######## multiplier_main ########
--- config.mk ---
export PLATFORM = sky130hd
export DESIGN_NAME = multiplier_main
export DESIGN_NICKNAME = d
export VERILOG_FILES = /design/src/rtl/multiplier_main_pkg.sv /design/src/rtl/multiplier_main.sv
export SDC_FILE = /design/constraint.sdc
export NUM_CORES = 1
export LEC_CHECK = 0
export CAP_MARGIN = 20
export CORE_MARGIN = 3
export CORE_UTILIZATION = 57
export CTS_CLUSTER_DIAMETER = 100
export DETAILED_ROUTE_END_ITERATION = 8
export PLACE_DENSITY_LB_ADDON = 0.1
export SYNTH_ARGS = -nofsm -noshare
export SYNTH_HDL_FRONTEND = slang
export SYNTH_SLANG_ARGS = --single-unit
--- constraint.sdc ---
create_clock -name Clk -period 3.7 [get_ports Clk]
set_input_delay 1.11 -clock Clk [delete_from_list [all_inputs] [get_ports Clk]]
set_output_delay 1.11 -clock Clk [all_outputs]
set_load 0.005 [all_outputs]
--- src/rtl/multiplier_main_pkg.sv ---
// -----------------------------------------------------------------------------
// multiplier_main_pkg
// Shared definitions for the shift-add multiplier (and its divider sibling):
// operand width, FSM state width and encoding, iteration counter width, and a
// helper that zero-extends an operand to the double-width datapath.
// No ports (package).
// -----------------------------------------------------------------------------
package multiplier_main_pkg;

    localparam int WIDTH       = 32;
    localparam int STATE_WIDTH = 2;
    localparam int COUNT_WIDTH = $clog2(WIDTH) + 1;

    // Count value seen during the final shift-add iteration.
    localparam logic [COUNT_WIDTH-1:0] LAST_COUNT = COUNT_WIDTH'(WIDTH - 1);

    typedef enum logic [STATE_WIDTH-1:0] {
        INIT = STATE_WIDTH'(0),
        S1   = STATE_WIDTH'(1),
        STOP = STATE_WIDTH'(2)
    } state_t;

    function automatic logic [2*WIDTH-1:0] widen(input logic [WIDTH-1:0] value);
        return {{WIDTH{1'b0}}, value};
    endfunction

endpackage

--- src/rtl/multiplier_main.sv ---
// -----------------------------------------------------------------------------
// multiplier_main
// Sequential shift-add multiplier computing A = Q*B + R in exactly WIDTH
// iterations. It rebuilds a dividend from the restoring divider's quotient,
// divisor and remainder, and doubles as a general multiply-accumulate unit.
//
// Ports:
//   Clk    in   1        rising-edge clock
//   Rst    in   1        asynchronous active-low reset
//   start  in   1        level request, only looked at in INIT
//   Q      in   WIDTH    multiplier (quotient)
//   B      in   WIDTH    multiplicand (divisor)
//   R      in   WIDTH    addend (remainder), preloaded into the accumulator
//   A      out  2*WIDTH  registered result Q*B + R
//   done   out  1        high while parked in STOP with a valid result
//   busy   out  1        high for the WIDTH iteration cycles
// -----------------------------------------------------------------------------
module multiplier_main
    import multiplier_main_pkg::*;
(
    input  logic                 Clk,
    input  logic                 Rst,
    input  logic                 start,
    input  logic [WIDTH-1:0]     Q,
    input  logic [WIDTH-1:0]     B,
    input  logic [WIDTH-1:0]     R,
    output logic [2*WIDTH-1:0]   A,
    output logic                 done,
    output logic                 busy
);

    state_t                 state;
    logic [2*WIDTH-1:0]     mcand;
    logic [WIDTH-1:0]       mplier;
    logic [2*WIDTH-1:0]     acc;
    logic [COUNT_WIDTH-1:0] count;
    logic [2*WIDTH-1:0]     acc_next;

    // Conditional add of this iteration; also the final result on the last pass.
    always_comb begin
        acc_next = acc;
        if (mplier[0]) begin
            acc_next = acc + mcand;
        end
    end

    // Single FSM block; done and busy are registered alongside the state so
    // they change on the same edges as the state transitions.
    always_ff @(posedge Clk or negedge Rst) begin
        if (!Rst) begin
            state  <= INIT;
            mcand  <= '0;
            mplier <= '0;
            acc    <= '0;
            count  <= '0;
            A      <= '0;
            done   <= 1'b0;
            busy   <= 1'b0;
        end else begin
            case (state)
                INIT: begin
                    done <= 1'b0;
                    if (start) begin
                        // Operands are captured only here; later changes are ignored.
                        mcand  <= widen(B);
                        mplier <= Q;
                        acc    <= widen(R);
                        count  <= '0;
                        busy   <= 1'b1;
                        state  <= S1;
                    end else begin
                        busy   <= 1'b0;
                    end
                end
                S1: begin
                    acc    <= acc_next;
                    mcand  <= mcand << 1;
                    mplier <= mplier >> 1;
                    count  <= count + 1'b1;
                    if (count == LAST_COUNT) begin
                        A     <= acc_next;
                        done  <= 1'b1;
                        busy  <= 1'b0;
                        state <= STOP;
                    end
                end
                STOP: begin
                    busy <= 1'b0;
                    if (!start) begin
                        done  <= 1'b0;
                        state <= INIT;
                    end else begin
                        done  <= 1'b1;
                    end
                end
                default: begin
                    done  <= 1'b0;
                    busy  <= 1'b0;
                    state <= INIT;
                end
            endcase
        end
    end

endmodule

######## psram_cmd_arb ########
## src/rtl/psram_define.sv

```systemverilog
// Shared types and constants for the PSRAM command arbiter: FSM states,
// source indices and the one-hot to index helper.
package psram_cmd_arb_pkg;

  localparam int NUM_SRC = 3;

  localparam logic [1:0] SRC_APB = 2'd0;
  localparam logic [1:0] SRC_WR  = 2'd1;
  localparam logic [1:0] SRC_RD  = 2'd2;

  typedef enum logic [1:0] {
    ST_IDLE  = 2'd0,
    ST_ISSUE = 2'd1,
    ST_WAIT  = 2'd2,
    ST_GAP   = 2'd3
  } arb_state_e;

  function automatic logic [1:0] onehot_to_idx(input logic [NUM_SRC-1:0] oh);
    logic [1:0] idx;
    case (oh)
      3'b010:  idx = SRC_WR;
      3'b100:  idx = SRC_RD;
      default: idx = SRC_APB;
    endcase
    return idx;
  endfunction

endpackage

```

## src/rtl/psram_rr_sel.sv

```systemverilog
// Combinational winner selection: round-robin from the source after ptr_i,
// or fixed priority APB > write > read when mode_i is 0.
module psram_rr_sel
  import psram_cmd_arb_pkg::*;
(
  input  logic [NUM_SRC-1:0] req_i,
  input  logic [1:0]         ptr_i,
  input  logic               mode_i,
  output logic [NUM_SRC-1:0] gnt_oh_o
);

  function automatic logic [NUM_SRC-1:0] pick(input logic [NUM_SRC-1:0] req,
                                              input logic [1:0] p0,
                                              input logic [1:0] p1,
                                              input logic [1:0] p2);
    logic [NUM_SRC-1:0] oh;
    oh = 3'b000;
    if (req[p0]) begin
      oh[p0] = 1'b1;
    end else if (req[p1]) begin
      oh[p1] = 1'b1;
    end else if (req[p2]) begin
      oh[p2] = 1'b1;
    end else begin
      oh = 3'b000;
    end
    return oh;
  endfunction

  // Search order rotates so the source after the last grant is tried first.
  always_comb begin
    gnt_oh_o = 3'b000;
    if (mode_i) begin
      case (ptr_i)
        SRC_APB: gnt_oh_o = pick(req_i, SRC_WR, SRC_RD, SRC_APB);
        SRC_WR:  gnt_oh_o = pick(req_i, SRC_RD, SRC_APB, SRC_WR);
        default: gnt_oh_o = pick(req_i, SRC_APB, SRC_WR, SRC_RD);
      endcase
    end else begin
      gnt_oh_o = pick(req_i, SRC_APB, SRC_WR, SRC_RD);
    end
  end

endmodule

```

## src/rtl/psram_cmd_arb.sv

```systemverilog
// Arbitrates APB, AXI-write and AXI-read requests onto one PSRAM command
// channel, holding the grant until the engine reports CE# release.
module psram_cmd_arb
  import psram_cmd_arb_pkg::*;
#(
  parameter int ADDR_WIDTH = 23,
  parameter int LEN_WIDTH  = 8,
  parameter int GAP_WIDTH  = 4
) (
  input  logic                         clk_i,
  input  logic                         rst_n_i,
  input  logic [NUM_SRC-1:0]           req_i,
  input  logic [NUM_SRC*ADDR_WIDTH-1:0] req_addr_i,
  input  logic [NUM_SRC*LEN_WIDTH-1:0]  req_len_i,
  input  logic [NUM_SRC-1:0]           req_wr_i,
  output logic [NUM_SRC-1:0]           gnt_o,
  output logic                         cmd_valid_o,
  input  logic                         cmd_ready_i,
  output logic [ADDR_WIDTH-1:0]        cmd_addr_o,
  output logic [LEN_WIDTH-1:0]         cmd_len_o,
  output logic                         cmd_wr_o,
  output logic [1:0]                   cmd_src_o,
  input  logic                         done_i,
  input  logic                         cfg_rr_i,
  input  logic [GAP_WIDTH-1:0]         cfg_gap_i,
  output logic                         busy_o
);

  localparam logic [GAP_WIDTH-1:0] GAP_ZERO = {GAP_WIDTH{1'b0}};
  localparam logic [GAP_WIDTH-1:0] GAP_ONE  = {{(GAP_WIDTH-1){1'b0}}, 1'b1};

  arb_state_e              state_q, state_d;
  logic [NUM_SRC-1:0]      gnt_q, gnt_d;
  logic                    cmd_valid_q, cmd_valid_d;
  logic [ADDR_WIDTH-1:0]   cmd_addr_q, cmd_addr_d;
  logic [LEN_WIDTH-1:0]    cmd_len_q, cmd_len_d;
  logic                    cmd_wr_q, cmd_wr_d;
  logic [1:0]              cmd_src_q, cmd_src_d;
  logic                    busy_q, busy_d;
  logic [GAP_WIDTH-1:0]    gap_cnt_q, gap_cnt_d;
  logic [1:0]              ptr_q, ptr_d;

  logic [NUM_SRC-1:0]      sel_oh;
  logic [1:0]              sel_idx;
  logic [ADDR_WIDTH-1:0]   sel_addr;
  logic [LEN_WIDTH-1:0]    sel_len;

  psram_rr_sel u_sel (
    .req_i    (req_i),
    .ptr_i    (ptr_q),
    .mode_i   (cfg_rr_i),
    .gnt_oh_o (sel_oh)
  );

  assign sel_idx = onehot_to_idx(sel_oh);

  // Unpack the command fields of the selected source.
  always_comb begin
    case (sel_idx)
      SRC_WR: begin
        sel_addr = req_addr_i[ADDR_WIDTH +: ADDR_WIDTH];
        sel_len  = req_len_i[LEN_WIDTH +: LEN_WIDTH];
      end
      SRC_RD: begin
        sel_addr = req_addr_i[2*ADDR_WIDTH +: ADDR_WIDTH];
        sel_len  = req_len_i[2*LEN_WIDTH +: LEN_WIDTH];
      end
      default: begin
        sel_addr = req_addr_i[0 +: ADDR_WIDTH];
        sel_len  = req_len_i[0 +: LEN_WIDTH];
      end
    endcase
  end

  // Next-state and registered-output logic.
  always_comb begin
    state_d     = state_q;
    gnt_d       = gnt_q;
    cmd_valid_d = cmd_valid_q;
    cmd_addr_d  = cmd_addr_q;
    cmd_len_d   = cmd_len_q;
    cmd_wr_d    = cmd_wr_q;
    cmd_src_d   = cmd_src_q;
    gap_cnt_d   = gap_cnt_q;
    ptr_d       = ptr_q;
    case (state_q)
      ST_IDLE: begin
        if (|req_i) begin
          state_d     = ST_ISSUE;
          gnt_d       = sel_oh;
          cmd_valid_d = 1'b1;
          cmd_addr_d  = sel_addr;
          cmd_len_d   = sel_len;
          cmd_wr_d    = req_wr_i[sel_idx];
          cmd_src_d   = sel_idx;
        end else begin
          state_d = ST_IDLE;
        end
      end
      ST_ISSUE: begin
        // done_i here (even on the handshake cycle) is not a completion.
        if (cmd_ready_i) begin
          state_d     = ST_WAIT;
          cmd_valid_d = 1'b0;
          ptr_d       = cmd_src_q;
        end else begin
          state_d = ST_ISSUE;
        end
      end
      ST_WAIT: begin
        if (done_i) begin
          gnt_d      = 3'b000;
          cmd_addr_d = {ADDR_WIDTH{1'b0}};
          cmd_len_d  = {LEN_WIDTH{1'b0}};
          cmd_wr_d   = 1'b0;
          cmd_src_d  = 2'd0;
          if (cfg_gap_i == GAP_ZERO) begin
            state_d = ST_IDLE;
          end else begin
            state_d   = ST_GAP;
            gap_cnt_d = cfg_gap_i - GAP_ONE;
          end
        end else begin
          state_d = ST_WAIT;
        end
      end
      ST_GAP: begin
        if (gap_cnt_q == GAP_ZERO) begin
          state_d = ST_IDLE;
        end else begin
          gap_cnt_d = gap_cnt_q - GAP_ONE;
        end
      end
      default: begin
        state_d     = ST_IDLE;
        gnt_d       = 3'b000;
        cmd_valid_d = 1'b0;
        gap_cnt_d   = GAP_ZERO;
      end
    endcase
    busy_d = (state_d != ST_IDLE);
  end

  // State and output registers.
  always_ff @(posedge clk_i or negedge rst_n_i) begin
    if (!rst_n_i) begin
      state_q     <= ST_IDLE;
      gnt_q       <= 3'b000;
      cmd_valid_q <= 1'b0;
      cmd_addr_q  <= {ADDR_WIDTH{1'b0}};
      cmd_len_q   <= {LEN_WIDTH{1'b0}};
      cmd_wr_q    <= 1'b0;
      cmd_src_q   <= 2'd0;
      busy_q      <= 1'b0;
      gap_cnt_q   <= GAP_ZERO;
      ptr_q       <= SRC_RD;
    end else begin
      state_q     <= state_d;
      gnt_q       <= gnt_d;
      cmd_valid_q <= cmd_valid_d;
      cmd_addr_q  <= cmd_addr_d;
      cmd_len_q   <= cmd_len_d;
      cmd_wr_q    <= cmd_wr_d;
      cmd_src_q   <= cmd_src_d;
      busy_q      <= busy_d;
      gap_cnt_q   <= gap_cnt_d;
      ptr_q       <= ptr_d;
    end
  end

  assign gnt_o       = gnt_q;
  assign cmd_valid_o = cmd_valid_q;
  assign cmd_addr_o  = cmd_addr_q;
  assign cmd_len_o   = cmd_len_q;
  assign cmd_wr_o    = cmd_wr_q;
  assign cmd_src_o   = cmd_src_q;
  assign busy_o      = busy_q;

endmodule

```

## config.mk

```make
export PLATFORM = sky130hd
export DESIGN_NAME = psram_cmd_arb
export DESIGN_NICKNAME = d
export VERILOG_FILES = /design/src/rtl/psram_define.sv /design/src/rtl/psram_rr_sel.sv /design/src/rtl/psram_cmd_arb.sv
export SDC_FILE = /design/constraint.sdc
export NUM_CORES = 1
export LEC_CHECK = 0
export ABC_AREA = 1
export CORE_ASPECT_RATIO = 1.25
export CORE_UTILIZATION = 40
export CTS_BUF_LIST = sky130_fd_sc_hd__clkbuf_8 sky130_fd_sc_hd__clkbuf_16
export DETAILED_ROUTE_END_ITERATION = 7
export HOLD_SLACK_MARGIN = 0.06
export MAX_ROUTING_LAYER = met4
export PLACE_DENSITY = 0.81
export SLEW_MARGIN = 15
export SYNTH_ARGS = -nofsm -noshare
export SYNTH_HDL_FRONTEND = slang
export SYNTH_HIERARCHICAL = 1
export SYNTH_SLANG_ARGS = --single-unit
```

## constraint.sdc

```tcl
create_clock -name clk_i -period 2.2 [get_ports clk_i]
set_input_delay 0.55 -clock clk_i [delete_from_list [all_inputs] [get_ports clk_i]]
set_output_delay 0.55 -clock clk_i [all_outputs]
set_load 0.05 [all_outputs]
```

######## hall_call_dispatcher_flat ########
File: config.mk
export PLATFORM = sky130hd
export DESIGN_NAME = hall_call_dispatcher_flat
export DESIGN_NICKNAME = d
export VERILOG_FILES = /design/src/rtl/hall_call_dispatcher_if.sv /design/src/rtl/hall_call_dispatcher.sv /design/src/flat_wrapper.sv
export SDC_FILE = /design/constraint.sdc
export NUM_CORES = 1
export LEC_CHECK = 0
export CAP_MARGIN = 10
export CORE_ASPECT_RATIO = 2
export CORE_MARGIN = 4
export CORE_UTILIZATION = 45
export DETAILED_ROUTE_END_ITERATION = 10
export GPL_TIMING_DRIVEN = 0
export PLACE_DENSITY = 0.75
export SLEW_MARGIN = 40
export SYNTH_ARGS = -nofsm -noshare
export SYNTH_HDL_FRONTEND = slang
export SYNTH_SLANG_ARGS = --single-unit
File: constraint.sdc
create_clock -name clk -period 5.7 [get_ports clk]
set_input_delay 1.71 -clock clk [delete_from_list [all_inputs] [get_ports clk]]
set_output_delay 1.71 -clock clk [all_outputs]
set_load 0.02 [all_outputs]
File: src/rtl/hall_call_dispatcher_if.sv
// Purpose : bundles the hall-call dispatcher's button, car-status and objective signals.
// Latency : n/a (wires only).
// Backpressure: none; obj_valid is a fixed-length strobe that the control unit must accept.
// Ports   : call / stateFloorA..C flow from the panel/cars; obj / obj_valid / pending
//           flow from the dispatcher. master = environment side, slave = dispatcher side.
interface hall_call_dispatcher_if #(
   parameter int FLOORS = 10
);
   logic [FLOORS-1:0] call;
   logic [5:0]        stateFloorA;
   logic [5:0]        stateFloorB;
   logic [5:0]        stateFloorC;
   logic [3:0]        obj;
   logic              obj_valid;
   logic [FLOORS-1:0] pending;

   modport master (
      output call, stateFloorA, stateFloorB, stateFloorC,
      input  obj, obj_valid, pending
   );

   modport slave (
      input  call, stateFloorA, stateFloorB, stateFloorC,
      output obj, obj_valid, pending
   );
endinterface

File: src/rtl/hall_call_dispatcher.sv
// Purpose : latches hall calls, issues one objective floor at a time (round-robin), retires on car stop.
// Latency : call->pending 1 cycle, call->obj_valid 2 cycles when idle, serve->retire 1 cycle.
// Backpressure: none; obj_valid held HOLD_CYCLES cycles then >=1 idle cycle before the next issue.
// Ports   : clk, rst_n (async active-low); hc_if.slave carries call, stateFloorA/B/C
//           ({floor[3:0], up_down, en}, en=0 means stopped), obj, obj_valid, pending.
module hall_call_dispatcher #(
   parameter int FLOORS      = 10,
   parameter int HOLD_CYCLES = 2
) (
   input  logic                   clk,
   input  logic                   rst_n,
   hall_call_dispatcher_if.slave  hc_if
);

   localparam int CW = (HOLD_CYCLES > 1) ? $clog2(HOLD_CYCLES) : 1;

   typedef enum logic {
      IDLE  = 1'b0,
      ISSUE = 1'b1
   } state_t;

   state_t            state_q, state_d;
   logic [FLOORS-1:0] pending_q, pending_d;
   logic [FLOORS-1:0] dispatched_q, dispatched_d;
   logic [3:0]        ptr_q, ptr_d;
   logic [3:0]        obj_q, obj_d;
   logic [CW-1:0]     hold_q, hold_d;

   logic [FLOORS-1:0] served;
   logic [FLOORS-1:0] eligible;
   logic [FLOORS-1:0] issue_mask;
   logic [3:0]        sel;
   logic              sel_vld;
   logic [4:0]        idx;

   // A car stopped at a floor index outside 0..FLOORS-1 matches no bit and is ignored.
   function automatic logic stopped_at(input logic [5:0] s, input int f);
      return (s[0] == 1'b0) && (s[5:2] == 4'(f));
   endfunction

   always_comb begin
      served = '0;
      for (int f = 0; f < FLOORS; f++) begin
         served[f] = stopped_at(hc_if.stateFloorA, f) |
                     stopped_at(hc_if.stateFloorB, f) |
                     stopped_at(hc_if.stateFloorC, f);
      end
   end

   // A floor already handed to the control unit stays out of selection until a car stops there.
   assign eligible = pending_q & ~dispatched_q;

   // First eligible floor at or after ptr, wrapping past FLOORS-1 back to 0.
   always_comb begin
      sel     = '0;
      sel_vld = 1'b0;
      idx     = '0;
      for (int i = 0; i < FLOORS; i++) begin
         idx = {1'b0, ptr_q} + 5'(i);
         if (idx >= 5'(FLOORS)) begin
            idx = idx - 5'(FLOORS);
         end
         if (!sel_vld && eligible[idx[3:0]]) begin
            sel_vld = 1'b1;
            sel     = idx[3:0];
         end
      end
   end

   // FSM next-state: IDLE picks and launches a floor, ISSUE counts out the strobe.
   always_comb begin
      state_d    = state_q;
      ptr_d      = ptr_q;
      obj_d      = obj_q;
      hold_d     = hold_q;
      issue_mask = '0;
      case (state_q)
         IDLE: begin
            if (sel_vld) begin
               obj_d           = sel;
               issue_mask[sel] = 1'b1;
               ptr_d           = (sel == 4'(FLOORS - 1)) ? 4'd0 : sel + 4'd1;
               hold_d          = CW'(HOLD_CYCLES - 1);
               state_d         = ISSUE;
            end
         end
         ISSUE: begin
            // A serve arriving mid-strobe does not cut it short.
            if (hold_q == '0) begin
               state_d = IDLE;
            end else begin
               hold_d = hold_q - CW'(1);
            end
         end
         default: state_d = IDLE;
      endcase
   end

   // Clear wins over set, so a call at an occupied floor never pends.
   assign pending_d    = (pending_q | hc_if.call) & ~served;
   assign dispatched_d = (dispatched_q | issue_mask) & ~served;

   always_ff @(posedge clk or negedge rst_n) begin
      if (!rst_n) begin
         state_q      <= IDLE;
         pending_q    <= '0;
         dispatched_q <= '0;
         ptr_q        <= '0;
         obj_q        <= '0;
         hold_q       <= '0;
      end else begin
         state_q      <= state_d;
         pending_q    <= pending_d;
         dispatched_q <= dispatched_d;
         ptr_q        <= ptr_d;
         obj_q        <= obj_d;
         hold_q       <= hold_d;
      end
   end

   // obj_valid comes straight from the state flop, so reset drops it without waiting for a clock.
   assign hc_if.obj       = obj_q;
   assign hc_if.obj_valid = (state_q == ISSUE);
   assign hc_if.pending   = pending_q;

endmodule

File: src/flat_wrapper.sv
// flat-port wrapper written by rule: the top's interface ports become plain ports
module hall_call_dispatcher_flat 
#(
   parameter int FLOORS      = 10,
   parameter int HOLD_CYCLES = 2
)
  (clk, rst_n, hc_if_call, hc_if_stateFloorA, hc_if_stateFloorB, hc_if_stateFloorC, hc_if_obj, hc_if_obj_valid, hc_if_pending);
  hall_call_dispatcher_if #(.FLOORS(FLOORS)) hc_if_i ();
  input  logic clk;
  input  logic rst_n;
  input wire logic [$bits(hc_if_i.call)-1:0] hc_if_call;
  input wire logic [$bits(hc_if_i.stateFloorA)-1:0] hc_if_stateFloorA;
  input wire logic [$bits(hc_if_i.stateFloorB)-1:0] hc_if_stateFloorB;
  input wire logic [$bits(hc_if_i.stateFloorC)-1:0] hc_if_stateFloorC;
  output wire logic [$bits(hc_if_i.obj)-1:0] hc_if_obj;
  output wire logic [$bits(hc_if_i.obj_valid)-1:0] hc_if_obj_valid;
  output wire logic [$bits(hc_if_i.pending)-1:0] hc_if_pending;
  assign hc_if_i.call = hc_if_call;
  assign hc_if_i.stateFloorA = hc_if_stateFloorA;
  assign hc_if_i.stateFloorB = hc_if_stateFloorB;
  assign hc_if_i.stateFloorC = hc_if_stateFloorC;
  assign hc_if_obj = hc_if_i.obj;
  assign hc_if_obj_valid = hc_if_i.obj_valid;
  assign hc_if_pending = hc_if_i.pending;
  hall_call_dispatcher #(.FLOORS(FLOORS), .HOLD_CYCLES(HOLD_CYCLES)) u_core (.clk(clk), .rst_n(rst_n), .hc_if(hc_if_i));
endmodule

==> layout pictures side by side <==
Congestion heat map.
image #1
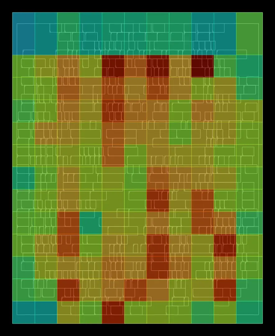
image #2
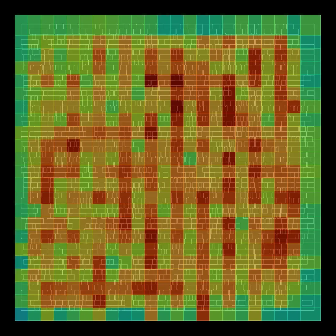
image #3
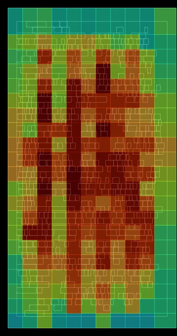
- lowest track usage: image #1
Image #1 comes from psram_cmd_arb.
Image #2 comes from multiplier_main.
Image #3 comes from hall_call_dispatcher_flat.

Fig. 1: psram_cmd_arb, close-up of the layout
Window x 26 to 51, y 16 to 41 um. Cells in grey, sequential cells in the stronger grey; small squares are vias.
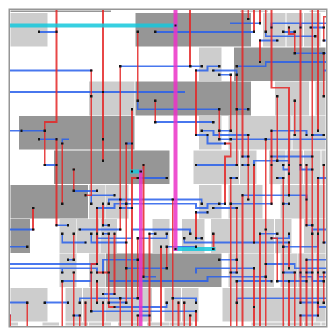
[blue] M1
[red] M2
[magenta] M4
[cyan] M3
netlist names of flops here include: cmd_addr_o (3), gnt_o (2)
sequential cells in the window: 7
cells with their middle in the window: 47
most frequent: nand2_1 (14), dfrtp_1 (6)

Fig. 2: psram_cmd_arb, gate-type map
Scale: 3 px per um.
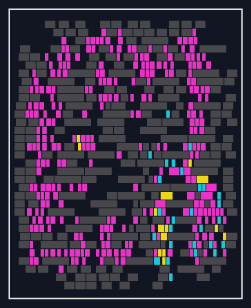
[yellow] nor cells | cells: 14
[cyan] inv cells | cells: 27
[magenta] nand cells | cells: 277 | where: all over the die
Comb/total area: 31.23%
non-filler cells, final: 634
most numerous logic cell after layout: nand2_1

==> impl_metrics.tcl, psram_cmd_arb <==
# place-and-route summary
set metrics [dict create \
    inverters 27 \
    xor_share_pct 0.3104 \
    regArea_mm2 0.001177 \
    mi_logic_area_mm2 0.001401 \
    syn-mean-instance-area_um2 6.984 \
    reg2reg_slack_ns 0.45 \
    worstRegToRegCells 12 \
    slowest_delay_ns 0.47 \
    max_slew_margin_pct 63.12 \
    antenna_found_initial 0 \
    grt_usage_pct 24.27 \
    synthMuxAreaShare_pct 0 \
    cts_buffer_depth 2 \
    post-route-period-util_pct 93.55 \
    required_ns 2.42 \
    drv_cap 0 \
    top_layer "met4" \
    use_met2_pct 44.54 \
    final-setup-viol-count 0 \
    syn2layout_area_growth_pct 59.02 \
    fin_setup_tns_ns 0 \
    status "finished, final reports clean" \
]
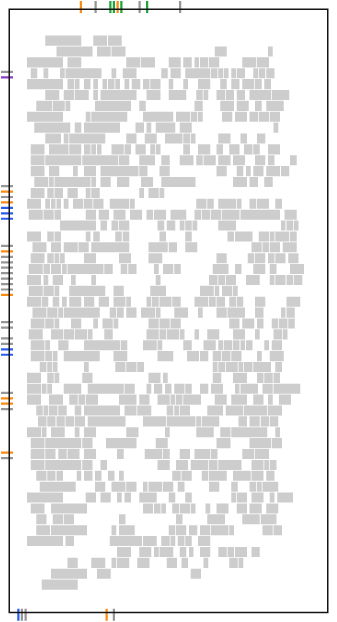
Fig. 3. Pin placement (hall_call_dispatcher_flat).
Scale: 4 px per um. Pins as bars across the die edge, other pins in grey.
[purple] rst_n | pins: 1 | direction: input | edge: left
[blue] hc_if_stateFloorA | pins: 6 | direction: input | edge: 5 left, 1 bottom
[green] hc_if_obj | pins: 4 | direction: output | edge: top
[orange] hc_if_call | pins: 10 | direction: input | edge: 7 left, 2 top, 1 bottom
all pins by edge: 31 left, 9 top, 5 bottom
Port Buf Inserts: 41
die height: 150.5 um
die width: 79.23 um

Fig. 4: hall_call_dispatcher_flat, gate-type map
Scale: 2 px per um.
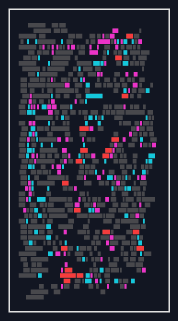
[magenta] nand cells | cells: 101 | where: all over the die
[red] mux cells | cells: 19
[cyan] nor cells | cells: 95 | where: all over the die
Comb/total area: 67.67%
non-filler cells, final: 770
most numerous logic cell after layout: nor2_1

==> impl_metrics.tcl, hall_call_dispatcher_flat <==
# place-and-route summary
set metrics [dict create \
    cts_buffer_depth 2 \
    rsz0062_at_grt "yes" \
    clkLatencyLatePin_ns 0.28 \
    grtUsageMet3_pct 2.695 \
    status "finished, final reports clean" \
    fin_setup_tns_ns 0 \
    path_delay_family "AND-OR/OR-AND gates" \
    finalClockSkew_ns 0.004397 \
    fp_util_pct 46.46 \
    yosys.area_share.adder_pct 6.468 \
    fmax_ghz 0.1791 \
    grt_pass1_wl_um 27540 \
    cp-endpoint "u_core.dispatched_q[6]" \
    worst_slack_ns 0.1168 \
    ant_nets 0 \
    aoi_share_pct 34.69 \
    final_util_pct 54.83 \
    cp_max_fo 10 \
    n_all_buffers 69 \
    place_hpwl_um 14770 \
    grt.overflow.total 0 \
    syn_area_mm2 0.004566 \
    yosysSeqAreaShare_pct 16.44 \
    placementRows 51 \
    warnings 44 \
    dominant_cells "combinational gates" \
    whs_path_depth 2 \
]
Fig. 5: multiplier_main, where the registers sit
Scale: 1.5 px per um. Other sequential cells in the stronger grey, the rest of the logic in the fainter grey.
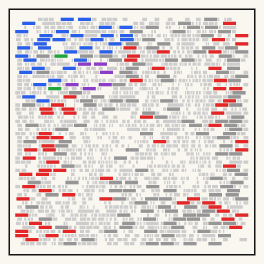
[red] mcand | sequential cells: 64 | where: all over the die
[green] state | sequential cells: 2
[blue] mplier | sequential cells: 32 | where: top left
[purple] count | sequential cells: 6
not coloured: 130
sequential fraction of total cell area: 34.65%
Sequential Area: 0.005857 mm2

==> impl_metrics.tcl, multiplier_main <==
# place-and-route summary
set metrics [dict create \
    grtUsageMet3_pct 5.315 \
    cts_num_sinks 234 \
    n_all_buffers 202 \
    comb_share_pct 45.18 \
    place_hpwl_um 29570 \
    use_met2_pct 50.19 \
    cp.depth 12 \
    gp_congestion 0.9514 \
    placementRows 56 \
    lay_top_cells "dfrtp_1, nand2_1, o21ai_0" \
    synth_cells 1567 \
    status "finished, final reports clean" \
    ff_type "dfrtp_1" \
    cp_max_fo 6 \
    antenna_cells 0 \
    drive_above_1_share_pct 5.986 \
    top_cell_area_share_pct 41.89 \
    aoi_share_pct 26.17 \
    ys_ff 234 \
    async_reset_ff_share_pct 100.0 \
    slowest_delay_ns 0.45 \
    wl_met2_um 18820 \
    finalClockSkew_ns 0.01231 \
    ys_sh_simple_pct 12.92 \
    clk_pin_slew_ns 0.06 \
    drt_wl_total_um 41620 \
    rsz0062_at_grt "no" \
    cts-buffers-inserted 26 \
]

######## fx3_slave_fifo_emu ########
Fig. 6: fx3_slave_fifo_emu, pin placement
Scale: 1 px per um. Pins as bars across the die edge, other pins in grey.
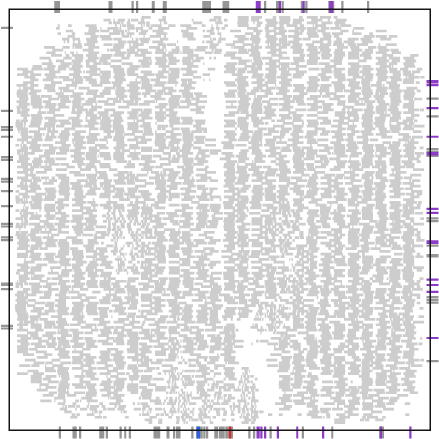

[config.mk]
export PLATFORM = sky130hd
export DESIGN_NAME = fx3_slave_fifo_emu
export DESIGN_NICKNAME = d
export VERILOG_FILES = /design/src/rtl/fx3_slave_fifo_emu.sv
export SDC_FILE = /design/constraint.sdc
export NUM_CORES = 2
export LEC_CHECK = 0
export CAP_MARGIN = 20
export CELL_PAD_IN_SITES_DETAIL_PLACEMENT = 1
export CELL_PAD_IN_SITES_GLOBAL_PLACEMENT = 1
export CORE_MARGIN = 5
export CORE_UTILIZATION = 50
export DETAILED_ROUTE_END_ITERATION = 6
export PLACE_DENSITY_LB_ADDON = 0.1
export REMOVE_ABC_BUFFERS = 1
export SETUP_SLACK_MARGIN = 0.2
export SLEW_MARGIN = 20
export SYNTH_ARGS = -nofsm -noshare
export SYNTH_HDL_FRONTEND = slang
export SYNTH_SLANG_ARGS = --single-unit
[constraint.sdc]
create_clock -name clk_pll -period 3.7 [get_ports clk_pll]
set_input_delay 0.74 -clock clk_pll [delete_from_list [all_inputs] [get_ports clk_pll]]
set_output_delay 0.74 -clock clk_pll [all_outputs]
set_load 0.02 [all_outputs]
[src/rtl/fx3_slave_fifo_emu.sv]
// -----------------------------------------------------------------------------
// fx3_slave_fifo_emu
//
// Behavioural-but-synthesizable stand-in for the FX3 synchronous slave FIFO
// interface, as seen from the FPGA master. Two socket buffers are modelled:
//   IN  socket : FPGA writes (ADDR=2'b00), host side drains it.
//   OUT socket : host side fills it, FPGA reads (ADDR=2'b11).
//
// Ports
//   clk_pll, reset          single clock, synchronous active-high reset
//   SLCS, ADDR, SLRD, SLWR  bus chip select / socket select / strobes (active low)
//   SLOE, PKEND             output enable / packet end (active low)
//   dq_in, dq_out, dq_oe    32-bit data bus halves and driver enable
//   FLAGA..FLAGD            registered IN not-full / IN space > WATERMARK /
//                           OUT not-empty / OUT occupancy > WATERMARK
//   host_wr_*               valid/ready stream filling the OUT socket
//   host_rd_*               valid/ready stream draining the IN socket (FWFT)
//   ovf_err, unf_err,       sticky: write to full IN socket, read from empty
//   addr_err                OUT socket, strobe aimed at the wrong/illegal socket
//
// Read path: a word popped at edge N reaches dq_out at edge N+2. The popped
// word passes through two pipeline stages and then loads dq_out, which holds
// its value whenever the slot reaching it carries no read.
// -----------------------------------------------------------------------------
module fx3_slave_fifo_emu #(
    parameter int DEPTH     = 32,
    parameter int WATERMARK = 4
) (
    input  logic        clk_pll,
    input  logic        reset,
    input  logic        SLCS,
    input  logic [1:0]  ADDR,
    input  logic        SLRD,
    input  logic        SLWR,
    input  logic        SLOE,
    input  logic        PKEND,
    input  logic [31:0] dq_in,
    output logic [31:0] dq_out,
    output logic        dq_oe,
    output logic        FLAGA,
    output logic        FLAGB,
    output logic        FLAGC,
    output logic        FLAGD,
    input  logic        host_wr_valid,
    output logic        host_wr_ready,
    input  logic [31:0] host_wr_data,
    output logic        host_rd_valid,
    input  logic        host_rd_ready,
    output logic [31:0] host_rd_data,
    output logic        host_rd_last,
    output logic        ovf_err,
    output logic        unf_err,
    output logic        addr_err
);

    localparam int AW = $clog2(DEPTH);
    localparam int CW = AW + 1;

    localparam logic [CW-1:0] FULL_CNT = CW'(DEPTH);
    localparam logic [CW-1:0] WM_CNT   = CW'(WATERMARK);

    localparam logic [1:0] SOCK_IN  = 2'b00;
    localparam logic [1:0] SOCK_OUT = 2'b11;

    // Socket storage: IN words carry the packet-end marker in bit 32.
    logic [32:0]   in_mem  [DEPTH];
    logic [31:0]   out_mem [DEPTH];

    logic [AW-1:0] in_wr_ptr, in_rd_ptr, out_wr_ptr, out_rd_ptr;
    logic [CW-1:0] in_cnt, out_cnt, in_cnt_nxt, out_cnt_nxt;

    logic          rd_p1_vld, rd_p2_vld;
    logic [31:0]   rd_p1_dat, rd_p2_dat;

    logic          rd_stb, wr_stb;
    logic          bus_rd, bus_wr, bad_addr;
    logic          in_full, in_empty, out_full, out_empty;
    logic          in_push, in_pop, out_push, out_pop;
    logic [32:0]   in_head;

    // ---------------- bus decode ----------------
    assign rd_stb = ~SLCS & ~SLRD;
    assign wr_stb = ~SLCS & ~SLWR;

    assign bus_wr = wr_stb & (ADDR == SOCK_IN);
    assign bus_rd = rd_stb & (ADDR == SOCK_OUT);

    // A strobe is illegal when it targets a reserved address or the socket
    // whose direction does not match it. With both strobes low, the strobe
    // that matches ADDR still transfers while the other one flags an error.
    assign bad_addr = ((rd_stb | wr_stb) & (ADDR != SOCK_IN) & (ADDR != SOCK_OUT))
                    | (wr_stb & (ADDR == SOCK_OUT))
                    | (rd_stb & (ADDR == SOCK_IN));

    // ---------------- occupancy / handshakes ----------------
    assign in_full   = (in_cnt  == FULL_CNT);
    assign in_empty  = (in_cnt  == '0);
    assign out_full  = (out_cnt == FULL_CNT);
    assign out_empty = (out_cnt == '0);

    // Host handshakes are held low while reset is applied.
    assign host_wr_ready = ~reset & ~out_full;
    assign host_rd_valid = ~reset & ~in_empty;

    assign in_push  = bus_wr & ~in_full;
    assign in_pop   = host_rd_valid & host_rd_ready;
    assign out_push = host_wr_valid & host_wr_ready;
    assign out_pop  = bus_rd & ~out_empty;

    assign in_head      = in_mem[in_rd_ptr];
    assign host_rd_data = in_head[31:0];
    assign host_rd_last = in_head[32];

    always_comb begin
        // NOTE: defaults first, so every path assigns these and no latch is inferred.
        in_cnt_nxt  = in_cnt;
        out_cnt_nxt = out_cnt;
        if (in_push && !in_pop) begin
            in_cnt_nxt = in_cnt + CW'(1);
        end else if (!in_push && in_pop) begin
            in_cnt_nxt = in_cnt - CW'(1);
        end
        if (out_push && !out_pop) begin
            out_cnt_nxt = out_cnt + CW'(1);
        end else if (!out_push && out_pop) begin
            out_cnt_nxt = out_cnt - CW'(1);
        end
    end

    // ---------------- storage ----------------
    // NOTE: the arrays are not reset; pointers and counts alone decide which entries are valid.
    always_ff @(posedge clk_pll) begin
        if (in_push) begin
            in_mem[in_wr_ptr] <= {~PKEND, dq_in};
        end
        if (out_push) begin
            out_mem[out_wr_ptr] <= host_wr_data;
        end
    end

    // ---------------- control state ----------------
    // NOTE: sequential state uses non-blocking assignments so every flop samples pre-edge values.
    always_ff @(posedge clk_pll) begin
        if (reset) begin
            in_wr_ptr  <= '0;
            in_rd_ptr  <= '0;
            out_wr_ptr <= '0;
            out_rd_ptr <= '0;
            in_cnt     <= '0;
            out_cnt    <= '0;
            rd_p1_vld  <= 1'b0;
            rd_p1_dat  <= '0;
            rd_p2_vld  <= 1'b0;
            rd_p2_dat  <= '0;
            dq_out     <= '0;
            dq_oe      <= 1'b0;
            FLAGA      <= 1'b0;
            FLAGB      <= 1'b0;
            FLAGC      <= 1'b0;
            FLAGD      <= 1'b0;
            ovf_err    <= 1'b0;
            unf_err    <= 1'b0;
            addr_err   <= 1'b0;
        end else begin
            if (in_push)  in_wr_ptr  <= in_wr_ptr  + AW'(1);
            if (in_pop)   in_rd_ptr  <= in_rd_ptr  + AW'(1);
            if (out_push) out_wr_ptr <= out_wr_ptr + AW'(1);
            if (out_pop)  out_rd_ptr <= out_rd_ptr + AW'(1);
            in_cnt  <= in_cnt_nxt;
            out_cnt <= out_cnt_nxt;

            // Read pipeline advances every cycle; only valid slots load dq_out.
            rd_p1_vld <= out_pop;
            rd_p1_dat <= out_mem[out_rd_ptr];
            rd_p2_vld <= rd_p1_vld;
            rd_p2_dat <= rd_p1_dat;
            if (rd_p2_vld) begin
                dq_out <= rd_p2_dat;
            end

            dq_oe <= ~SLCS & ~SLOE;

            // Flags reflect the occupancy after this edge's push/pop.
            FLAGA <= (in_cnt_nxt < FULL_CNT);
            FLAGB <= ((FULL_CNT - in_cnt_nxt) > WM_CNT);
            FLAGC <= (out_cnt_nxt != '0);
            FLAGD <= (out_cnt_nxt > WM_CNT);

            ovf_err  <= ovf_err  | (bus_wr & in_full);
            unf_err  <= unf_err  | (bus_rd & out_empty);
            addr_err <= addr_err | bad_addr;
        end
    end

endmodule

######## disp_scan_decoder ########
===== src/rtl/disp_scan_decoder.sv =====
// Recovers the four digit values from a multiplexed, active-low anode scan.
// A digit is captured only after its anode and value stay stable for SETTLE
// cycles. Once all four digits are seen, the frame is committed to dig0..dig3
// and handed to the consumer with a valid/ack handshake.
module disp_scan_decoder #(
    parameter int SETTLE = 2
) (
    input  logic       clk,
    input  logic       reset,
    input  logic       an0,
    input  logic       an1,
    input  logic       an2,
    input  logic       an3,
    input  logic [3:0] char,
    input  logic       frame_ack,
    output logic [3:0] dig0,
    output logic [3:0] dig1,
    output logic [3:0] dig2,
    output logic [3:0] dig3,
    output logic       frame_valid,
    output logic       overrun,
    output logic       multi_err
);

    localparam logic [3:0] SETTLE_C = 4'(SETTLE);

    typedef enum logic [1:0] {
        S_IDLE,
        S_SETTLE,
        S_HOLD
    } state_t;

    state_t     state;
    state_t     state_next;

    logic [3:0] an_r;
    logic [3:0] char_r;

    logic       is_one;
    logic       is_multi;
    logic [1:0] one_idx;

    logic [3:0] cnt;
    logic [3:0] cnt_next;
    logic [3:0] cnt_inc;
    logic [1:0] digit;
    logic [1:0] digit_next;
    logic [3:0] held;
    logic [3:0] held_next;
    logic       cap;

    logic [3:0] seen;
    logic [3:0] seen_set;
    logic       commit;
    logic [3:0] shadow [4];

    // Register the raw scan inputs once so every decision uses a clean sample.
    always_ff @(posedge clk) begin
        if (reset) begin
            an_r   <= 4'hF;
            char_r <= 4'h0;
        end else begin
            an_r   <= {an3, an2, an1, an0};
            char_r <= char;
        end
    end

    // Classify the sampled anode pattern as none, exactly one lit, or several lit.
    always_comb begin
        is_one   = 1'b0;
        is_multi = 1'b0;
        one_idx  = 2'd0;
        case (an_r)
            4'b1111: ;
            4'b1110: begin is_one = 1'b1; one_idx = 2'd0; end
            4'b1101: begin is_one = 1'b1; one_idx = 2'd1; end
            4'b1011: begin is_one = 1'b1; one_idx = 2'd2; end
            4'b0111: begin is_one = 1'b1; one_idx = 2'd3; end
            default: is_multi = 1'b1;
        endcase
    end

    assign cnt_inc = cnt + 4'd1;

    // Next-state logic: count stable cycles for one digit, capture once, then
    // hold until the anode goes away. A multi-anode pattern is never "one",
    // so it falls back to idle from every state.
    always_comb begin
        state_next = state;
        cnt_next   = cnt;
        digit_next = digit;
        held_next  = held;
        cap        = 1'b0;
        case (state)
            S_IDLE: begin
                if (is_one) begin
                    digit_next = one_idx;
                    held_next  = char_r;
                    if (SETTLE_C == 4'd1) begin
                        cap        = 1'b1;
                        cnt_next   = 4'd0;
                        state_next = S_HOLD;
                    end else begin
                        cnt_next   = 4'd1;
                        state_next = S_SETTLE;
                    end
                end
            end
            S_SETTLE: begin
                if (is_one && one_idx == digit && char_r == held) begin
                    if (cnt_inc == SETTLE_C) begin
                        cap        = 1'b1;
                        cnt_next   = 4'd0;
                        state_next = S_HOLD;
                    end else begin
                        cnt_next = cnt_inc;
                    end
                end else begin
                    cnt_next   = 4'd0;
                    state_next = S_IDLE;
                end
            end
            S_HOLD: begin
                if (!(is_one && one_idx == digit)) begin
                    state_next = S_IDLE;
                end
            end
            default: begin
                cnt_next   = 4'd0;
                state_next = S_IDLE;
            end
        endcase
    end

    // Scan FSM state register.
    always_ff @(posedge clk) begin
        if (reset) begin
            state <= S_IDLE;
            cnt   <= 4'd0;
            digit <= 2'd0;
            held  <= 4'd0;
        end else begin
            state <= state_next;
            cnt   <= cnt_next;
            digit <= digit_next;
            held  <= held_next;
        end
    end

    assign commit   = (seen == 4'hF);
    assign seen_set = cap ? (4'b0001 << one_idx) : 4'b0000;

    // Shadow capture and seen tracking; a commit clears seen but a capture on
    // the same edge already counts toward the next frame.
    always_ff @(posedge clk) begin
        if (reset) begin
            seen <= 4'h0;
            for (int i = 0; i < 4; i++) begin
                shadow[i] <= 4'h0;
            end
        end else begin
            seen <= (commit ? 4'h0 : seen) | seen_set;
            if (cap) begin
                shadow[one_idx] <= char_r;
            end
        end
    end

    // Frame hand-off: commit loads all digits at once unless an unacked frame
    // is still pending, in which case the new one is dropped and flagged.
    always_ff @(posedge clk) begin
        if (reset) begin
            dig0        <= 4'h0;
            dig1        <= 4'h0;
            dig2        <= 4'h0;
            dig3        <= 4'h0;
            frame_valid <= 1'b0;
            overrun     <= 1'b0;
            multi_err   <= 1'b0;
        end else begin
            if (is_multi) begin
                multi_err <= 1'b1;
            end
            if (commit) begin
                if (!frame_valid || frame_ack) begin
                    dig0        <= shadow[0];
                    dig1        <= shadow[1];
                    dig2        <= shadow[2];
                    dig3        <= shadow[3];
                    frame_valid <= 1'b1;
                end else begin
                    overrun <= 1'b1;
                end
            end else if (frame_ack) begin
                frame_valid <= 1'b0;
            end
        end
    end

endmodule


===== config.mk =====
export PLATFORM = sky130hd
export DESIGN_NAME = disp_scan_decoder
export DESIGN_NICKNAME = d
export VERILOG_FILES = /design/src/rtl/disp_scan_decoder.sv
export SDC_FILE = /design/constraint.sdc
export NUM_CORES = 1
export LEC_CHECK = 0
export ABC_AREA = 0
export CAP_MARGIN = 20
export CORE_UTILIZATION = 35
export DETAILED_ROUTE_END_ITERATION = 8
export SLEW_MARGIN = 20
export SYNTH_ARGS = -nofsm -noshare
export SYNTH_HDL_FRONTEND = slang
export SYNTH_SLANG_ARGS = --single-unit
export TNS_END_PERCENT = 20

===== constraint.sdc =====
create_clock -name clk -period 2 [get_ports clk]
set_input_delay 0.4 -clock clk [delete_from_list [all_inputs] [get_ports clk]]
set_output_delay 0.4 -clock clk [all_outputs]
set_load 0.01 [all_outputs]

######## delay_line_tank_ctrl ########
`config.mk`:
```
export PLATFORM = sky130hd
export DESIGN_NAME = delay_line_tank_ctrl
export DESIGN_NICKNAME = d
export VERILOG_FILES = /design/src/rtl/delay_line_tank_ctrl.sv
export SDC_FILE = /design/constraint.sdc
export NUM_CORES = 1
export LEC_CHECK = 0
export ABC_AREA = 1
export CAP_MARGIN = 0
export CORE_ASPECT_RATIO = 1.4
export CORE_MARGIN = 4
export CORE_UTILIZATION = 54
export DETAILED_ROUTE_END_ITERATION = 10
export PLACE_DENSITY = 0.81
export SLEW_MARGIN = 10
export SYNTH_ARGS = -nofsm -noshare
export SYNTH_HDL_FRONTEND = slang
export SYNTH_SLANG_ARGS = --single-unit
```
`constraint.sdc`:
```
create_clock -name clk_in -period 4.9 [get_ports clk_in]
set_input_delay 0.98 -clock clk_in [delete_from_list [all_inputs] [get_ports clk_in]]
set_output_delay 0.98 -clock clk_in [all_outputs]
set_load 0.05 [all_outputs]
```
`src/rtl/delay_line_tank_ctrl.sv`:
```
// delay_line_tank_ctrl: sequences one circulating delay-line tank as word-addressed storage with single-request read/write service
module delay_line_tank_ctrl #(
    parameter  int WORDS      = 32,
    parameter  int WORD_WIDTH = 35,
    localparam int AW         = (WORDS > 1) ? $clog2(WORDS) : 1,
    localparam int SW         = $clog2(WORD_WIDTH + 1)
) (
    input  logic                  clk_in,
    input  logic                  rst_n_in,
    input  logic                  slot_stb,
    input  logic                  rx_bit,
    output logic                  tx_bit,
    output logic                  tx_stb,
    input  logic                  req_valid,
    output logic                  req_ready,
    input  logic                  req_write,
    input  logic [AW-1:0]         req_addr,
    input  logic [WORD_WIDTH-1:0] req_wdata,
    output logic                  resp_valid,
    output logic                  resp_err,
    output logic [WORD_WIDTH-1:0] resp_rdata,
    output logic                  clear_busy
);
    typedef enum logic [2:0] {CLEAR, IDLE, WAIT, XFER, DONE} state_t;
    state_t                state_q, state_d;
    logic [SW-1:0]         slot_q, slot_d;
    logic [AW-1:0]         word_q, word_d, addr_q, addr_d;
    logic                  write_q, write_d, err_q, err_d;
    logic [WORD_WIDTH-1:0] wdata_q, wdata_d, rdata_q, rdata_d, resp_rdata_q, resp_rdata_d;
    logic                  tx_bit_q, tx_bit_d, tx_stb_q, tx_stb_d;
    logic                  resp_valid_q, resp_valid_d, resp_err_q, resp_err_d;
    logic                  last_slot, last_word, start, xfer;
    assign last_slot  = slot_q == SW'(WORD_WIDTH);
    assign last_word  = word_q == AW'(WORDS - 1);
    assign start      = slot_stb && state_q == WAIT && slot_q == '0 && word_q == addr_q;
    assign xfer       = start || state_q == XFER;
    assign tx_bit     = tx_bit_q;
    assign tx_stb     = tx_stb_q;
    assign req_ready  = state_q == IDLE;
    assign resp_valid = resp_valid_q;
    assign resp_err   = resp_err_q;
    assign resp_rdata = resp_rdata_q;
    assign clear_busy = state_q == CLEAR;
    always_comb begin
        state_d      = state_q;
        slot_d       = slot_q;
        word_d       = word_q;
        addr_d       = addr_q;
        write_d      = write_q;
        err_d        = err_q;
        wdata_d      = wdata_q;
        rdata_d      = rdata_q;
        tx_bit_d     = tx_bit_q;
        tx_stb_d     = slot_stb;
        resp_valid_d = 1'b0;
        resp_err_d   = resp_err_q;
        resp_rdata_d = resp_rdata_q;
        if (slot_stb) begin
            slot_d   = last_slot ? '0 : slot_q + 1'b1;
            word_d   = !last_slot ? word_q : last_word ? '0 : word_q + 1'b1;
            tx_bit_d = (last_slot || state_q == CLEAR) ? 1'b0 : (xfer && write_q) ? wdata_q[WORD_WIDTH-1] : rx_bit;
            if (xfer && !last_slot) begin
                rdata_d = {rdata_q[WORD_WIDTH-2:0], rx_bit};
                wdata_d = wdata_q << 1;
            end
        end
        if (state_q == CLEAR && slot_stb && last_slot && last_word)
            state_d = IDLE;
        if (state_q == IDLE && req_valid) begin
            write_d = req_write;
            addr_d  = req_addr;
            wdata_d = req_wdata;
            err_d   = 32'(req_addr) >= WORDS;
            state_d = err_d ? DONE : WAIT;
        end
        if (start)
            state_d = XFER;
        if (state_q == XFER && slot_stb && last_slot)
            state_d = DONE;
        if (state_q == DONE) begin
            state_d      = IDLE;
            resp_valid_d = 1'b1;
            resp_err_d   = err_q;
            resp_rdata_d = err_q ? '0 : rdata_q;
        end
    end
    always_ff @(posedge clk_in or negedge rst_n_in) begin
        if (!rst_n_in) begin
            state_q      <= CLEAR;
            slot_q       <= '0;
            word_q       <= '0;
            addr_q       <= '0;
            write_q      <= 1'b0;
            err_q        <= 1'b0;
            wdata_q      <= '0;
            rdata_q      <= '0;
            tx_bit_q     <= 1'b0;
            tx_stb_q     <= 1'b0;
            resp_valid_q <= 1'b0;
            resp_err_q   <= 1'b0;
            resp_rdata_q <= '0;
        end else begin
            state_q      <= state_d;
            slot_q       <= slot_d;
            word_q       <= word_d;
            addr_q       <= addr_d;
            write_q      <= write_d;
            err_q        <= err_d;
            wdata_q      <= wdata_d;
            rdata_q      <= rdata_d;
            tx_bit_q     <= tx_bit_d;
            tx_stb_q     <= tx_stb_d;
            resp_valid_q <= resp_valid_d;
            resp_err_q   <= resp_err_d;
            resp_rdata_q <= resp_rdata_d;
        end
    end
endmodule
```
Fig. 7: fx3_slave_fifo_emu, where the registers sit
Scale: 1 px per um. Other sequential cells in the stronger grey, the rest of the logic in the fainter grey.
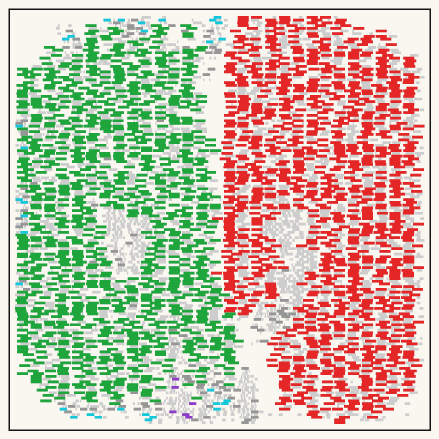
[green] out_mem | sequential cells: 1,024
[purple] out_cnt | sequential cells: 6 | where: bottom middle
[cyan] dq_out | sequential cells: 32
[red] in_mem | sequential cells: 1,056

## Picture notes: Fig. 6
[blue] ADDR | pins: 2 | direction: input | edge: bottom
[purple] host_rd_data | pins: 32 | direction: output | edge: 15 right, 9 bottom, 8 top
[red] ovf_err | pins: 1 | direction: output | edge: bottom
all pins by edge: 60 bottom, 41 top, 29 right, 20 left

==> impl_metrics.tcl, fx3_slave_fifo_emu <==
# place-and-route summary
set metrics [dict create \
    holdWs_ns 0.2342 \
    ys_types 57 \
    n_tap_cell 2204 \
    ys_top_logic_family "multiplexers" \
    violations "setup timing" \
    rsz0062_at_grt "yes" \
    path_cells "buf_12 -> buf_16 -> buf_12 -> buf_16 -> mux4_2 -> mux4_2 -> mux2_4 -> buf_6" \
    worst_slack_ns -0.2576 \
    final-setup-viol-count 33 \
    r2r-end "FLAGD" \
    top_cells_by_area "edfxtp_1, mux4_2, dfxtp_1, mux2i_1, nor2_1" \
    finalPower_mw 57.16 \
    top_layer "met4" \
    worstRegToRegCells 8 \
    comb_share_pct 18.51 \
    grt_max_degree 112 \
    postCtsHoldBufs 0 \
    htree_levels 4 \
    final_cell_area_mm2 0.09922 \
    yosys-stat-area_mm2 0.08384 \
    largest_reg_flops 1056 \
    layout.nets 4088 \
    whs_path_depth 2 \
    status "finished, violations left" \
    drtIter0Drc 3656 \
    pg_seq_mw 27.8 \
    buf_share_pct 5.543 \
    met1_length_um 82310 \
    io_buffers 149 \
    cp_max_fo 7 \
    dominant_cells "registers" \
    powerComb_mw 7.36 \
    critical_path_class "flip-flop to output pin" \
    grt_usage_pct 24.64 \
    gp_congestion 0.7897 \
    pwr-share-seq_pct 48.6 \
    ir_drop_uv 488.4 \
]
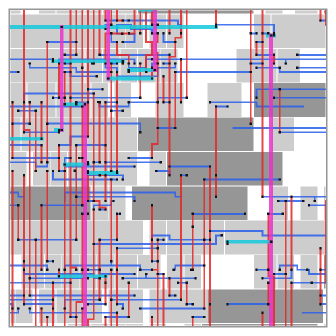
Fig. 8. Close-up of the layout (delay_line_tank_ctrl).
Window x 35 to 60, y 27 to 52 um. Cells in grey, sequential cells in the stronger grey; small squares are vias.
[blue] M1
[cyan] M3
[red] M2
[magenta] M4
most frequent: nand2_1 (16), inv_1 (9), dfrtp_1 (6)
netlist names of flops here include: rdata_q (3), slot_q (3)
sequential cells in the window: 6
cells with their middle in the window: 62

==> impl_metrics.tcl, delay_line_tank_ctrl <==
# place-and-route summary
set metrics [dict create \
    status "finished, final reports clean" \
    clkLatencyLatePin_ns 0.40 \
    async_reset_ff_share_pct 100.0 \
    dr.pass1.iters 5 \
    required_ns 5.18 \
    fin_crit_ns 3.376 \
    worst_slack_ns 1.524 \
    r2r-end "rdata_q[5]" \
    placementRows 44 \
    fmax_ghz 0.2962 \
    ys_top_logic_family "simple AND/OR/NAND/NOR gates" \
    met1_length_um 4855 \
    end_kind "flip-flop" \
    busiest_layer "met2" \
    path_delay_family "simple AND/OR/NAND/NOR gates" \
    wl_met3_um 598 \
    ff_count 128 \
    finalHoldViolCount 0 \
    inverters 61 \
    met1_usage_pct 24.31 \
    synth_cells 612 \
    final-setup-viol-count 0 \
    ir_drop_uv 327.1 \
    xor_share_pct 0.4557 \
    hold_start "resp_rdata[34]" \
    syn2layout_area_growth_pct 25.00 \
    gp_congestion 0.7851 \
    antenna_found_initial 0 \
    postCtsHoldBufs 0 \
]
Fig. 9: disp_scan_decoder, where the registers sit
Scale: 3 px per um. Other sequential cells in the stronger grey, the rest of the logic in the fainter grey.
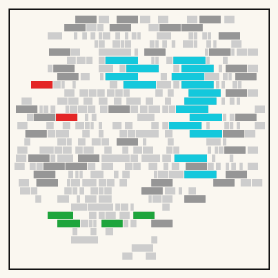
[cyan] shadow | sequential cells: 16
[green] cnt | sequential cells: 4
[red] digit | sequential cells: 2
Seq. pwr: 1.29 mW
sequential fraction of total cell area: 39.82%
Sequential Area: 0.001346 mm2
final core occ: 49.49%

Fig. 10: disp_scan_decoder, congestion heat map
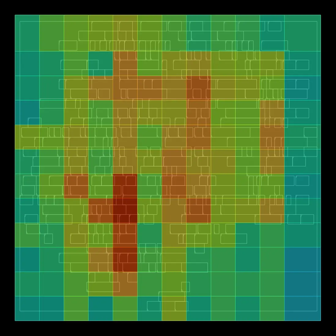
Routed WL per cell: 12.36 um
met2 Use GR: 22.73%
grt met1 use: 19.48%
busiest grt layer: met2

==> impl_metrics.tcl, disp_scan_decoder <==
# place-and-route summary
set metrics [dict create \
    ff_type "dfxtp_1" \
    ys_sh_simple_pct 24.55 \
    arrival_ns 1.96 \
    chipArea_mm2 0.007418 \
    ff_count 59 \
    clockBufferCount 11 \
    cp-endpoint "shadow[0][2]" \
    grt.overflow.total 0 \
    ys_warn_count 0 \
    leakagePower_nw 1.274 \
    top_cell_area_share_pct 34.75 \
    max_slew_margin_pct 63.25 \
    syn2layout_area_growth_pct 36.46 \
    clk_pin_slew_ns 0.06 \
    hp-class "flip-flop to flip-flop" \
    end_kind "flip-flop" \
    cts-buffers-inserted 9 \
    ir_drop_uv 477.2 \
    fp_util_pct 36.26 \
    path_cells "ha_2 -> and3_1 -> a31oi_2 -> a31o_2 -> or2_4 -> o21bai_1 -> buf_4" \
    drtIter0Drc 63 \
    status "finished, final reports clean" \
    die_w_um 86.13 \
    whs_path_depth 2 \
    cp.depth 7 \
    synth_cells 243 \
]

######## systolic_matmul_core ########
**config.mk**
```make
export PLATFORM = sky130hd
export DESIGN_NAME = systolic_matmul_core
export DESIGN_NICKNAME = d
export VERILOG_FILES = /design/src/rtl/systolic_pkg.sv /design/src/rtl/systolic_matmul_core_pe.sv /design/src/rtl/systolic_matmul_core.sv
export SDC_FILE = /design/constraint.sdc
export NUM_CORES = 2
export LEC_CHECK = 0
export CAP_MARGIN = 20
export CORE_ASPECT_RATIO = 1.25
export CORE_MARGIN = 4
export CORE_UTILIZATION = 40
export DETAILED_ROUTE_END_ITERATION = 10
export PLACE_DENSITY_LB_ADDON = 0.25
export SYNTH_ARGS = -nofsm -noshare
export SYNTH_HDL_FRONTEND = slang
export SYNTH_SLANG_ARGS = --single-unit
```
**constraint.sdc**
```tcl
create_clock -name clk_i -period 19.1 [get_ports clk_i]
set_input_delay 3.82 -clock clk_i [delete_from_list [all_inputs] [get_ports clk_i]]
set_output_delay 3.82 -clock clk_i [all_outputs]
set_load 0.05 [all_outputs]
```
**src/rtl/systolic_pkg.sv**
```systemverilog
// Shared definitions for the systolic matrix-multiply core.
//   state_e        : controller states (IDLE, LOAD, RUN, DONE)
//   acc_w_default  : default accumulator width for a given element width / dimension
//   elem_lsb       : LSB position of element (row, col) in a row-major flat vector
package systolic_pkg;

    typedef enum logic [1:0] {
        IDLE = 2'd0,
        LOAD = 2'd1,
        RUN  = 2'd2,
        DONE = 2'd3
    } state_e;

    // A full-width product plus log2(N) bits of dot-product growth plus one
    // guard bit, so a single C = A x B never wraps in either signedness.
    function automatic int acc_w_default(input int data_w, input int n);
        return 2 * data_w + $clog2(n) + 1;
    endfunction

    function automatic int elem_lsb(input int row, input int col, input int n, input int w);
        return (row * n + col) * w;
    endfunction

endpackage

```
**src/rtl/systolic_matmul_core_pe.sv**
```systemverilog
// One processing element of the output-stationary systolic grid.
//   clk_i, rst_ni : clock, asynchronous active-low reset
//   clr_i         : zero the accumulator on this edge (product is discarded)
//   signed_i      : 1 = operands are two's complement, 0 = unsigned
//   a_i / a_o     : A operand in from the left, registered copy out to the right
//   b_i / b_o     : B operand in from above, registered copy out below
//   acc_o         : accumulator value as it will be after this edge
module systolic_pe
    import systolic_pkg::*;
#(
    parameter int DATA_W = 4,
    parameter int ACC_W  = acc_w_default(DATA_W, 4)
) (
    input  logic              clk_i,
    input  logic              rst_ni,
    input  logic              clr_i,
    input  logic              signed_i,
    input  logic [DATA_W-1:0] a_i,
    input  logic [DATA_W-1:0] b_i,
    output logic [DATA_W-1:0] a_o,
    output logic [DATA_W-1:0] b_o,
    output logic [ACC_W-1:0]  acc_o
);

    logic [DATA_W-1:0]   a_q, a_d;
    logic [DATA_W-1:0]   b_q, b_d;
    logic [ACC_W-1:0]    acc_q, acc_d;
    logic [2*DATA_W-1:0] a_ext, b_ext, prod;
    logic [ACC_W-1:0]    prod_ext;

    always_comb begin
        a_d = a_i;
        b_d = b_i;
        // The low 2*DATA_W bits of a product are the same for signed and
        // unsigned operands once each operand is extended the right way, so
        // one multiplier serves both modes.
        a_ext    = {{DATA_W{signed_i & a_i[DATA_W-1]}}, a_i};
        b_ext    = {{DATA_W{signed_i & b_i[DATA_W-1]}}, b_i};
        prod     = a_ext * b_ext;
        prod_ext = {{(ACC_W - 2 * DATA_W){signed_i & prod[2*DATA_W-1]}}, prod};
        acc_d    = clr_i ? '0 : acc_q + prod_ext;
    end

    // NOTE: state registers use non-blocking assignments only, so every flop
    // samples the pre-edge value of its neighbours regardless of block order.
    always_ff @(posedge clk_i or negedge rst_ni) begin
        if (!rst_ni) begin
            a_q   <= '0;
            b_q   <= '0;
            acc_q <= '0;
        end else begin
            a_q   <= a_d;
            b_q   <= b_d;
            acc_q <= acc_d;
        end
    end

    assign a_o   = a_q;
    assign b_o   = b_q;
    // The next-state value is exported so the final product of a run lands in
    // the result register on the same edge that ends RUN.
    assign acc_o = acc_d;

endmodule

```
**src/rtl/systolic_matmul_core.sv**
```systemverilog
// N x N output-stationary systolic matrix multiplier: C = A x B or C += A x B.
//   clk_i, rst_ni      : clock, asynchronous active-low reset
//   start_i            : request; accepted only in IDLE or DONE
//   signed_i, acc_i    : operand signedness / accumulate mode, sampled at accept
//   mat_a_i, mat_b_i   : row-major flat operands, DATA_W bits per element
//   result_o           : row-major flat C, ACC_W bits per element, held between runs
//   busy_o             : high while the array is computing
//   done_o             : one-cycle pulse on the cycle result_o takes a new value
module systolic_matmul_core
    import systolic_pkg::*;
#(
    parameter int N      = 4,
    parameter int DATA_W = 4,
    parameter int ACC_W  = acc_w_default(DATA_W, N)
) (
    input  logic                  clk_i,
    input  logic                  rst_ni,
    input  logic                  start_i,
    input  logic                  signed_i,
    input  logic                  acc_i,
    input  logic [N*N*DATA_W-1:0] mat_a_i,
    input  logic [N*N*DATA_W-1:0] mat_b_i,
    output logic [N*N*ACC_W-1:0]  result_o,
    output logic                  busy_o,
    output logic                  done_o
);

    localparam int MAT_W = N * N * DATA_W;
    localparam int RES_W = N * N * ACC_W;
    localparam int CNT_W = $clog2(3 * N - 2);
    localparam logic [CNT_W-1:0] CNT_LAST = CNT_W'(3 * N - 3);

    state_e           state_q, state_d;
    logic [CNT_W-1:0] cnt_q, cnt_d;
    logic [MAT_W-1:0] a_cap_q, a_cap_d;
    logic [MAT_W-1:0] b_cap_q, b_cap_d;
    logic             signed_q, signed_d;
    logic             acc_mode_q, acc_mode_d;
    logic [RES_W-1:0] result_q, result_d;
    logic             busy_q, busy_d;
    logic             done_q, done_d;

    logic                  pe_clr;
    logic [DATA_W-1:0]     a_inj [N];
    logic [DATA_W-1:0]     b_inj [N];
    logic [DATA_W-1:0]     a_in  [N][N];
    logic [DATA_W-1:0]     b_in  [N][N];
    logic [DATA_W-1:0]     a_fwd [N][N];
    logic [DATA_W-1:0]     b_fwd [N][N];
    logic [ACC_W-1:0]      acc_nxt [N][N];
    logic [2*N*DATA_W-1:0] fwd_unused;

    // ------------------------------------------------------------------
    // Controller
    // ------------------------------------------------------------------
    always_comb begin
        // NOTE: every variable gets its hold value first, so branches that do
        // not mention a signal cannot infer a latch.
        state_d    = state_q;
        cnt_d      = cnt_q;
        a_cap_d    = a_cap_q;
        b_cap_d    = b_cap_q;
        signed_d   = signed_q;
        acc_mode_d = acc_mode_q;
        result_d   = result_q;
        done_d     = 1'b0;

        unique case (state_q)
            IDLE, DONE: begin
                if (start_i) begin
                    state_d    = LOAD;
                    a_cap_d    = mat_a_i;
                    b_cap_d    = mat_b_i;
                    signed_d   = signed_i;
                    acc_mode_d = acc_i;
                end else begin
                    state_d = IDLE;
                end
            end
            LOAD: begin
                state_d = RUN;
                cnt_d   = '0;
            end
            RUN: begin
                if (cnt_q == CNT_LAST) begin
                    state_d = DONE;
                    done_d  = 1'b1;
                    for (int r = 0; r < N; r++) begin
                        for (int c = 0; c < N; c++) begin
                            result_d[elem_lsb(r, c, N, ACC_W) +: ACC_W] = acc_nxt[r][c];
                        end
                    end
                end else begin
                    cnt_d = cnt_q + CNT_W'(1);
                end
            end
            default: state_d = IDLE;
        endcase

        busy_d = (state_d == RUN);
    end

    // NOTE: the operand and result registers are reset along with the control
    // state so result_o reads zero after reset and accumulate mode starts from a
    // known value.
    always_ff @(posedge clk_i or negedge rst_ni) begin
        if (!rst_ni) begin
            state_q    <= IDLE;
            cnt_q      <= '0;
            a_cap_q    <= '0;
            b_cap_q    <= '0;
            signed_q   <= 1'b0;
            acc_mode_q <= 1'b0;
            result_q   <= '0;
            busy_q     <= 1'b0;
            done_q     <= 1'b0;
        end else begin
            state_q    <= state_d;
            cnt_q      <= cnt_d;
            a_cap_q    <= a_cap_d;
            b_cap_q    <= b_cap_d;
            signed_q   <= signed_d;
            acc_mode_q <= acc_mode_d;
            result_q   <= result_d;
            busy_q     <= busy_d;
            done_q     <= done_d;
        end
    end

    // Accumulators are wiped on the LOAD edge unless this run accumulates.
    assign pe_clr = (state_q == LOAD) && !acc_mode_q;

    // ------------------------------------------------------------------
    // Skewed injection at the array edges: row r of A and column c of B are
    // delayed by r (resp. c) cycles by indexing the captured operands with
    // cnt - r. Outside RUN and outside each window zeros are fed, so the PE
    // stage registers are already flushed to zero by the time LOAD comes round.
    // ------------------------------------------------------------------
    always_comb begin
        int k;
        k = 0;
        for (int i = 0; i < N; i++) begin
            a_inj[i] = '0;
            b_inj[i] = '0;
        end
        if (state_q == RUN) begin
            for (int i = 0; i < N; i++) begin
                k = int'(cnt_q) - i;
                if (k >= 0 && k < N) begin
                    a_inj[i] = a_cap_q[elem_lsb(i, k, N, DATA_W) +: DATA_W];
                    b_inj[i] = b_cap_q[elem_lsb(k, i, N, DATA_W) +: DATA_W];
                end
            end
        end
    end

    // ------------------------------------------------------------------
    // PE grid: A flows right, B flows down, C stays put.
    // ------------------------------------------------------------------
    for (genvar r = 0; r < N; r++) begin : g_row
        for (genvar c = 0; c < N; c++) begin : g_col
            if (c == 0) begin : g_a_edge
                assign a_in[r][c] = a_inj[r];
            end else begin : g_a_chain
                assign a_in[r][c] = a_fwd[r][c-1];
            end

            if (r == 0) begin : g_b_edge
                assign b_in[r][c] = b_inj[c];
            end else begin : g_b_chain
                assign b_in[r][c] = b_fwd[r-1][c];
            end

            systolic_pe #(
                .DATA_W (DATA_W),
                .ACC_W  (ACC_W)
            ) u_pe (
                .clk_i    (clk_i),
                .rst_ni   (rst_ni),
                .clr_i    (pe_clr),
                .signed_i (signed_q),
                .a_i      (a_in[r][c]),
                .b_i      (b_in[r][c]),
                .a_o      (a_fwd[r][c]),
                .b_o      (b_fwd[r][c]),
                .acc_o    (acc_nxt[r][c])
            );
        end
    end

    // Operands leaving the right and bottom edges of the grid go nowhere.
    always_comb begin
        for (int i = 0; i < N; i++) begin
            fwd_unused[i*DATA_W +: DATA_W]     = a_fwd[i][N-1];
            fwd_unused[(N+i)*DATA_W +: DATA_W] = b_fwd[N-1][i];
        end
    end

    assign result_o = result_q;
    assign busy_o   = busy_q;
    assign done_o   = done_q;

endmodule

```
######## systolic_spi_master ########
<file path="src/rtl/systolic_spi_master.sv">
// SPI master (mode 0, MSB first) for the systolic-array SPI wrapper.
// The host pushes bytes over a valid/ready stream. Each byte shifted out
// returns one byte on rx_data/rx_valid. cs_n stays low across bytes until a
// byte flagged tx_last has gone out, or until the host aborts an open
// transaction while it is waiting. The wrapper irq is brought into the clk
// domain through a two-flop synchronizer.
// All timing parameters are in clk cycles and must be >= 1.
module systolic_spi_master #(
    parameter int CLK_DIV      = 5,
    parameter int CS_SETUP_CYC = 5,
    parameter int BYTE_GAP_CYC = 5,
    parameter int CS_HOLD_CYC  = 5,
    parameter int CS_IDLE_CYC  = 10
) (
    input  logic       clk,
    input  logic       rst,
    input  logic       tx_valid,
    output logic       tx_ready,
    input  logic [7:0] tx_data,
    input  logic       tx_last,
    input  logic       abort,
    output logic       rx_valid,
    output logic [7:0] rx_data,
    output logic       busy,
    output logic       sclk,
    output logic       mosi,
    output logic       cs_n,
    input  logic       miso,
    input  logic       irq_in,
    output logic       irq_sync
);

    localparam int CNT_W = 16;
    localparam logic [CNT_W-1:0] DIV_LAST   = CNT_W'(CLK_DIV - 1);
    localparam logic [CNT_W-1:0] SETUP_LAST = CNT_W'(CS_SETUP_CYC - 1);
    localparam logic [CNT_W-1:0] GAP_LAST   = CNT_W'(BYTE_GAP_CYC - 1);
    localparam logic [CNT_W-1:0] HOLD_LAST  = CNT_W'(CS_HOLD_CYC - 1);
    localparam logic [CNT_W-1:0] IDLE_LAST  = CNT_W'(CS_IDLE_CYC - 1);

    typedef enum logic [2:0] {
        IDLE,
        CS_SETUP,
        BIT_LO,
        BIT_HI,
        GAP,
        WAIT,
        CS_HOLD,
        CS_IDLE
    } state_t;

    state_t           state, state_d;
    logic [CNT_W-1:0] cnt, cnt_d;
    logic [2:0]       bit_cnt, bit_cnt_d;
    logic [6:0]       tx_sh, tx_sh_d;     // bits still to go out after the one on mosi
    logic [7:0]       rx_sh, rx_sh_d;
    logic             last_q, last_d;
    logic             sclk_d, mosi_d, cs_n_d;
    logic [7:0]       rx_data_d;
    logic             rx_valid_d;
    logic             accept;
    logic             irq_meta;

    // Host may hand over a byte only in IDLE or WAIT, and never while in reset
    assign tx_ready = !rst && (state == IDLE || state == WAIT);
    assign busy     = (state != IDLE);
    assign accept   = tx_valid && tx_ready;

    // State, counters, shift registers and registered SPI pins
    always_ff @(posedge clk or posedge rst) begin
        if (rst) begin
            state    <= IDLE;
            cnt      <= '0;
            bit_cnt  <= '0;
            tx_sh    <= '0;
            rx_sh    <= '0;
            last_q   <= 1'b0;
            sclk     <= 1'b0;
            mosi     <= 1'b0;
            cs_n     <= 1'b1;
            rx_data  <= '0;
            rx_valid <= 1'b0;
        end else begin
            state    <= state_d;
            cnt      <= cnt_d;
            bit_cnt  <= bit_cnt_d;
            tx_sh    <= tx_sh_d;
            rx_sh    <= rx_sh_d;
            last_q   <= last_d;
            sclk     <= sclk_d;
            mosi     <= mosi_d;
            cs_n     <= cs_n_d;
            rx_data  <= rx_data_d;
            rx_valid <= rx_valid_d;
        end
    end

    // Next-state and next pin values; every SPI pin changes on the same edge as its state change
    always_comb begin
        state_d    = state;
        cnt_d      = cnt;
        bit_cnt_d  = bit_cnt;
        tx_sh_d    = tx_sh;
        rx_sh_d    = rx_sh;
        last_d     = last_q;
        sclk_d     = sclk;
        mosi_d     = mosi;
        cs_n_d     = cs_n;
        rx_data_d  = rx_data;
        rx_valid_d = 1'b0;

        case (state)
            IDLE: begin
                if (accept) begin
                    state_d   = CS_SETUP;
                    cnt_d     = '0;
                    bit_cnt_d = '0;
                    cs_n_d    = 1'b0;
                    mosi_d    = tx_data[7];
                    tx_sh_d   = tx_data[6:0];
                    last_d    = tx_last;
                end
            end
            CS_SETUP: begin
                if (cnt == SETUP_LAST) begin
                    state_d = BIT_LO;
                    cnt_d   = '0;
                end else begin
                    cnt_d = cnt + 1'b1;
                end
            end
            BIT_LO: begin
                if (cnt == DIV_LAST) begin
                    state_d = BIT_HI;
                    cnt_d   = '0;
                    sclk_d  = 1'b1;
                    rx_sh_d = {rx_sh[6:0], miso};
                end else begin
                    cnt_d = cnt + 1'b1;
                end
            end
            BIT_HI: begin
                if (cnt == DIV_LAST) begin
                    cnt_d  = '0;
                    sclk_d = 1'b0;
                    if (bit_cnt == 3'd7) begin
                        // mosi keeps the last bit through GAP/WAIT/CS_HOLD
                        rx_data_d  = rx_sh;
                        rx_valid_d = 1'b1;
                        state_d    = last_q ? CS_HOLD : GAP;
                    end else begin
                        bit_cnt_d = bit_cnt + 3'd1;
                        mosi_d    = tx_sh[6];
                        tx_sh_d   = {tx_sh[5:0], 1'b0};
                        state_d   = BIT_LO;
                    end
                end else begin
                    cnt_d = cnt + 1'b1;
                end
            end
            GAP: begin
                if (cnt == GAP_LAST) begin
                    state_d = WAIT;
                    cnt_d   = '0;
                end else begin
                    cnt_d = cnt + 1'b1;
                end
            end
            WAIT: begin
                // A byte offered together with abort wins: the transaction stays open
                if (accept) begin
                    state_d   = BIT_LO;
                    cnt_d     = '0;
                    bit_cnt_d = '0;
                    mosi_d    = tx_data[7];
                    tx_sh_d   = tx_data[6:0];
                    last_d    = tx_last;
                end else if (abort) begin
                    state_d = CS_HOLD;
                    cnt_d   = '0;
                end
            end
            CS_HOLD: begin
                if (cnt == HOLD_LAST) begin
                    state_d = CS_IDLE;
                    cnt_d   = '0;
                    cs_n_d  = 1'b1;
                    mosi_d  = 1'b0;
                end else begin
                    cnt_d = cnt + 1'b1;
                end
            end
            CS_IDLE: begin
                if (cnt == IDLE_LAST) begin
                    state_d = IDLE;
                    cnt_d   = '0;
                end else begin
                    cnt_d = cnt + 1'b1;
                end
            end
            default: begin
                state_d = IDLE;
                cnt_d   = '0;
            end
        endcase
    end

    // Two-flop synchronizer for the asynchronous wrapper irq
    always_ff @(posedge clk or posedge rst) begin
        if (rst) begin
            irq_meta <= 1'b0;
            irq_sync <= 1'b0;
        end else begin
            irq_meta <= irq_in;
            irq_sync <= irq_meta;
        end
    end

endmodule

</file>
<file path="config.mk">
export PLATFORM = sky130hd
export DESIGN_NAME = systolic_spi_master
export DESIGN_NICKNAME = d
export VERILOG_FILES = /design/src/rtl/systolic_spi_master.sv
export SDC_FILE = /design/constraint.sdc
export NUM_CORES = 1
export LEC_CHECK = 0
export ABC_AREA = 1
export CAP_MARGIN = 20
export CORE_MARGIN = 2
export CORE_UTILIZATION = 55
export DETAILED_ROUTE_END_ITERATION = 10
export GPL_TIMING_DRIVEN = 1
export PLACE_DENSITY = 0.89
export SYNTH_ARGS = -nofsm -noshare
export SYNTH_HDL_FRONTEND = slang
export SYNTH_SLANG_ARGS = --single-unit
</file>
<file path="constraint.sdc">
create_clock -name clk -period 2.1 [get_ports clk]
set_clock_uncertainty 0.05 [all_clocks]
set_input_delay 0.21 -clock clk [delete_from_list [all_inputs] [get_ports clk]]
set_output_delay 0.21 -clock clk [all_outputs]
set_load 0.005 [all_outputs]
</file>
######## wash_phase_timer_flat ########
**config.mk**
```make
export PLATFORM = sky130hd
export DESIGN_NAME = wash_phase_timer_flat
export DESIGN_NICKNAME = d
export VERILOG_FILES = /design/src/rtl/wash_phase_timer_if.sv /design/src/rtl/wash_phase_timer.sv /design/src/flat_wrapper.sv
export SDC_FILE = /design/constraint.sdc
export NUM_CORES = 1
export LEC_CHECK = 0
export ABC_AREA = 1
export CORE_AREA = 2 2 104 106
export DETAILED_ROUTE_END_ITERATION = 8
export DIE_AREA = 0 0 106 108
export HOLD_SLACK_MARGIN = 0.03
export PLACE_DENSITY = 0.46
export SYNTH_ARGS = -nofsm -noshare
export SYNTH_HDL_FRONTEND = slang
export SYNTH_SLANG_ARGS = --single-unit
export TNS_END_PERCENT = 1
```
**constraint.sdc**
```tcl
create_clock -name clk -period 2.5 [get_ports clk]
set_input_delay 0.75 -clock clk [delete_from_list [all_inputs] [get_ports clk]]
set_output_delay 0.75 -clock clk [all_outputs]
set_load 0.01 [all_outputs]
```
**src/rtl/wash_phase_timer_if.sv**
```systemverilog
// Control bundle between the washing-machine FSM (master) and the phase timer (slave).
// Handshake: the master holds timer_enable high for as long as it wants phases timed; the slave
// answers each expired phase with a one-cycle timer_done, and dropping timer_enable aborts at once.
interface wash_phase_timer_if #(
  parameter int CNT_W = 12
);
  logic             timer_enable;
  logic [1:0]       phase_sel;
  logic             mode1;
  logic             mode2;
  logic             mode3;
  logic             pause;
  logic             timer_done;
  logic [CNT_W-1:0] remaining;
  logic             busy;
  logic [1:0]       dbg_state;

  modport master (
    output timer_enable, phase_sel, mode1, mode2, mode3, pause,
    input  timer_done, remaining, busy, dbg_state
  );

  modport slave (
    input  timer_enable, phase_sel, mode1, mode2, mode3, pause,
    output timer_done, remaining, busy, dbg_state
  );
endinterface

```
**src/rtl/wash_phase_timer.sv**
```systemverilog
// Phase-duration timer: mode-scaled per-phase duration counted down in prescaled seconds.
// dbg_state encodes IDLE=0, LOAD=1, RUN=2, DONE=3.
module wash_phase_timer #(
  parameter int TICK_DIV = 50000000,
  parameter int CNT_W    = 12,
  parameter int SOAK_T   = 600,
  parameter int WASH_T   = 900,
  parameter int RINSE_T  = 300,
  parameter int SPIN_T   = 300
) (
  input  logic                  clk,
  input  logic                  rst_n,
  wash_phase_timer_if.slave     bus
);
  localparam int          PRE_W   = (TICK_DIV > 2) ? $clog2(TICK_DIV) : 1;
  localparam logic [31:0] MAX_CNT = (32'd1 << CNT_W) - 32'd1;
  localparam logic [PRE_W-1:0] PRE_LAST = PRE_W'(TICK_DIV - 1);

  typedef enum logic [1:0] {
    S_IDLE = 2'd0,
    S_LOAD = 2'd1,
    S_RUN  = 2'd2,
    S_DONE = 2'd3
  } state_t;

  state_t           r_state;
  logic [PRE_W-1:0] r_presc;
  logic [CNT_W-1:0] r_remaining;
  logic             r_done;
  logic             r_busy;
  logic [1:0]       r_phase_q;

  state_t           w_next;
  logic [PRE_W-1:0] w_presc_nx;
  logic [CNT_W-1:0] w_rem_nx;
  logic             w_done_nx;
  logic [1:0]       w_phase_nx;
  logic [31:0]      w_base;
  logic [31:0]      w_scaled;
  logic [CNT_W-1:0] w_dur;

  // Duration from the live selects; only consumed on the LOAD exit edge.
  always_comb begin
    w_base = 32'(SOAK_T);
    case (bus.phase_sel)
      2'b00: w_base = 32'(SOAK_T);
      2'b01: w_base = 32'(WASH_T);
      2'b10: w_base = 32'(RINSE_T);
      default: w_base = 32'(SPIN_T);
    endcase
    if (bus.mode1 || !(bus.mode2 || bus.mode3)) begin
      w_scaled = w_base;
    end else if (bus.mode2) begin
      w_scaled = w_base << 1;
    end else begin
      w_scaled = w_base >> 1;
    end
    if (w_scaled > MAX_CNT) begin
      w_scaled = MAX_CNT;
    end
    w_dur = (w_scaled == 32'd0) ? CNT_W'(1) : w_scaled[CNT_W-1:0];
  end

  always_comb begin
    w_next     = r_state;
    w_presc_nx = r_presc;
    w_rem_nx   = r_remaining;
    w_done_nx  = 1'b0;
    w_phase_nx = r_phase_q;
    if (!bus.timer_enable) begin
      w_next     = S_IDLE;
      w_presc_nx = '0;
      w_rem_nx   = '0;
    end else begin
      case (r_state)
        S_IDLE: begin
          w_next = S_LOAD;
        end
        S_LOAD: begin
          w_next     = S_RUN;
          w_phase_nx = bus.phase_sel;
          w_rem_nx   = w_dur;
          w_presc_nx = '0;
        end
        S_RUN: begin
          if (!bus.pause) begin
            if (r_presc == PRE_LAST && r_remaining == CNT_W'(1)) begin
              w_next     = S_DONE;
              w_done_nx  = 1'b1;
              w_presc_nx = '0;
              w_rem_nx   = '0;
            end else if (bus.phase_sel != r_phase_q) begin
              w_next = S_LOAD;
            end else if (r_presc == PRE_LAST) begin
              w_presc_nx = '0;
              w_rem_nx   = r_remaining - CNT_W'(1);
            end else begin
              w_presc_nx = r_presc + PRE_W'(1);
            end
          end
        end
        default: begin
          w_next   = S_LOAD;
          w_rem_nx = '0;
        end
      endcase
    end
  end

  always_ff @(posedge clk) begin
    if (!rst_n) begin
      r_state     <= S_IDLE;
      r_presc     <= '0;
      r_remaining <= '0;
      r_done      <= 1'b0;
      r_busy      <= 1'b0;
      r_phase_q   <= 2'b00;
    end else begin
      r_state     <= w_next;
      r_presc     <= w_presc_nx;
      r_remaining <= w_rem_nx;
      r_done      <= w_done_nx;
      r_busy      <= (w_next != S_IDLE);
      r_phase_q   <= w_phase_nx;
    end
  end

  assign bus.timer_done = r_done;
  assign bus.remaining  = r_remaining;
  assign bus.busy       = r_busy;
  assign bus.dbg_state  = r_state;
endmodule

```
**src/flat_wrapper.sv**
```systemverilog
// flat-port wrapper written by rule: the top's interface ports become plain ports
module wash_phase_timer_flat 
#(
  parameter int TICK_DIV = 50000000,
  parameter int CNT_W    = 12,
  parameter int SOAK_T   = 600,
  parameter int WASH_T   = 900,
  parameter int RINSE_T  = 300,
  parameter int SPIN_T   = 300
)
  (clk, rst_n, bus_timer_enable, bus_phase_sel, bus_mode1, bus_mode2, bus_mode3, bus_pause, bus_timer_done, bus_remaining, bus_busy, bus_dbg_state);
  wash_phase_timer_if #(.CNT_W(CNT_W)) bus_i ();
  input  logic clk;
  input  logic rst_n;
  input wire logic [$bits(bus_i.timer_enable)-1:0] bus_timer_enable;
  input wire logic [$bits(bus_i.phase_sel)-1:0] bus_phase_sel;
  input wire logic [$bits(bus_i.mode1)-1:0] bus_mode1;
  input wire logic [$bits(bus_i.mode2)-1:0] bus_mode2;
  input wire logic [$bits(bus_i.mode3)-1:0] bus_mode3;
  input wire logic [$bits(bus_i.pause)-1:0] bus_pause;
  output wire logic [$bits(bus_i.timer_done)-1:0] bus_timer_done;
  output wire logic [$bits(bus_i.remaining)-1:0] bus_remaining;
  output wire logic [$bits(bus_i.busy)-1:0] bus_busy;
  output wire logic [$bits(bus_i.dbg_state)-1:0] bus_dbg_state;
  assign bus_i.timer_enable = bus_timer_enable;
  assign bus_i.phase_sel = bus_phase_sel;
  assign bus_i.mode1 = bus_mode1;
  assign bus_i.mode2 = bus_mode2;
  assign bus_i.mode3 = bus_mode3;
  assign bus_i.pause = bus_pause;
  assign bus_timer_done = bus_i.timer_done;
  assign bus_remaining = bus_i.remaining;
  assign bus_busy = bus_i.busy;
  assign bus_dbg_state = bus_i.dbg_state;
  wash_phase_timer #(.TICK_DIV(TICK_DIV), .CNT_W(CNT_W), .SOAK_T(SOAK_T), .WASH_T(WASH_T), .RINSE_T(RINSE_T), .SPIN_T(SPIN_T)) u_core (.clk(clk), .rst_n(rst_n), .bus(bus_i));
endmodule
```
######## uart_rx_core ########
<file path="src/rtl/uart_pkg.sv">
// uart_pkg: shared types and helpers for the UART receive and transmit paths.
package uart_pkg;

    typedef enum logic [2:0] {
        IDLE,
        START,
        DATA,
        PARITY,
        STOP
    } rx_state_e;

    typedef enum logic [1:0] {
        PAR_NONE = 2'd0,
        PAR_EVEN = 2'd1,
        PAR_ODD  = 2'd2
    } parity_mode_e;

    // System clocks per oversampling tick, truncated; 0 means the clock is too slow.
    function automatic int calc_clks_per_tick(input int clk_rate, input int baud_rate,
                                              input int oversample);
        longint denom;
        denom = longint'(baud_rate) * longint'(oversample);
        return int'(longint'(clk_rate) / denom);
    endfunction

endpackage

</file>
<file path="src/rtl/uart_baud_tick.sv">
// uart_baud_tick: divides the system clock down to the oversampling tick rate.
// The synchronous clear restarts the count so the tick phase can be aligned to
// an external event such as a start-bit edge.
module uart_baud_tick #(
    parameter int CLKS_PER_TICK = 1
) (
    input  logic clock,
    input  logic rst,
    input  logic clear,
    output logic tick
);

    localparam int CW = (CLKS_PER_TICK > 1) ? $clog2(CLKS_PER_TICK) : 1;
    localparam logic [CW-1:0] TERMINAL = CW'(CLKS_PER_TICK - 1);

    logic [CW-1:0] count;

    // Wrap at the terminal count, or restart on clear.
    always_ff @(posedge clock) begin
        if (rst || clear || count == TERMINAL) begin
            count <= '0;
        end else begin
            count <= count + CW'(1);
        end
    end

    assign tick = (count == TERMINAL);

endmodule

</file>
<file path="src/rtl/uart_rx_core.sv">
// uart_rx_core: oversampling UART receiver with valid/ready output.
// Optional macro UART_RX_MAJORITY_EN: each bit is a 2-of-3 vote over the ticks
// around mid-bit, decided one tick later than the single-sample build.
module uart_rx_core
    import uart_pkg::*;
#(
    parameter int CLK_RATE    = 100000000,
    parameter int BAUD_RATE   = 115200,
    parameter int OVERSAMPLE  = 16,
    parameter int DATA_BITS   = 8,
    parameter int PARITY_MODE = 0,
    parameter int STOP_BITS   = 1
) (
    input  logic                 clock,
    input  logic                 rst,
    input  logic                 rx_i,
    output logic [DATA_BITS-1:0] m_data,
    output logic                 m_valid,
    input  logic                 m_ready,
    output logic                 parity_err,
    output logic                 frame_err,
    output logic                 overrun,
    output logic                 busy
);

    localparam int CLKS_PER_TICK = calc_clks_per_tick(CLK_RATE, BAUD_RATE, OVERSAMPLE);
    localparam int TW            = $clog2(OVERSAMPLE);
    localparam int BW            = $clog2(DATA_BITS + 1);
    localparam int MID           = OVERSAMPLE / 2 - 1;
`ifdef UART_RX_MAJORITY_EN
    localparam int DECIDE        = MID + 1;
`else
    localparam int DECIDE        = MID;
`endif

    localparam logic [TW-1:0] TICK_LAST  = TW'(OVERSAMPLE - 1);
    localparam logic [TW-1:0] DECIDE_IDX = TW'(DECIDE);
    localparam logic [BW-1:0] LAST_DATA  = BW'(DATA_BITS - 1);
    localparam logic          LAST_STOP  = 1'(STOP_BITS - 1);
    localparam parity_mode_e  PAR        = parity_mode_e'(PARITY_MODE[1:0]);

    generate
        if (CLKS_PER_TICK < 1) begin : g_bad_rate
            $error("uart_rx_core: CLK_RATE below BAUD_RATE*OVERSAMPLE");
        end
        if (OVERSAMPLE < 4 || (OVERSAMPLE % 2) != 0) begin : g_bad_oversample
            $error("uart_rx_core: OVERSAMPLE must be even and at least 4");
        end
        if (DATA_BITS < 5 || DATA_BITS > 9) begin : g_bad_data_bits
            $error("uart_rx_core: DATA_BITS must be 5..9");
        end
        if (PARITY_MODE < 0 || PARITY_MODE > 2 || STOP_BITS < 1 || STOP_BITS > 2) begin : g_bad_frame
            $error("uart_rx_core: PARITY_MODE must be 0..2 and STOP_BITS 1..2");
        end
    endgenerate

    rx_state_e              state;
    logic                   rx_meta;
    logic                   rx_sync;
    logic                   tick;
    logic                   tick_clear;
    logic [TW-1:0]          tick_idx;
    logic [BW-1:0]          bit_cnt;
    logic                   stop_cnt;
    logic [DATA_BITS-1:0]   shift_reg;
    logic                   parity_bad;
    logic                   frame_bad;
    logic                   bit_val;
    logic                   decide;
    logic                   par_expect;

    // Two-flop synchroniser; resets to the idle-high line level.
    always_ff @(posedge clock) begin
        if (rst) begin
            rx_meta <= 1'b1;
            rx_sync <= 1'b1;
        end else begin
            rx_meta <= rx_i;
            rx_sync <= rx_meta;
        end
    end

    // Restart the tick phase on the falling edge that opens a frame.
    assign tick_clear = (state == IDLE) && !rx_sync;

    uart_baud_tick #(
        .CLKS_PER_TICK(CLKS_PER_TICK)
    ) u_baud_tick (
        .clock(clock),
        .rst  (rst),
        .clear(tick_clear),
        .tick (tick)
    );

`ifdef UART_RX_MAJORITY_EN
    logic sample_a;
    logic sample_b;

    // Capture the two early votes that precede the deciding tick.
    always_ff @(posedge clock) begin
        if (rst) begin
            sample_a <= 1'b1;
            sample_b <= 1'b1;
        end else if (tick && tick_idx == TW'(MID - 1)) begin
            sample_a <= rx_sync;
        end else if (tick && tick_idx == TW'(MID)) begin
            sample_b <= rx_sync;
        end
    end

    assign bit_val = (sample_a & sample_b) | (sample_a & rx_sync) | (sample_b & rx_sync);
`else
    assign bit_val = rx_sync;
`endif

    assign decide     = tick && (tick_idx == DECIDE_IDX);
    assign par_expect = (PAR == PAR_ODD) ? ~(^shift_reg) : (^shift_reg);
    assign busy       = (state != IDLE);

    // Frame FSM plus output word register and handshake.
    always_ff @(posedge clock) begin
        if (rst) begin
            state      <= IDLE;
            tick_idx   <= '0;
            bit_cnt    <= '0;
            stop_cnt   <= 1'b0;
            shift_reg  <= '0;
            parity_bad <= 1'b0;
            frame_bad  <= 1'b0;
            m_data     <= '0;
            m_valid    <= 1'b0;
            parity_err <= 1'b0;
            frame_err  <= 1'b0;
            overrun    <= 1'b0;
        end else begin
            overrun <= 1'b0;
            // NOTE: the last non-blocking assignment in the block wins, so a
            // word load in STOP below overrides this handshake clear.
            if (m_valid && m_ready) begin
                m_valid <= 1'b0;
            end
            if (state != IDLE && tick) begin
                tick_idx <= (tick_idx == TICK_LAST) ? '0 : tick_idx + TW'(1);
            end

            case (state)
                IDLE: begin
                    tick_idx <= '0;
                    if (!rx_sync) begin
                        state <= START;
                    end
                end
                START: begin
                    if (decide) begin
                        if (bit_val) begin
                            state <= IDLE;
                        end else begin
                            state      <= DATA;
                            bit_cnt    <= '0;
                            stop_cnt   <= 1'b0;
                            parity_bad <= 1'b0;
                            frame_bad  <= 1'b0;
                        end
                    end
                end
                DATA: begin
                    if (decide) begin
                        shift_reg <= {bit_val, shift_reg[DATA_BITS-1:1]};
                        bit_cnt   <= bit_cnt + BW'(1);
                        if (bit_cnt == LAST_DATA) begin
                            state <= (PAR == PAR_NONE) ? STOP : PARITY;
                        end
                    end
                end
                PARITY: begin
                    if (decide) begin
                        parity_bad <= (bit_val != par_expect);
                        state      <= STOP;
                    end
                end
                STOP: begin
                    if (decide) begin
                        if (!bit_val) begin
                            frame_bad <= 1'b1;
                        end
                        stop_cnt <= stop_cnt + 1'b1;
                        if (stop_cnt == LAST_STOP) begin
                            // Leave at mid-bit so a back-to-back start edge is seen.
                            state <= IDLE;
                            if (!m_valid || m_ready) begin
                                m_data     <= shift_reg;
                                parity_err <= parity_bad;
                                frame_err  <= frame_bad | !bit_val;
                                m_valid    <= 1'b1;
                            end else begin
                                overrun <= 1'b1;
                            end
                        end
                    end
                end
                default: state <= IDLE;
            endcase
        end
    end

endmodule

</file>
<file path="config.mk">
export PLATFORM = sky130hd
export DESIGN_NAME = uart_rx_core
export DESIGN_NICKNAME = d
export VERILOG_FILES = /design/src/rtl/uart_pkg.sv /design/src/rtl/uart_baud_tick.sv /design/src/rtl/uart_rx_core.sv
export SDC_FILE = /design/constraint.sdc
export NUM_CORES = 1
export LEC_CHECK = 0
export ABC_CLOCK_PERIOD_IN_PS = 1700
export CAP_MARGIN = 20
export CORE_MARGIN = 2
export CORE_UTILIZATION = 56
export DETAILED_ROUTE_END_ITERATION = 8
export GPL_ROUTABILITY_DRIVEN = 1
export HOLD_SLACK_MARGIN = 0.15
export PLACE_DENSITY = 0.78
export SYNTH_ARGS = -nofsm -noshare
export SYNTH_HDL_FRONTEND = slang
export SYNTH_SLANG_ARGS = --single-unit
</file>
<file path="constraint.sdc">
create_clock -name clock -period 1.7 [get_ports clock]
set_input_delay 0.34 -clock clock [delete_from_list [all_inputs] [get_ports clock]]
set_output_delay 0.34 -clock clock [all_outputs]
set_load 0.01 [all_outputs]
</file>
Fig. 11: wash_phase_timer_flat, where the registers sit
Scale: 2 px per um. Other sequential cells in the stronger grey, the rest of the logic in the fainter grey.
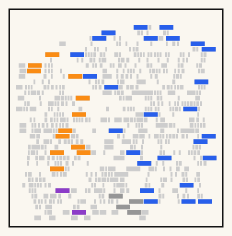
[blue] u_core.r_presc | sequential cells: 26
[orange] u_core.bus.remaining | sequential cells: 12 | where: left middle
[purple] u_core.r_phase_q | sequential cells: 2
not coloured: 4
final core occ: 38.38%
Sequential Area: 880.8 um2

Fig. 12: wash_phase_timer_flat, pin placement
Scale: 4 px per um. Pins as bars across the die edge, other pins in grey.
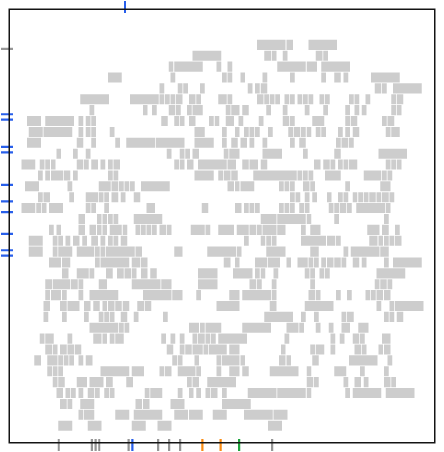
[green] bus_busy | pins: 1 | direction: output | edge: bottom
[blue] bus_remaining | pins: 12 | direction: output | edge: 10 left, 1 top, 1 bottom
[orange] bus_dbg_state | pins: 2 | direction: output | edge: bottom
all pins by edge: 13 bottom, 11 left, 1 top
die height: 108 um
die width: 106 um
Port Buf Inserts: 24

==> impl_metrics.tcl, wash_phase_timer_flat <==
# place-and-route summary
set metrics [dict create \
    critical_path_class "flip-flop to flip-flop" \
    hp-class "flip-flop to flip-flop" \
    reg2reg_slack_ns 0.26 \
    clockBufferCount 7 \
    inverters 58 \
    powerComb_mw 0.240 \
    grt_max_degree 24 \
    ys_sh_simple_pct 49.49 \
    end_kind "flip-flop" \
    cts_setup_buffers 0 \
    cp.depth 10 \
    p_switching_mw 0.4190 \
    synth_cells 571 \
    cp-endpoint "u_core.bus.remaining[6]" \
    status "finished, final reports clean" \
    p_sw_share_pct 26.50 \
    synthMuxAreaShare_pct 0 \
    final-setup-viol-count 0 \
    met1_usage_pct 22.67 \
    path_cells "ha_1 -> nand2_2 -> nor2_8 -> nand3_4 -> nor2_4 -> nand2_4 -> a21oi_4 -> nand2_2 -> nand2_1 -> a21oi_1" \
    yosys.area_share.adder_pct 2.250 \
    arrival_ns 2.43 \
    n_tap_cell 136 \
    ff_count 44 \
    grt.overflow.total 0 \
    mi_logic_area_mm2 0.002146 \
    ys_warn_count 0 \
]
Fig. 13: systolic_spi_master, congestion heat map
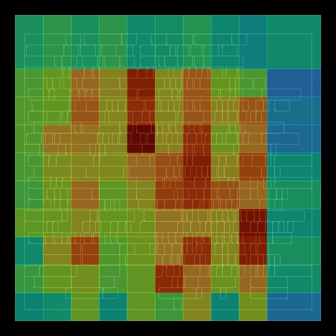
grt met3 use: 4.762%
grt met1 use: 30.93%
met2 Use GR: 36.43%

==> impl_metrics.tcl, systolic_spi_master <==
# place-and-route summary
set metrics [dict create \
    p_sw_share_pct 43.04 \
    drv_slew 0 \
    wl_met2_um 2822 \
    place_hpwl_um 3977 \
    syn_area_mm2 0.002798 \
    slowest_delay_ns 0.50 \
    holdWs_ns 0.2798 \
    status "finished, final reports clean" \
    antenna_found_initial 0 \
    hp-class "input port to flip-flop" \
    yosys.area_share.adder_pct 2.236 \
    clk_pin_slew_ns 0.09 \
    ys_top_logic_family "simple AND/OR/NAND/NOR gates" \
    largestRegisters "cnt (16), rx_data (8), rx_sh (8)" \
    top_register "cnt" \
    p_switching_mw 1.586 \
    xor_share_pct 0.6261 \
    syn-mean-instance-area_um2 8.204 \
    cp_max_fo 5 \
    largest_reg_flops 16 \
    ys_sh_simple_pct 30.41 \
    die_w_um 75.32 \
    ff_count 52 \
    pre_cts_slack_ns 0.2312 \
    pg_seq_mw 1.41 \
    grt_pass1_vias 2189 \
    finalPower_mw 3.686 \
]
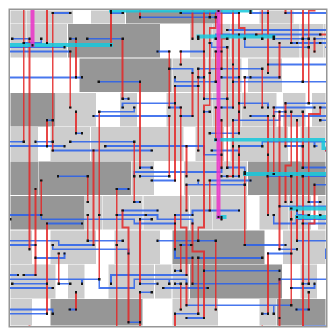
Fig. 14. Close-up of the layout (uart_rx_core).
Window x 18 to 43, y 6 to 31 um. Cells in grey, sequential cells in the stronger grey; small squares are vias.
[magenta] M4
[blue] M1
[red] M2
[cyan] M3
most frequent: dfxtp_1 (9), mux2i_1 (8), nor2_1 (7)
netlist names of flops here include: m_data (3), bit_cnt (2), shift_reg (2)
sequential cells in the window: 9
cells with their middle in the window: 52

==> impl_metrics.tcl, uart_rx_core <==
# place-and-route summary
set metrics [dict create \
    status "finished, final reports clean" \
    leakagePower_nw 0.7773 \
    grt.overflow.total 0 \
    lay_top_cells "dfxtp_1, nor2_1, mux2i_1" \
    fmax_ghz 0.6251 \
    n_all_buffers 28 \
    inverters 5 \
    final_cell_area_mm2 0.002167 \
    grt_usage_pct 22.22 \
    use_met2_pct 35.41 \
    cts_buffer_depth 2 \
    wl_per_cell_um 13.22 \
    ir_drop_uv 518.7 \
    comb_power_share_pct 4.2 \
    chipArea_mm2 0.003759 \
    ys_types 42 \
    layout.nets 223 \
    top_power_group "sequential cells" \
    drv_slew 0 \
    critical_path_class "flip-flop to flip-flop" \
    path_delay_family "simple AND/OR/NAND/NOR gates" \
    cp.depth 7 \
    cp-endpoint "shift_reg[0]" \
]
Fig. 15: systolic_matmul_core, close-up of the layout
Window x 131 to 156, y 94 to 119 um. Cells in grey, sequential cells in the stronger grey; small squares are vias.
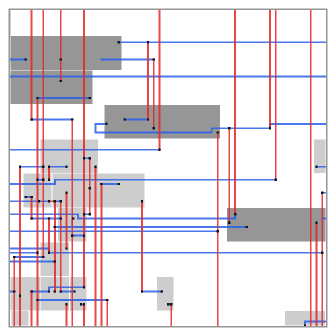
[blue] M1
[red] M2
most frequent: dfrtp_1 (4)
sequential cells in the window: 4
cells with their middle in the window: 13
netlist names of flops here include: g_row.g_col.u_pe.b_o (3), g_row.g_col.u_pe.a_o (1)

==> impl_metrics.tcl, systolic_matmul_core <==
# place-and-route summary
set metrics [dict create \
    status "finished, final reports clean" \
    drtIter0Drc 990 \
    hp-class "flip-flop to flip-flop" \
    max_slew_margin_pct 30.35 \
    synth.top_cells.by_count "dfrtp_1, ha_1, inv_1" \
    comb_share_pct 49.15 \
    grt_pass1_vias 27210 \
    xor_share_pct 6.730 \
    dr.pass1.iters 4 \
    synth.most_common_cell "dfrtp_1" \
    cp_max_fo 35 \
    gp_congestion 0.8366 \
    grt.overflow.total 0 \
    grtUsageMet3_pct 3.872 \
    cp.depth 22 \
    top_cell_area_share_pct 37.70 \
    ios 311 \
    wl_per_cell_um 18.22 \
    ir_drop_uv 88.22 \
    ys_top_logic_family "adder cells" \
    ys_sh_simple_pct 10.74 \
    antenna_cells 0 \
    fp_nets 4152 \
    powerComb_mw 1.74 \
    syn2layout_area_growth_pct 17.86 \
    use_met2_pct 32.97 \
    r2r_start "cnt_q[0]" \
    drt_wl_total_um 92750 \
    holdWs_ns 0.4674 \
    cp_slowest_cell "dfrtp_4" \
    p_int_mw 3.165 \
    mi_logic_area_mm2 0.02253 \
    cts_tree "yes" \
    vias 25410 \
]


==> notes/layouts.md <==
Pictures saved along the way, in no particular order.

Gate-type map.
shot_01.png
Scale: 2 px per um.
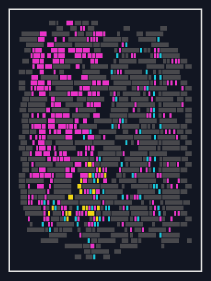
shot_02.png
Scale: 4 px per um.
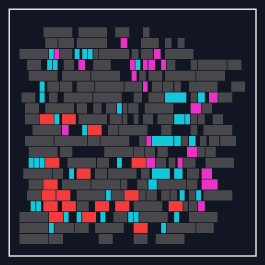
shot_03.png
Scale: 1.5 px per um.
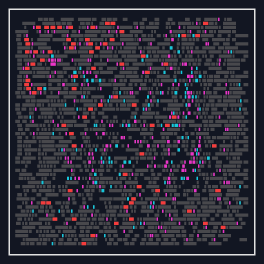
shot_04.png
Scale: 2 px per um.
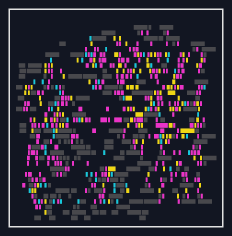
shot_05.png
Scale: 3 px per um.
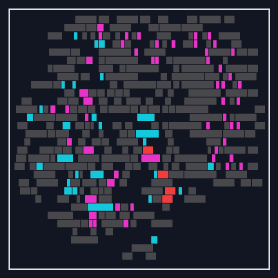
shot_06.png
Scale: 4 px per um.
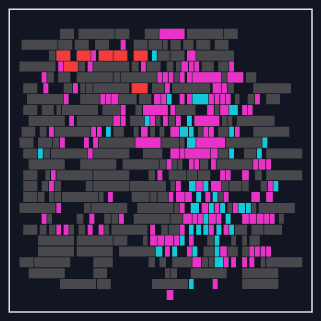
- fewest cells: shot_02.png
- most cells: shot_03.png
For wash_phase_timer_flat, see shot_04.png.
For disp_scan_decoder, see shot_05.png.
For uart_rx_core, see shot_02.png.
For delay_line_tank_ctrl, see shot_01.png.
For systolic_spi_master, see shot_06.png.
For multiplier_main, see shot_03.png.


==> layout pictures side by side <==
Pin placement.
(a)
Scale: 8 px per um. Pins as bars across the die edge, other pins in grey.
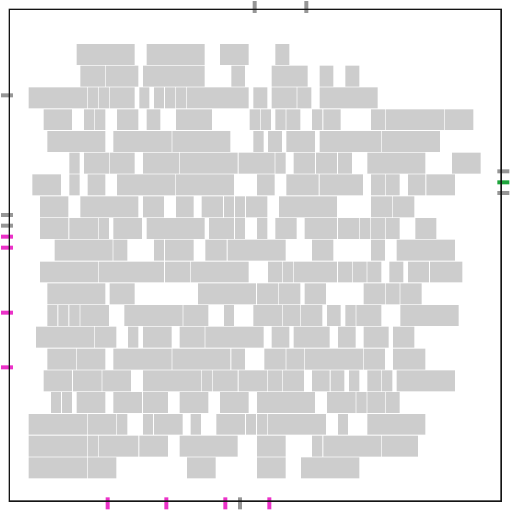
(b)
Scale: 4 px per um. Pins as bars across the die edge, other pins in grey.
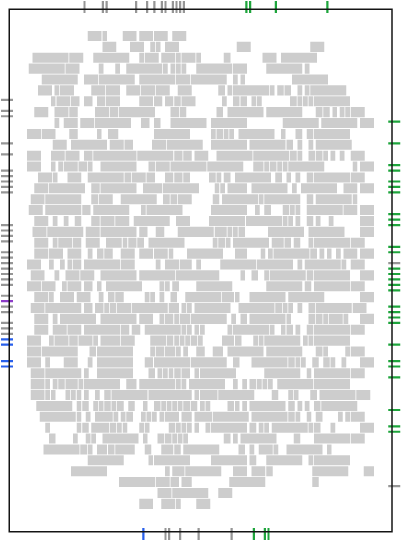
(c)
Scale: 6 px per um. Pins as bars across the die edge, other pins in grey.
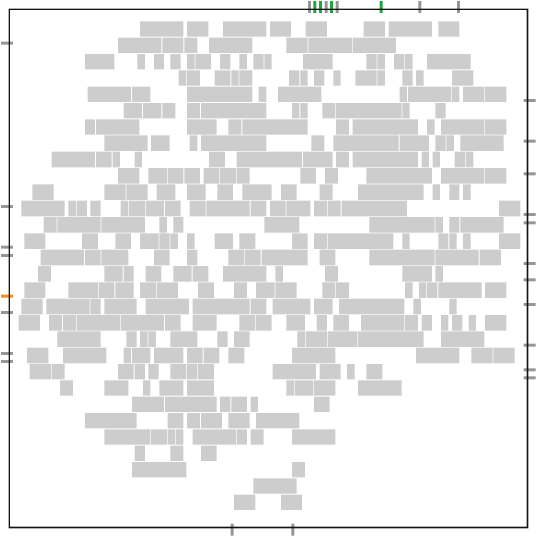
(d)
Scale: 6 px per um. Pins as bars across the die edge, other pins in grey.
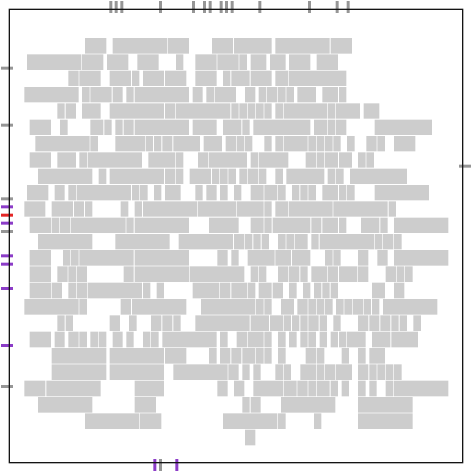
(e)
Scale: 4 px per um. Pins as bars across the die edge, other pins in grey.
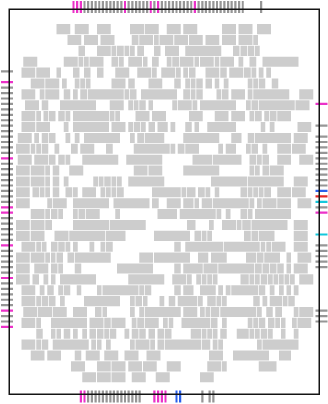
(f)
Scale: 3 px per um. Pins as bars across the die edge, other pins in grey.
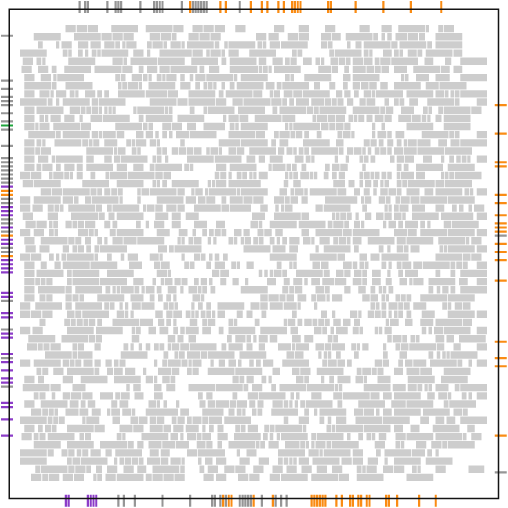
(a) -> uart_rx_core
(f) -> multiplier_main
(d) -> systolic_spi_master
(b) -> delay_line_tank_ctrl
(e) -> psram_cmd_arb
(c) -> disp_scan_decoder

Power and IR drop assume default switching activity.
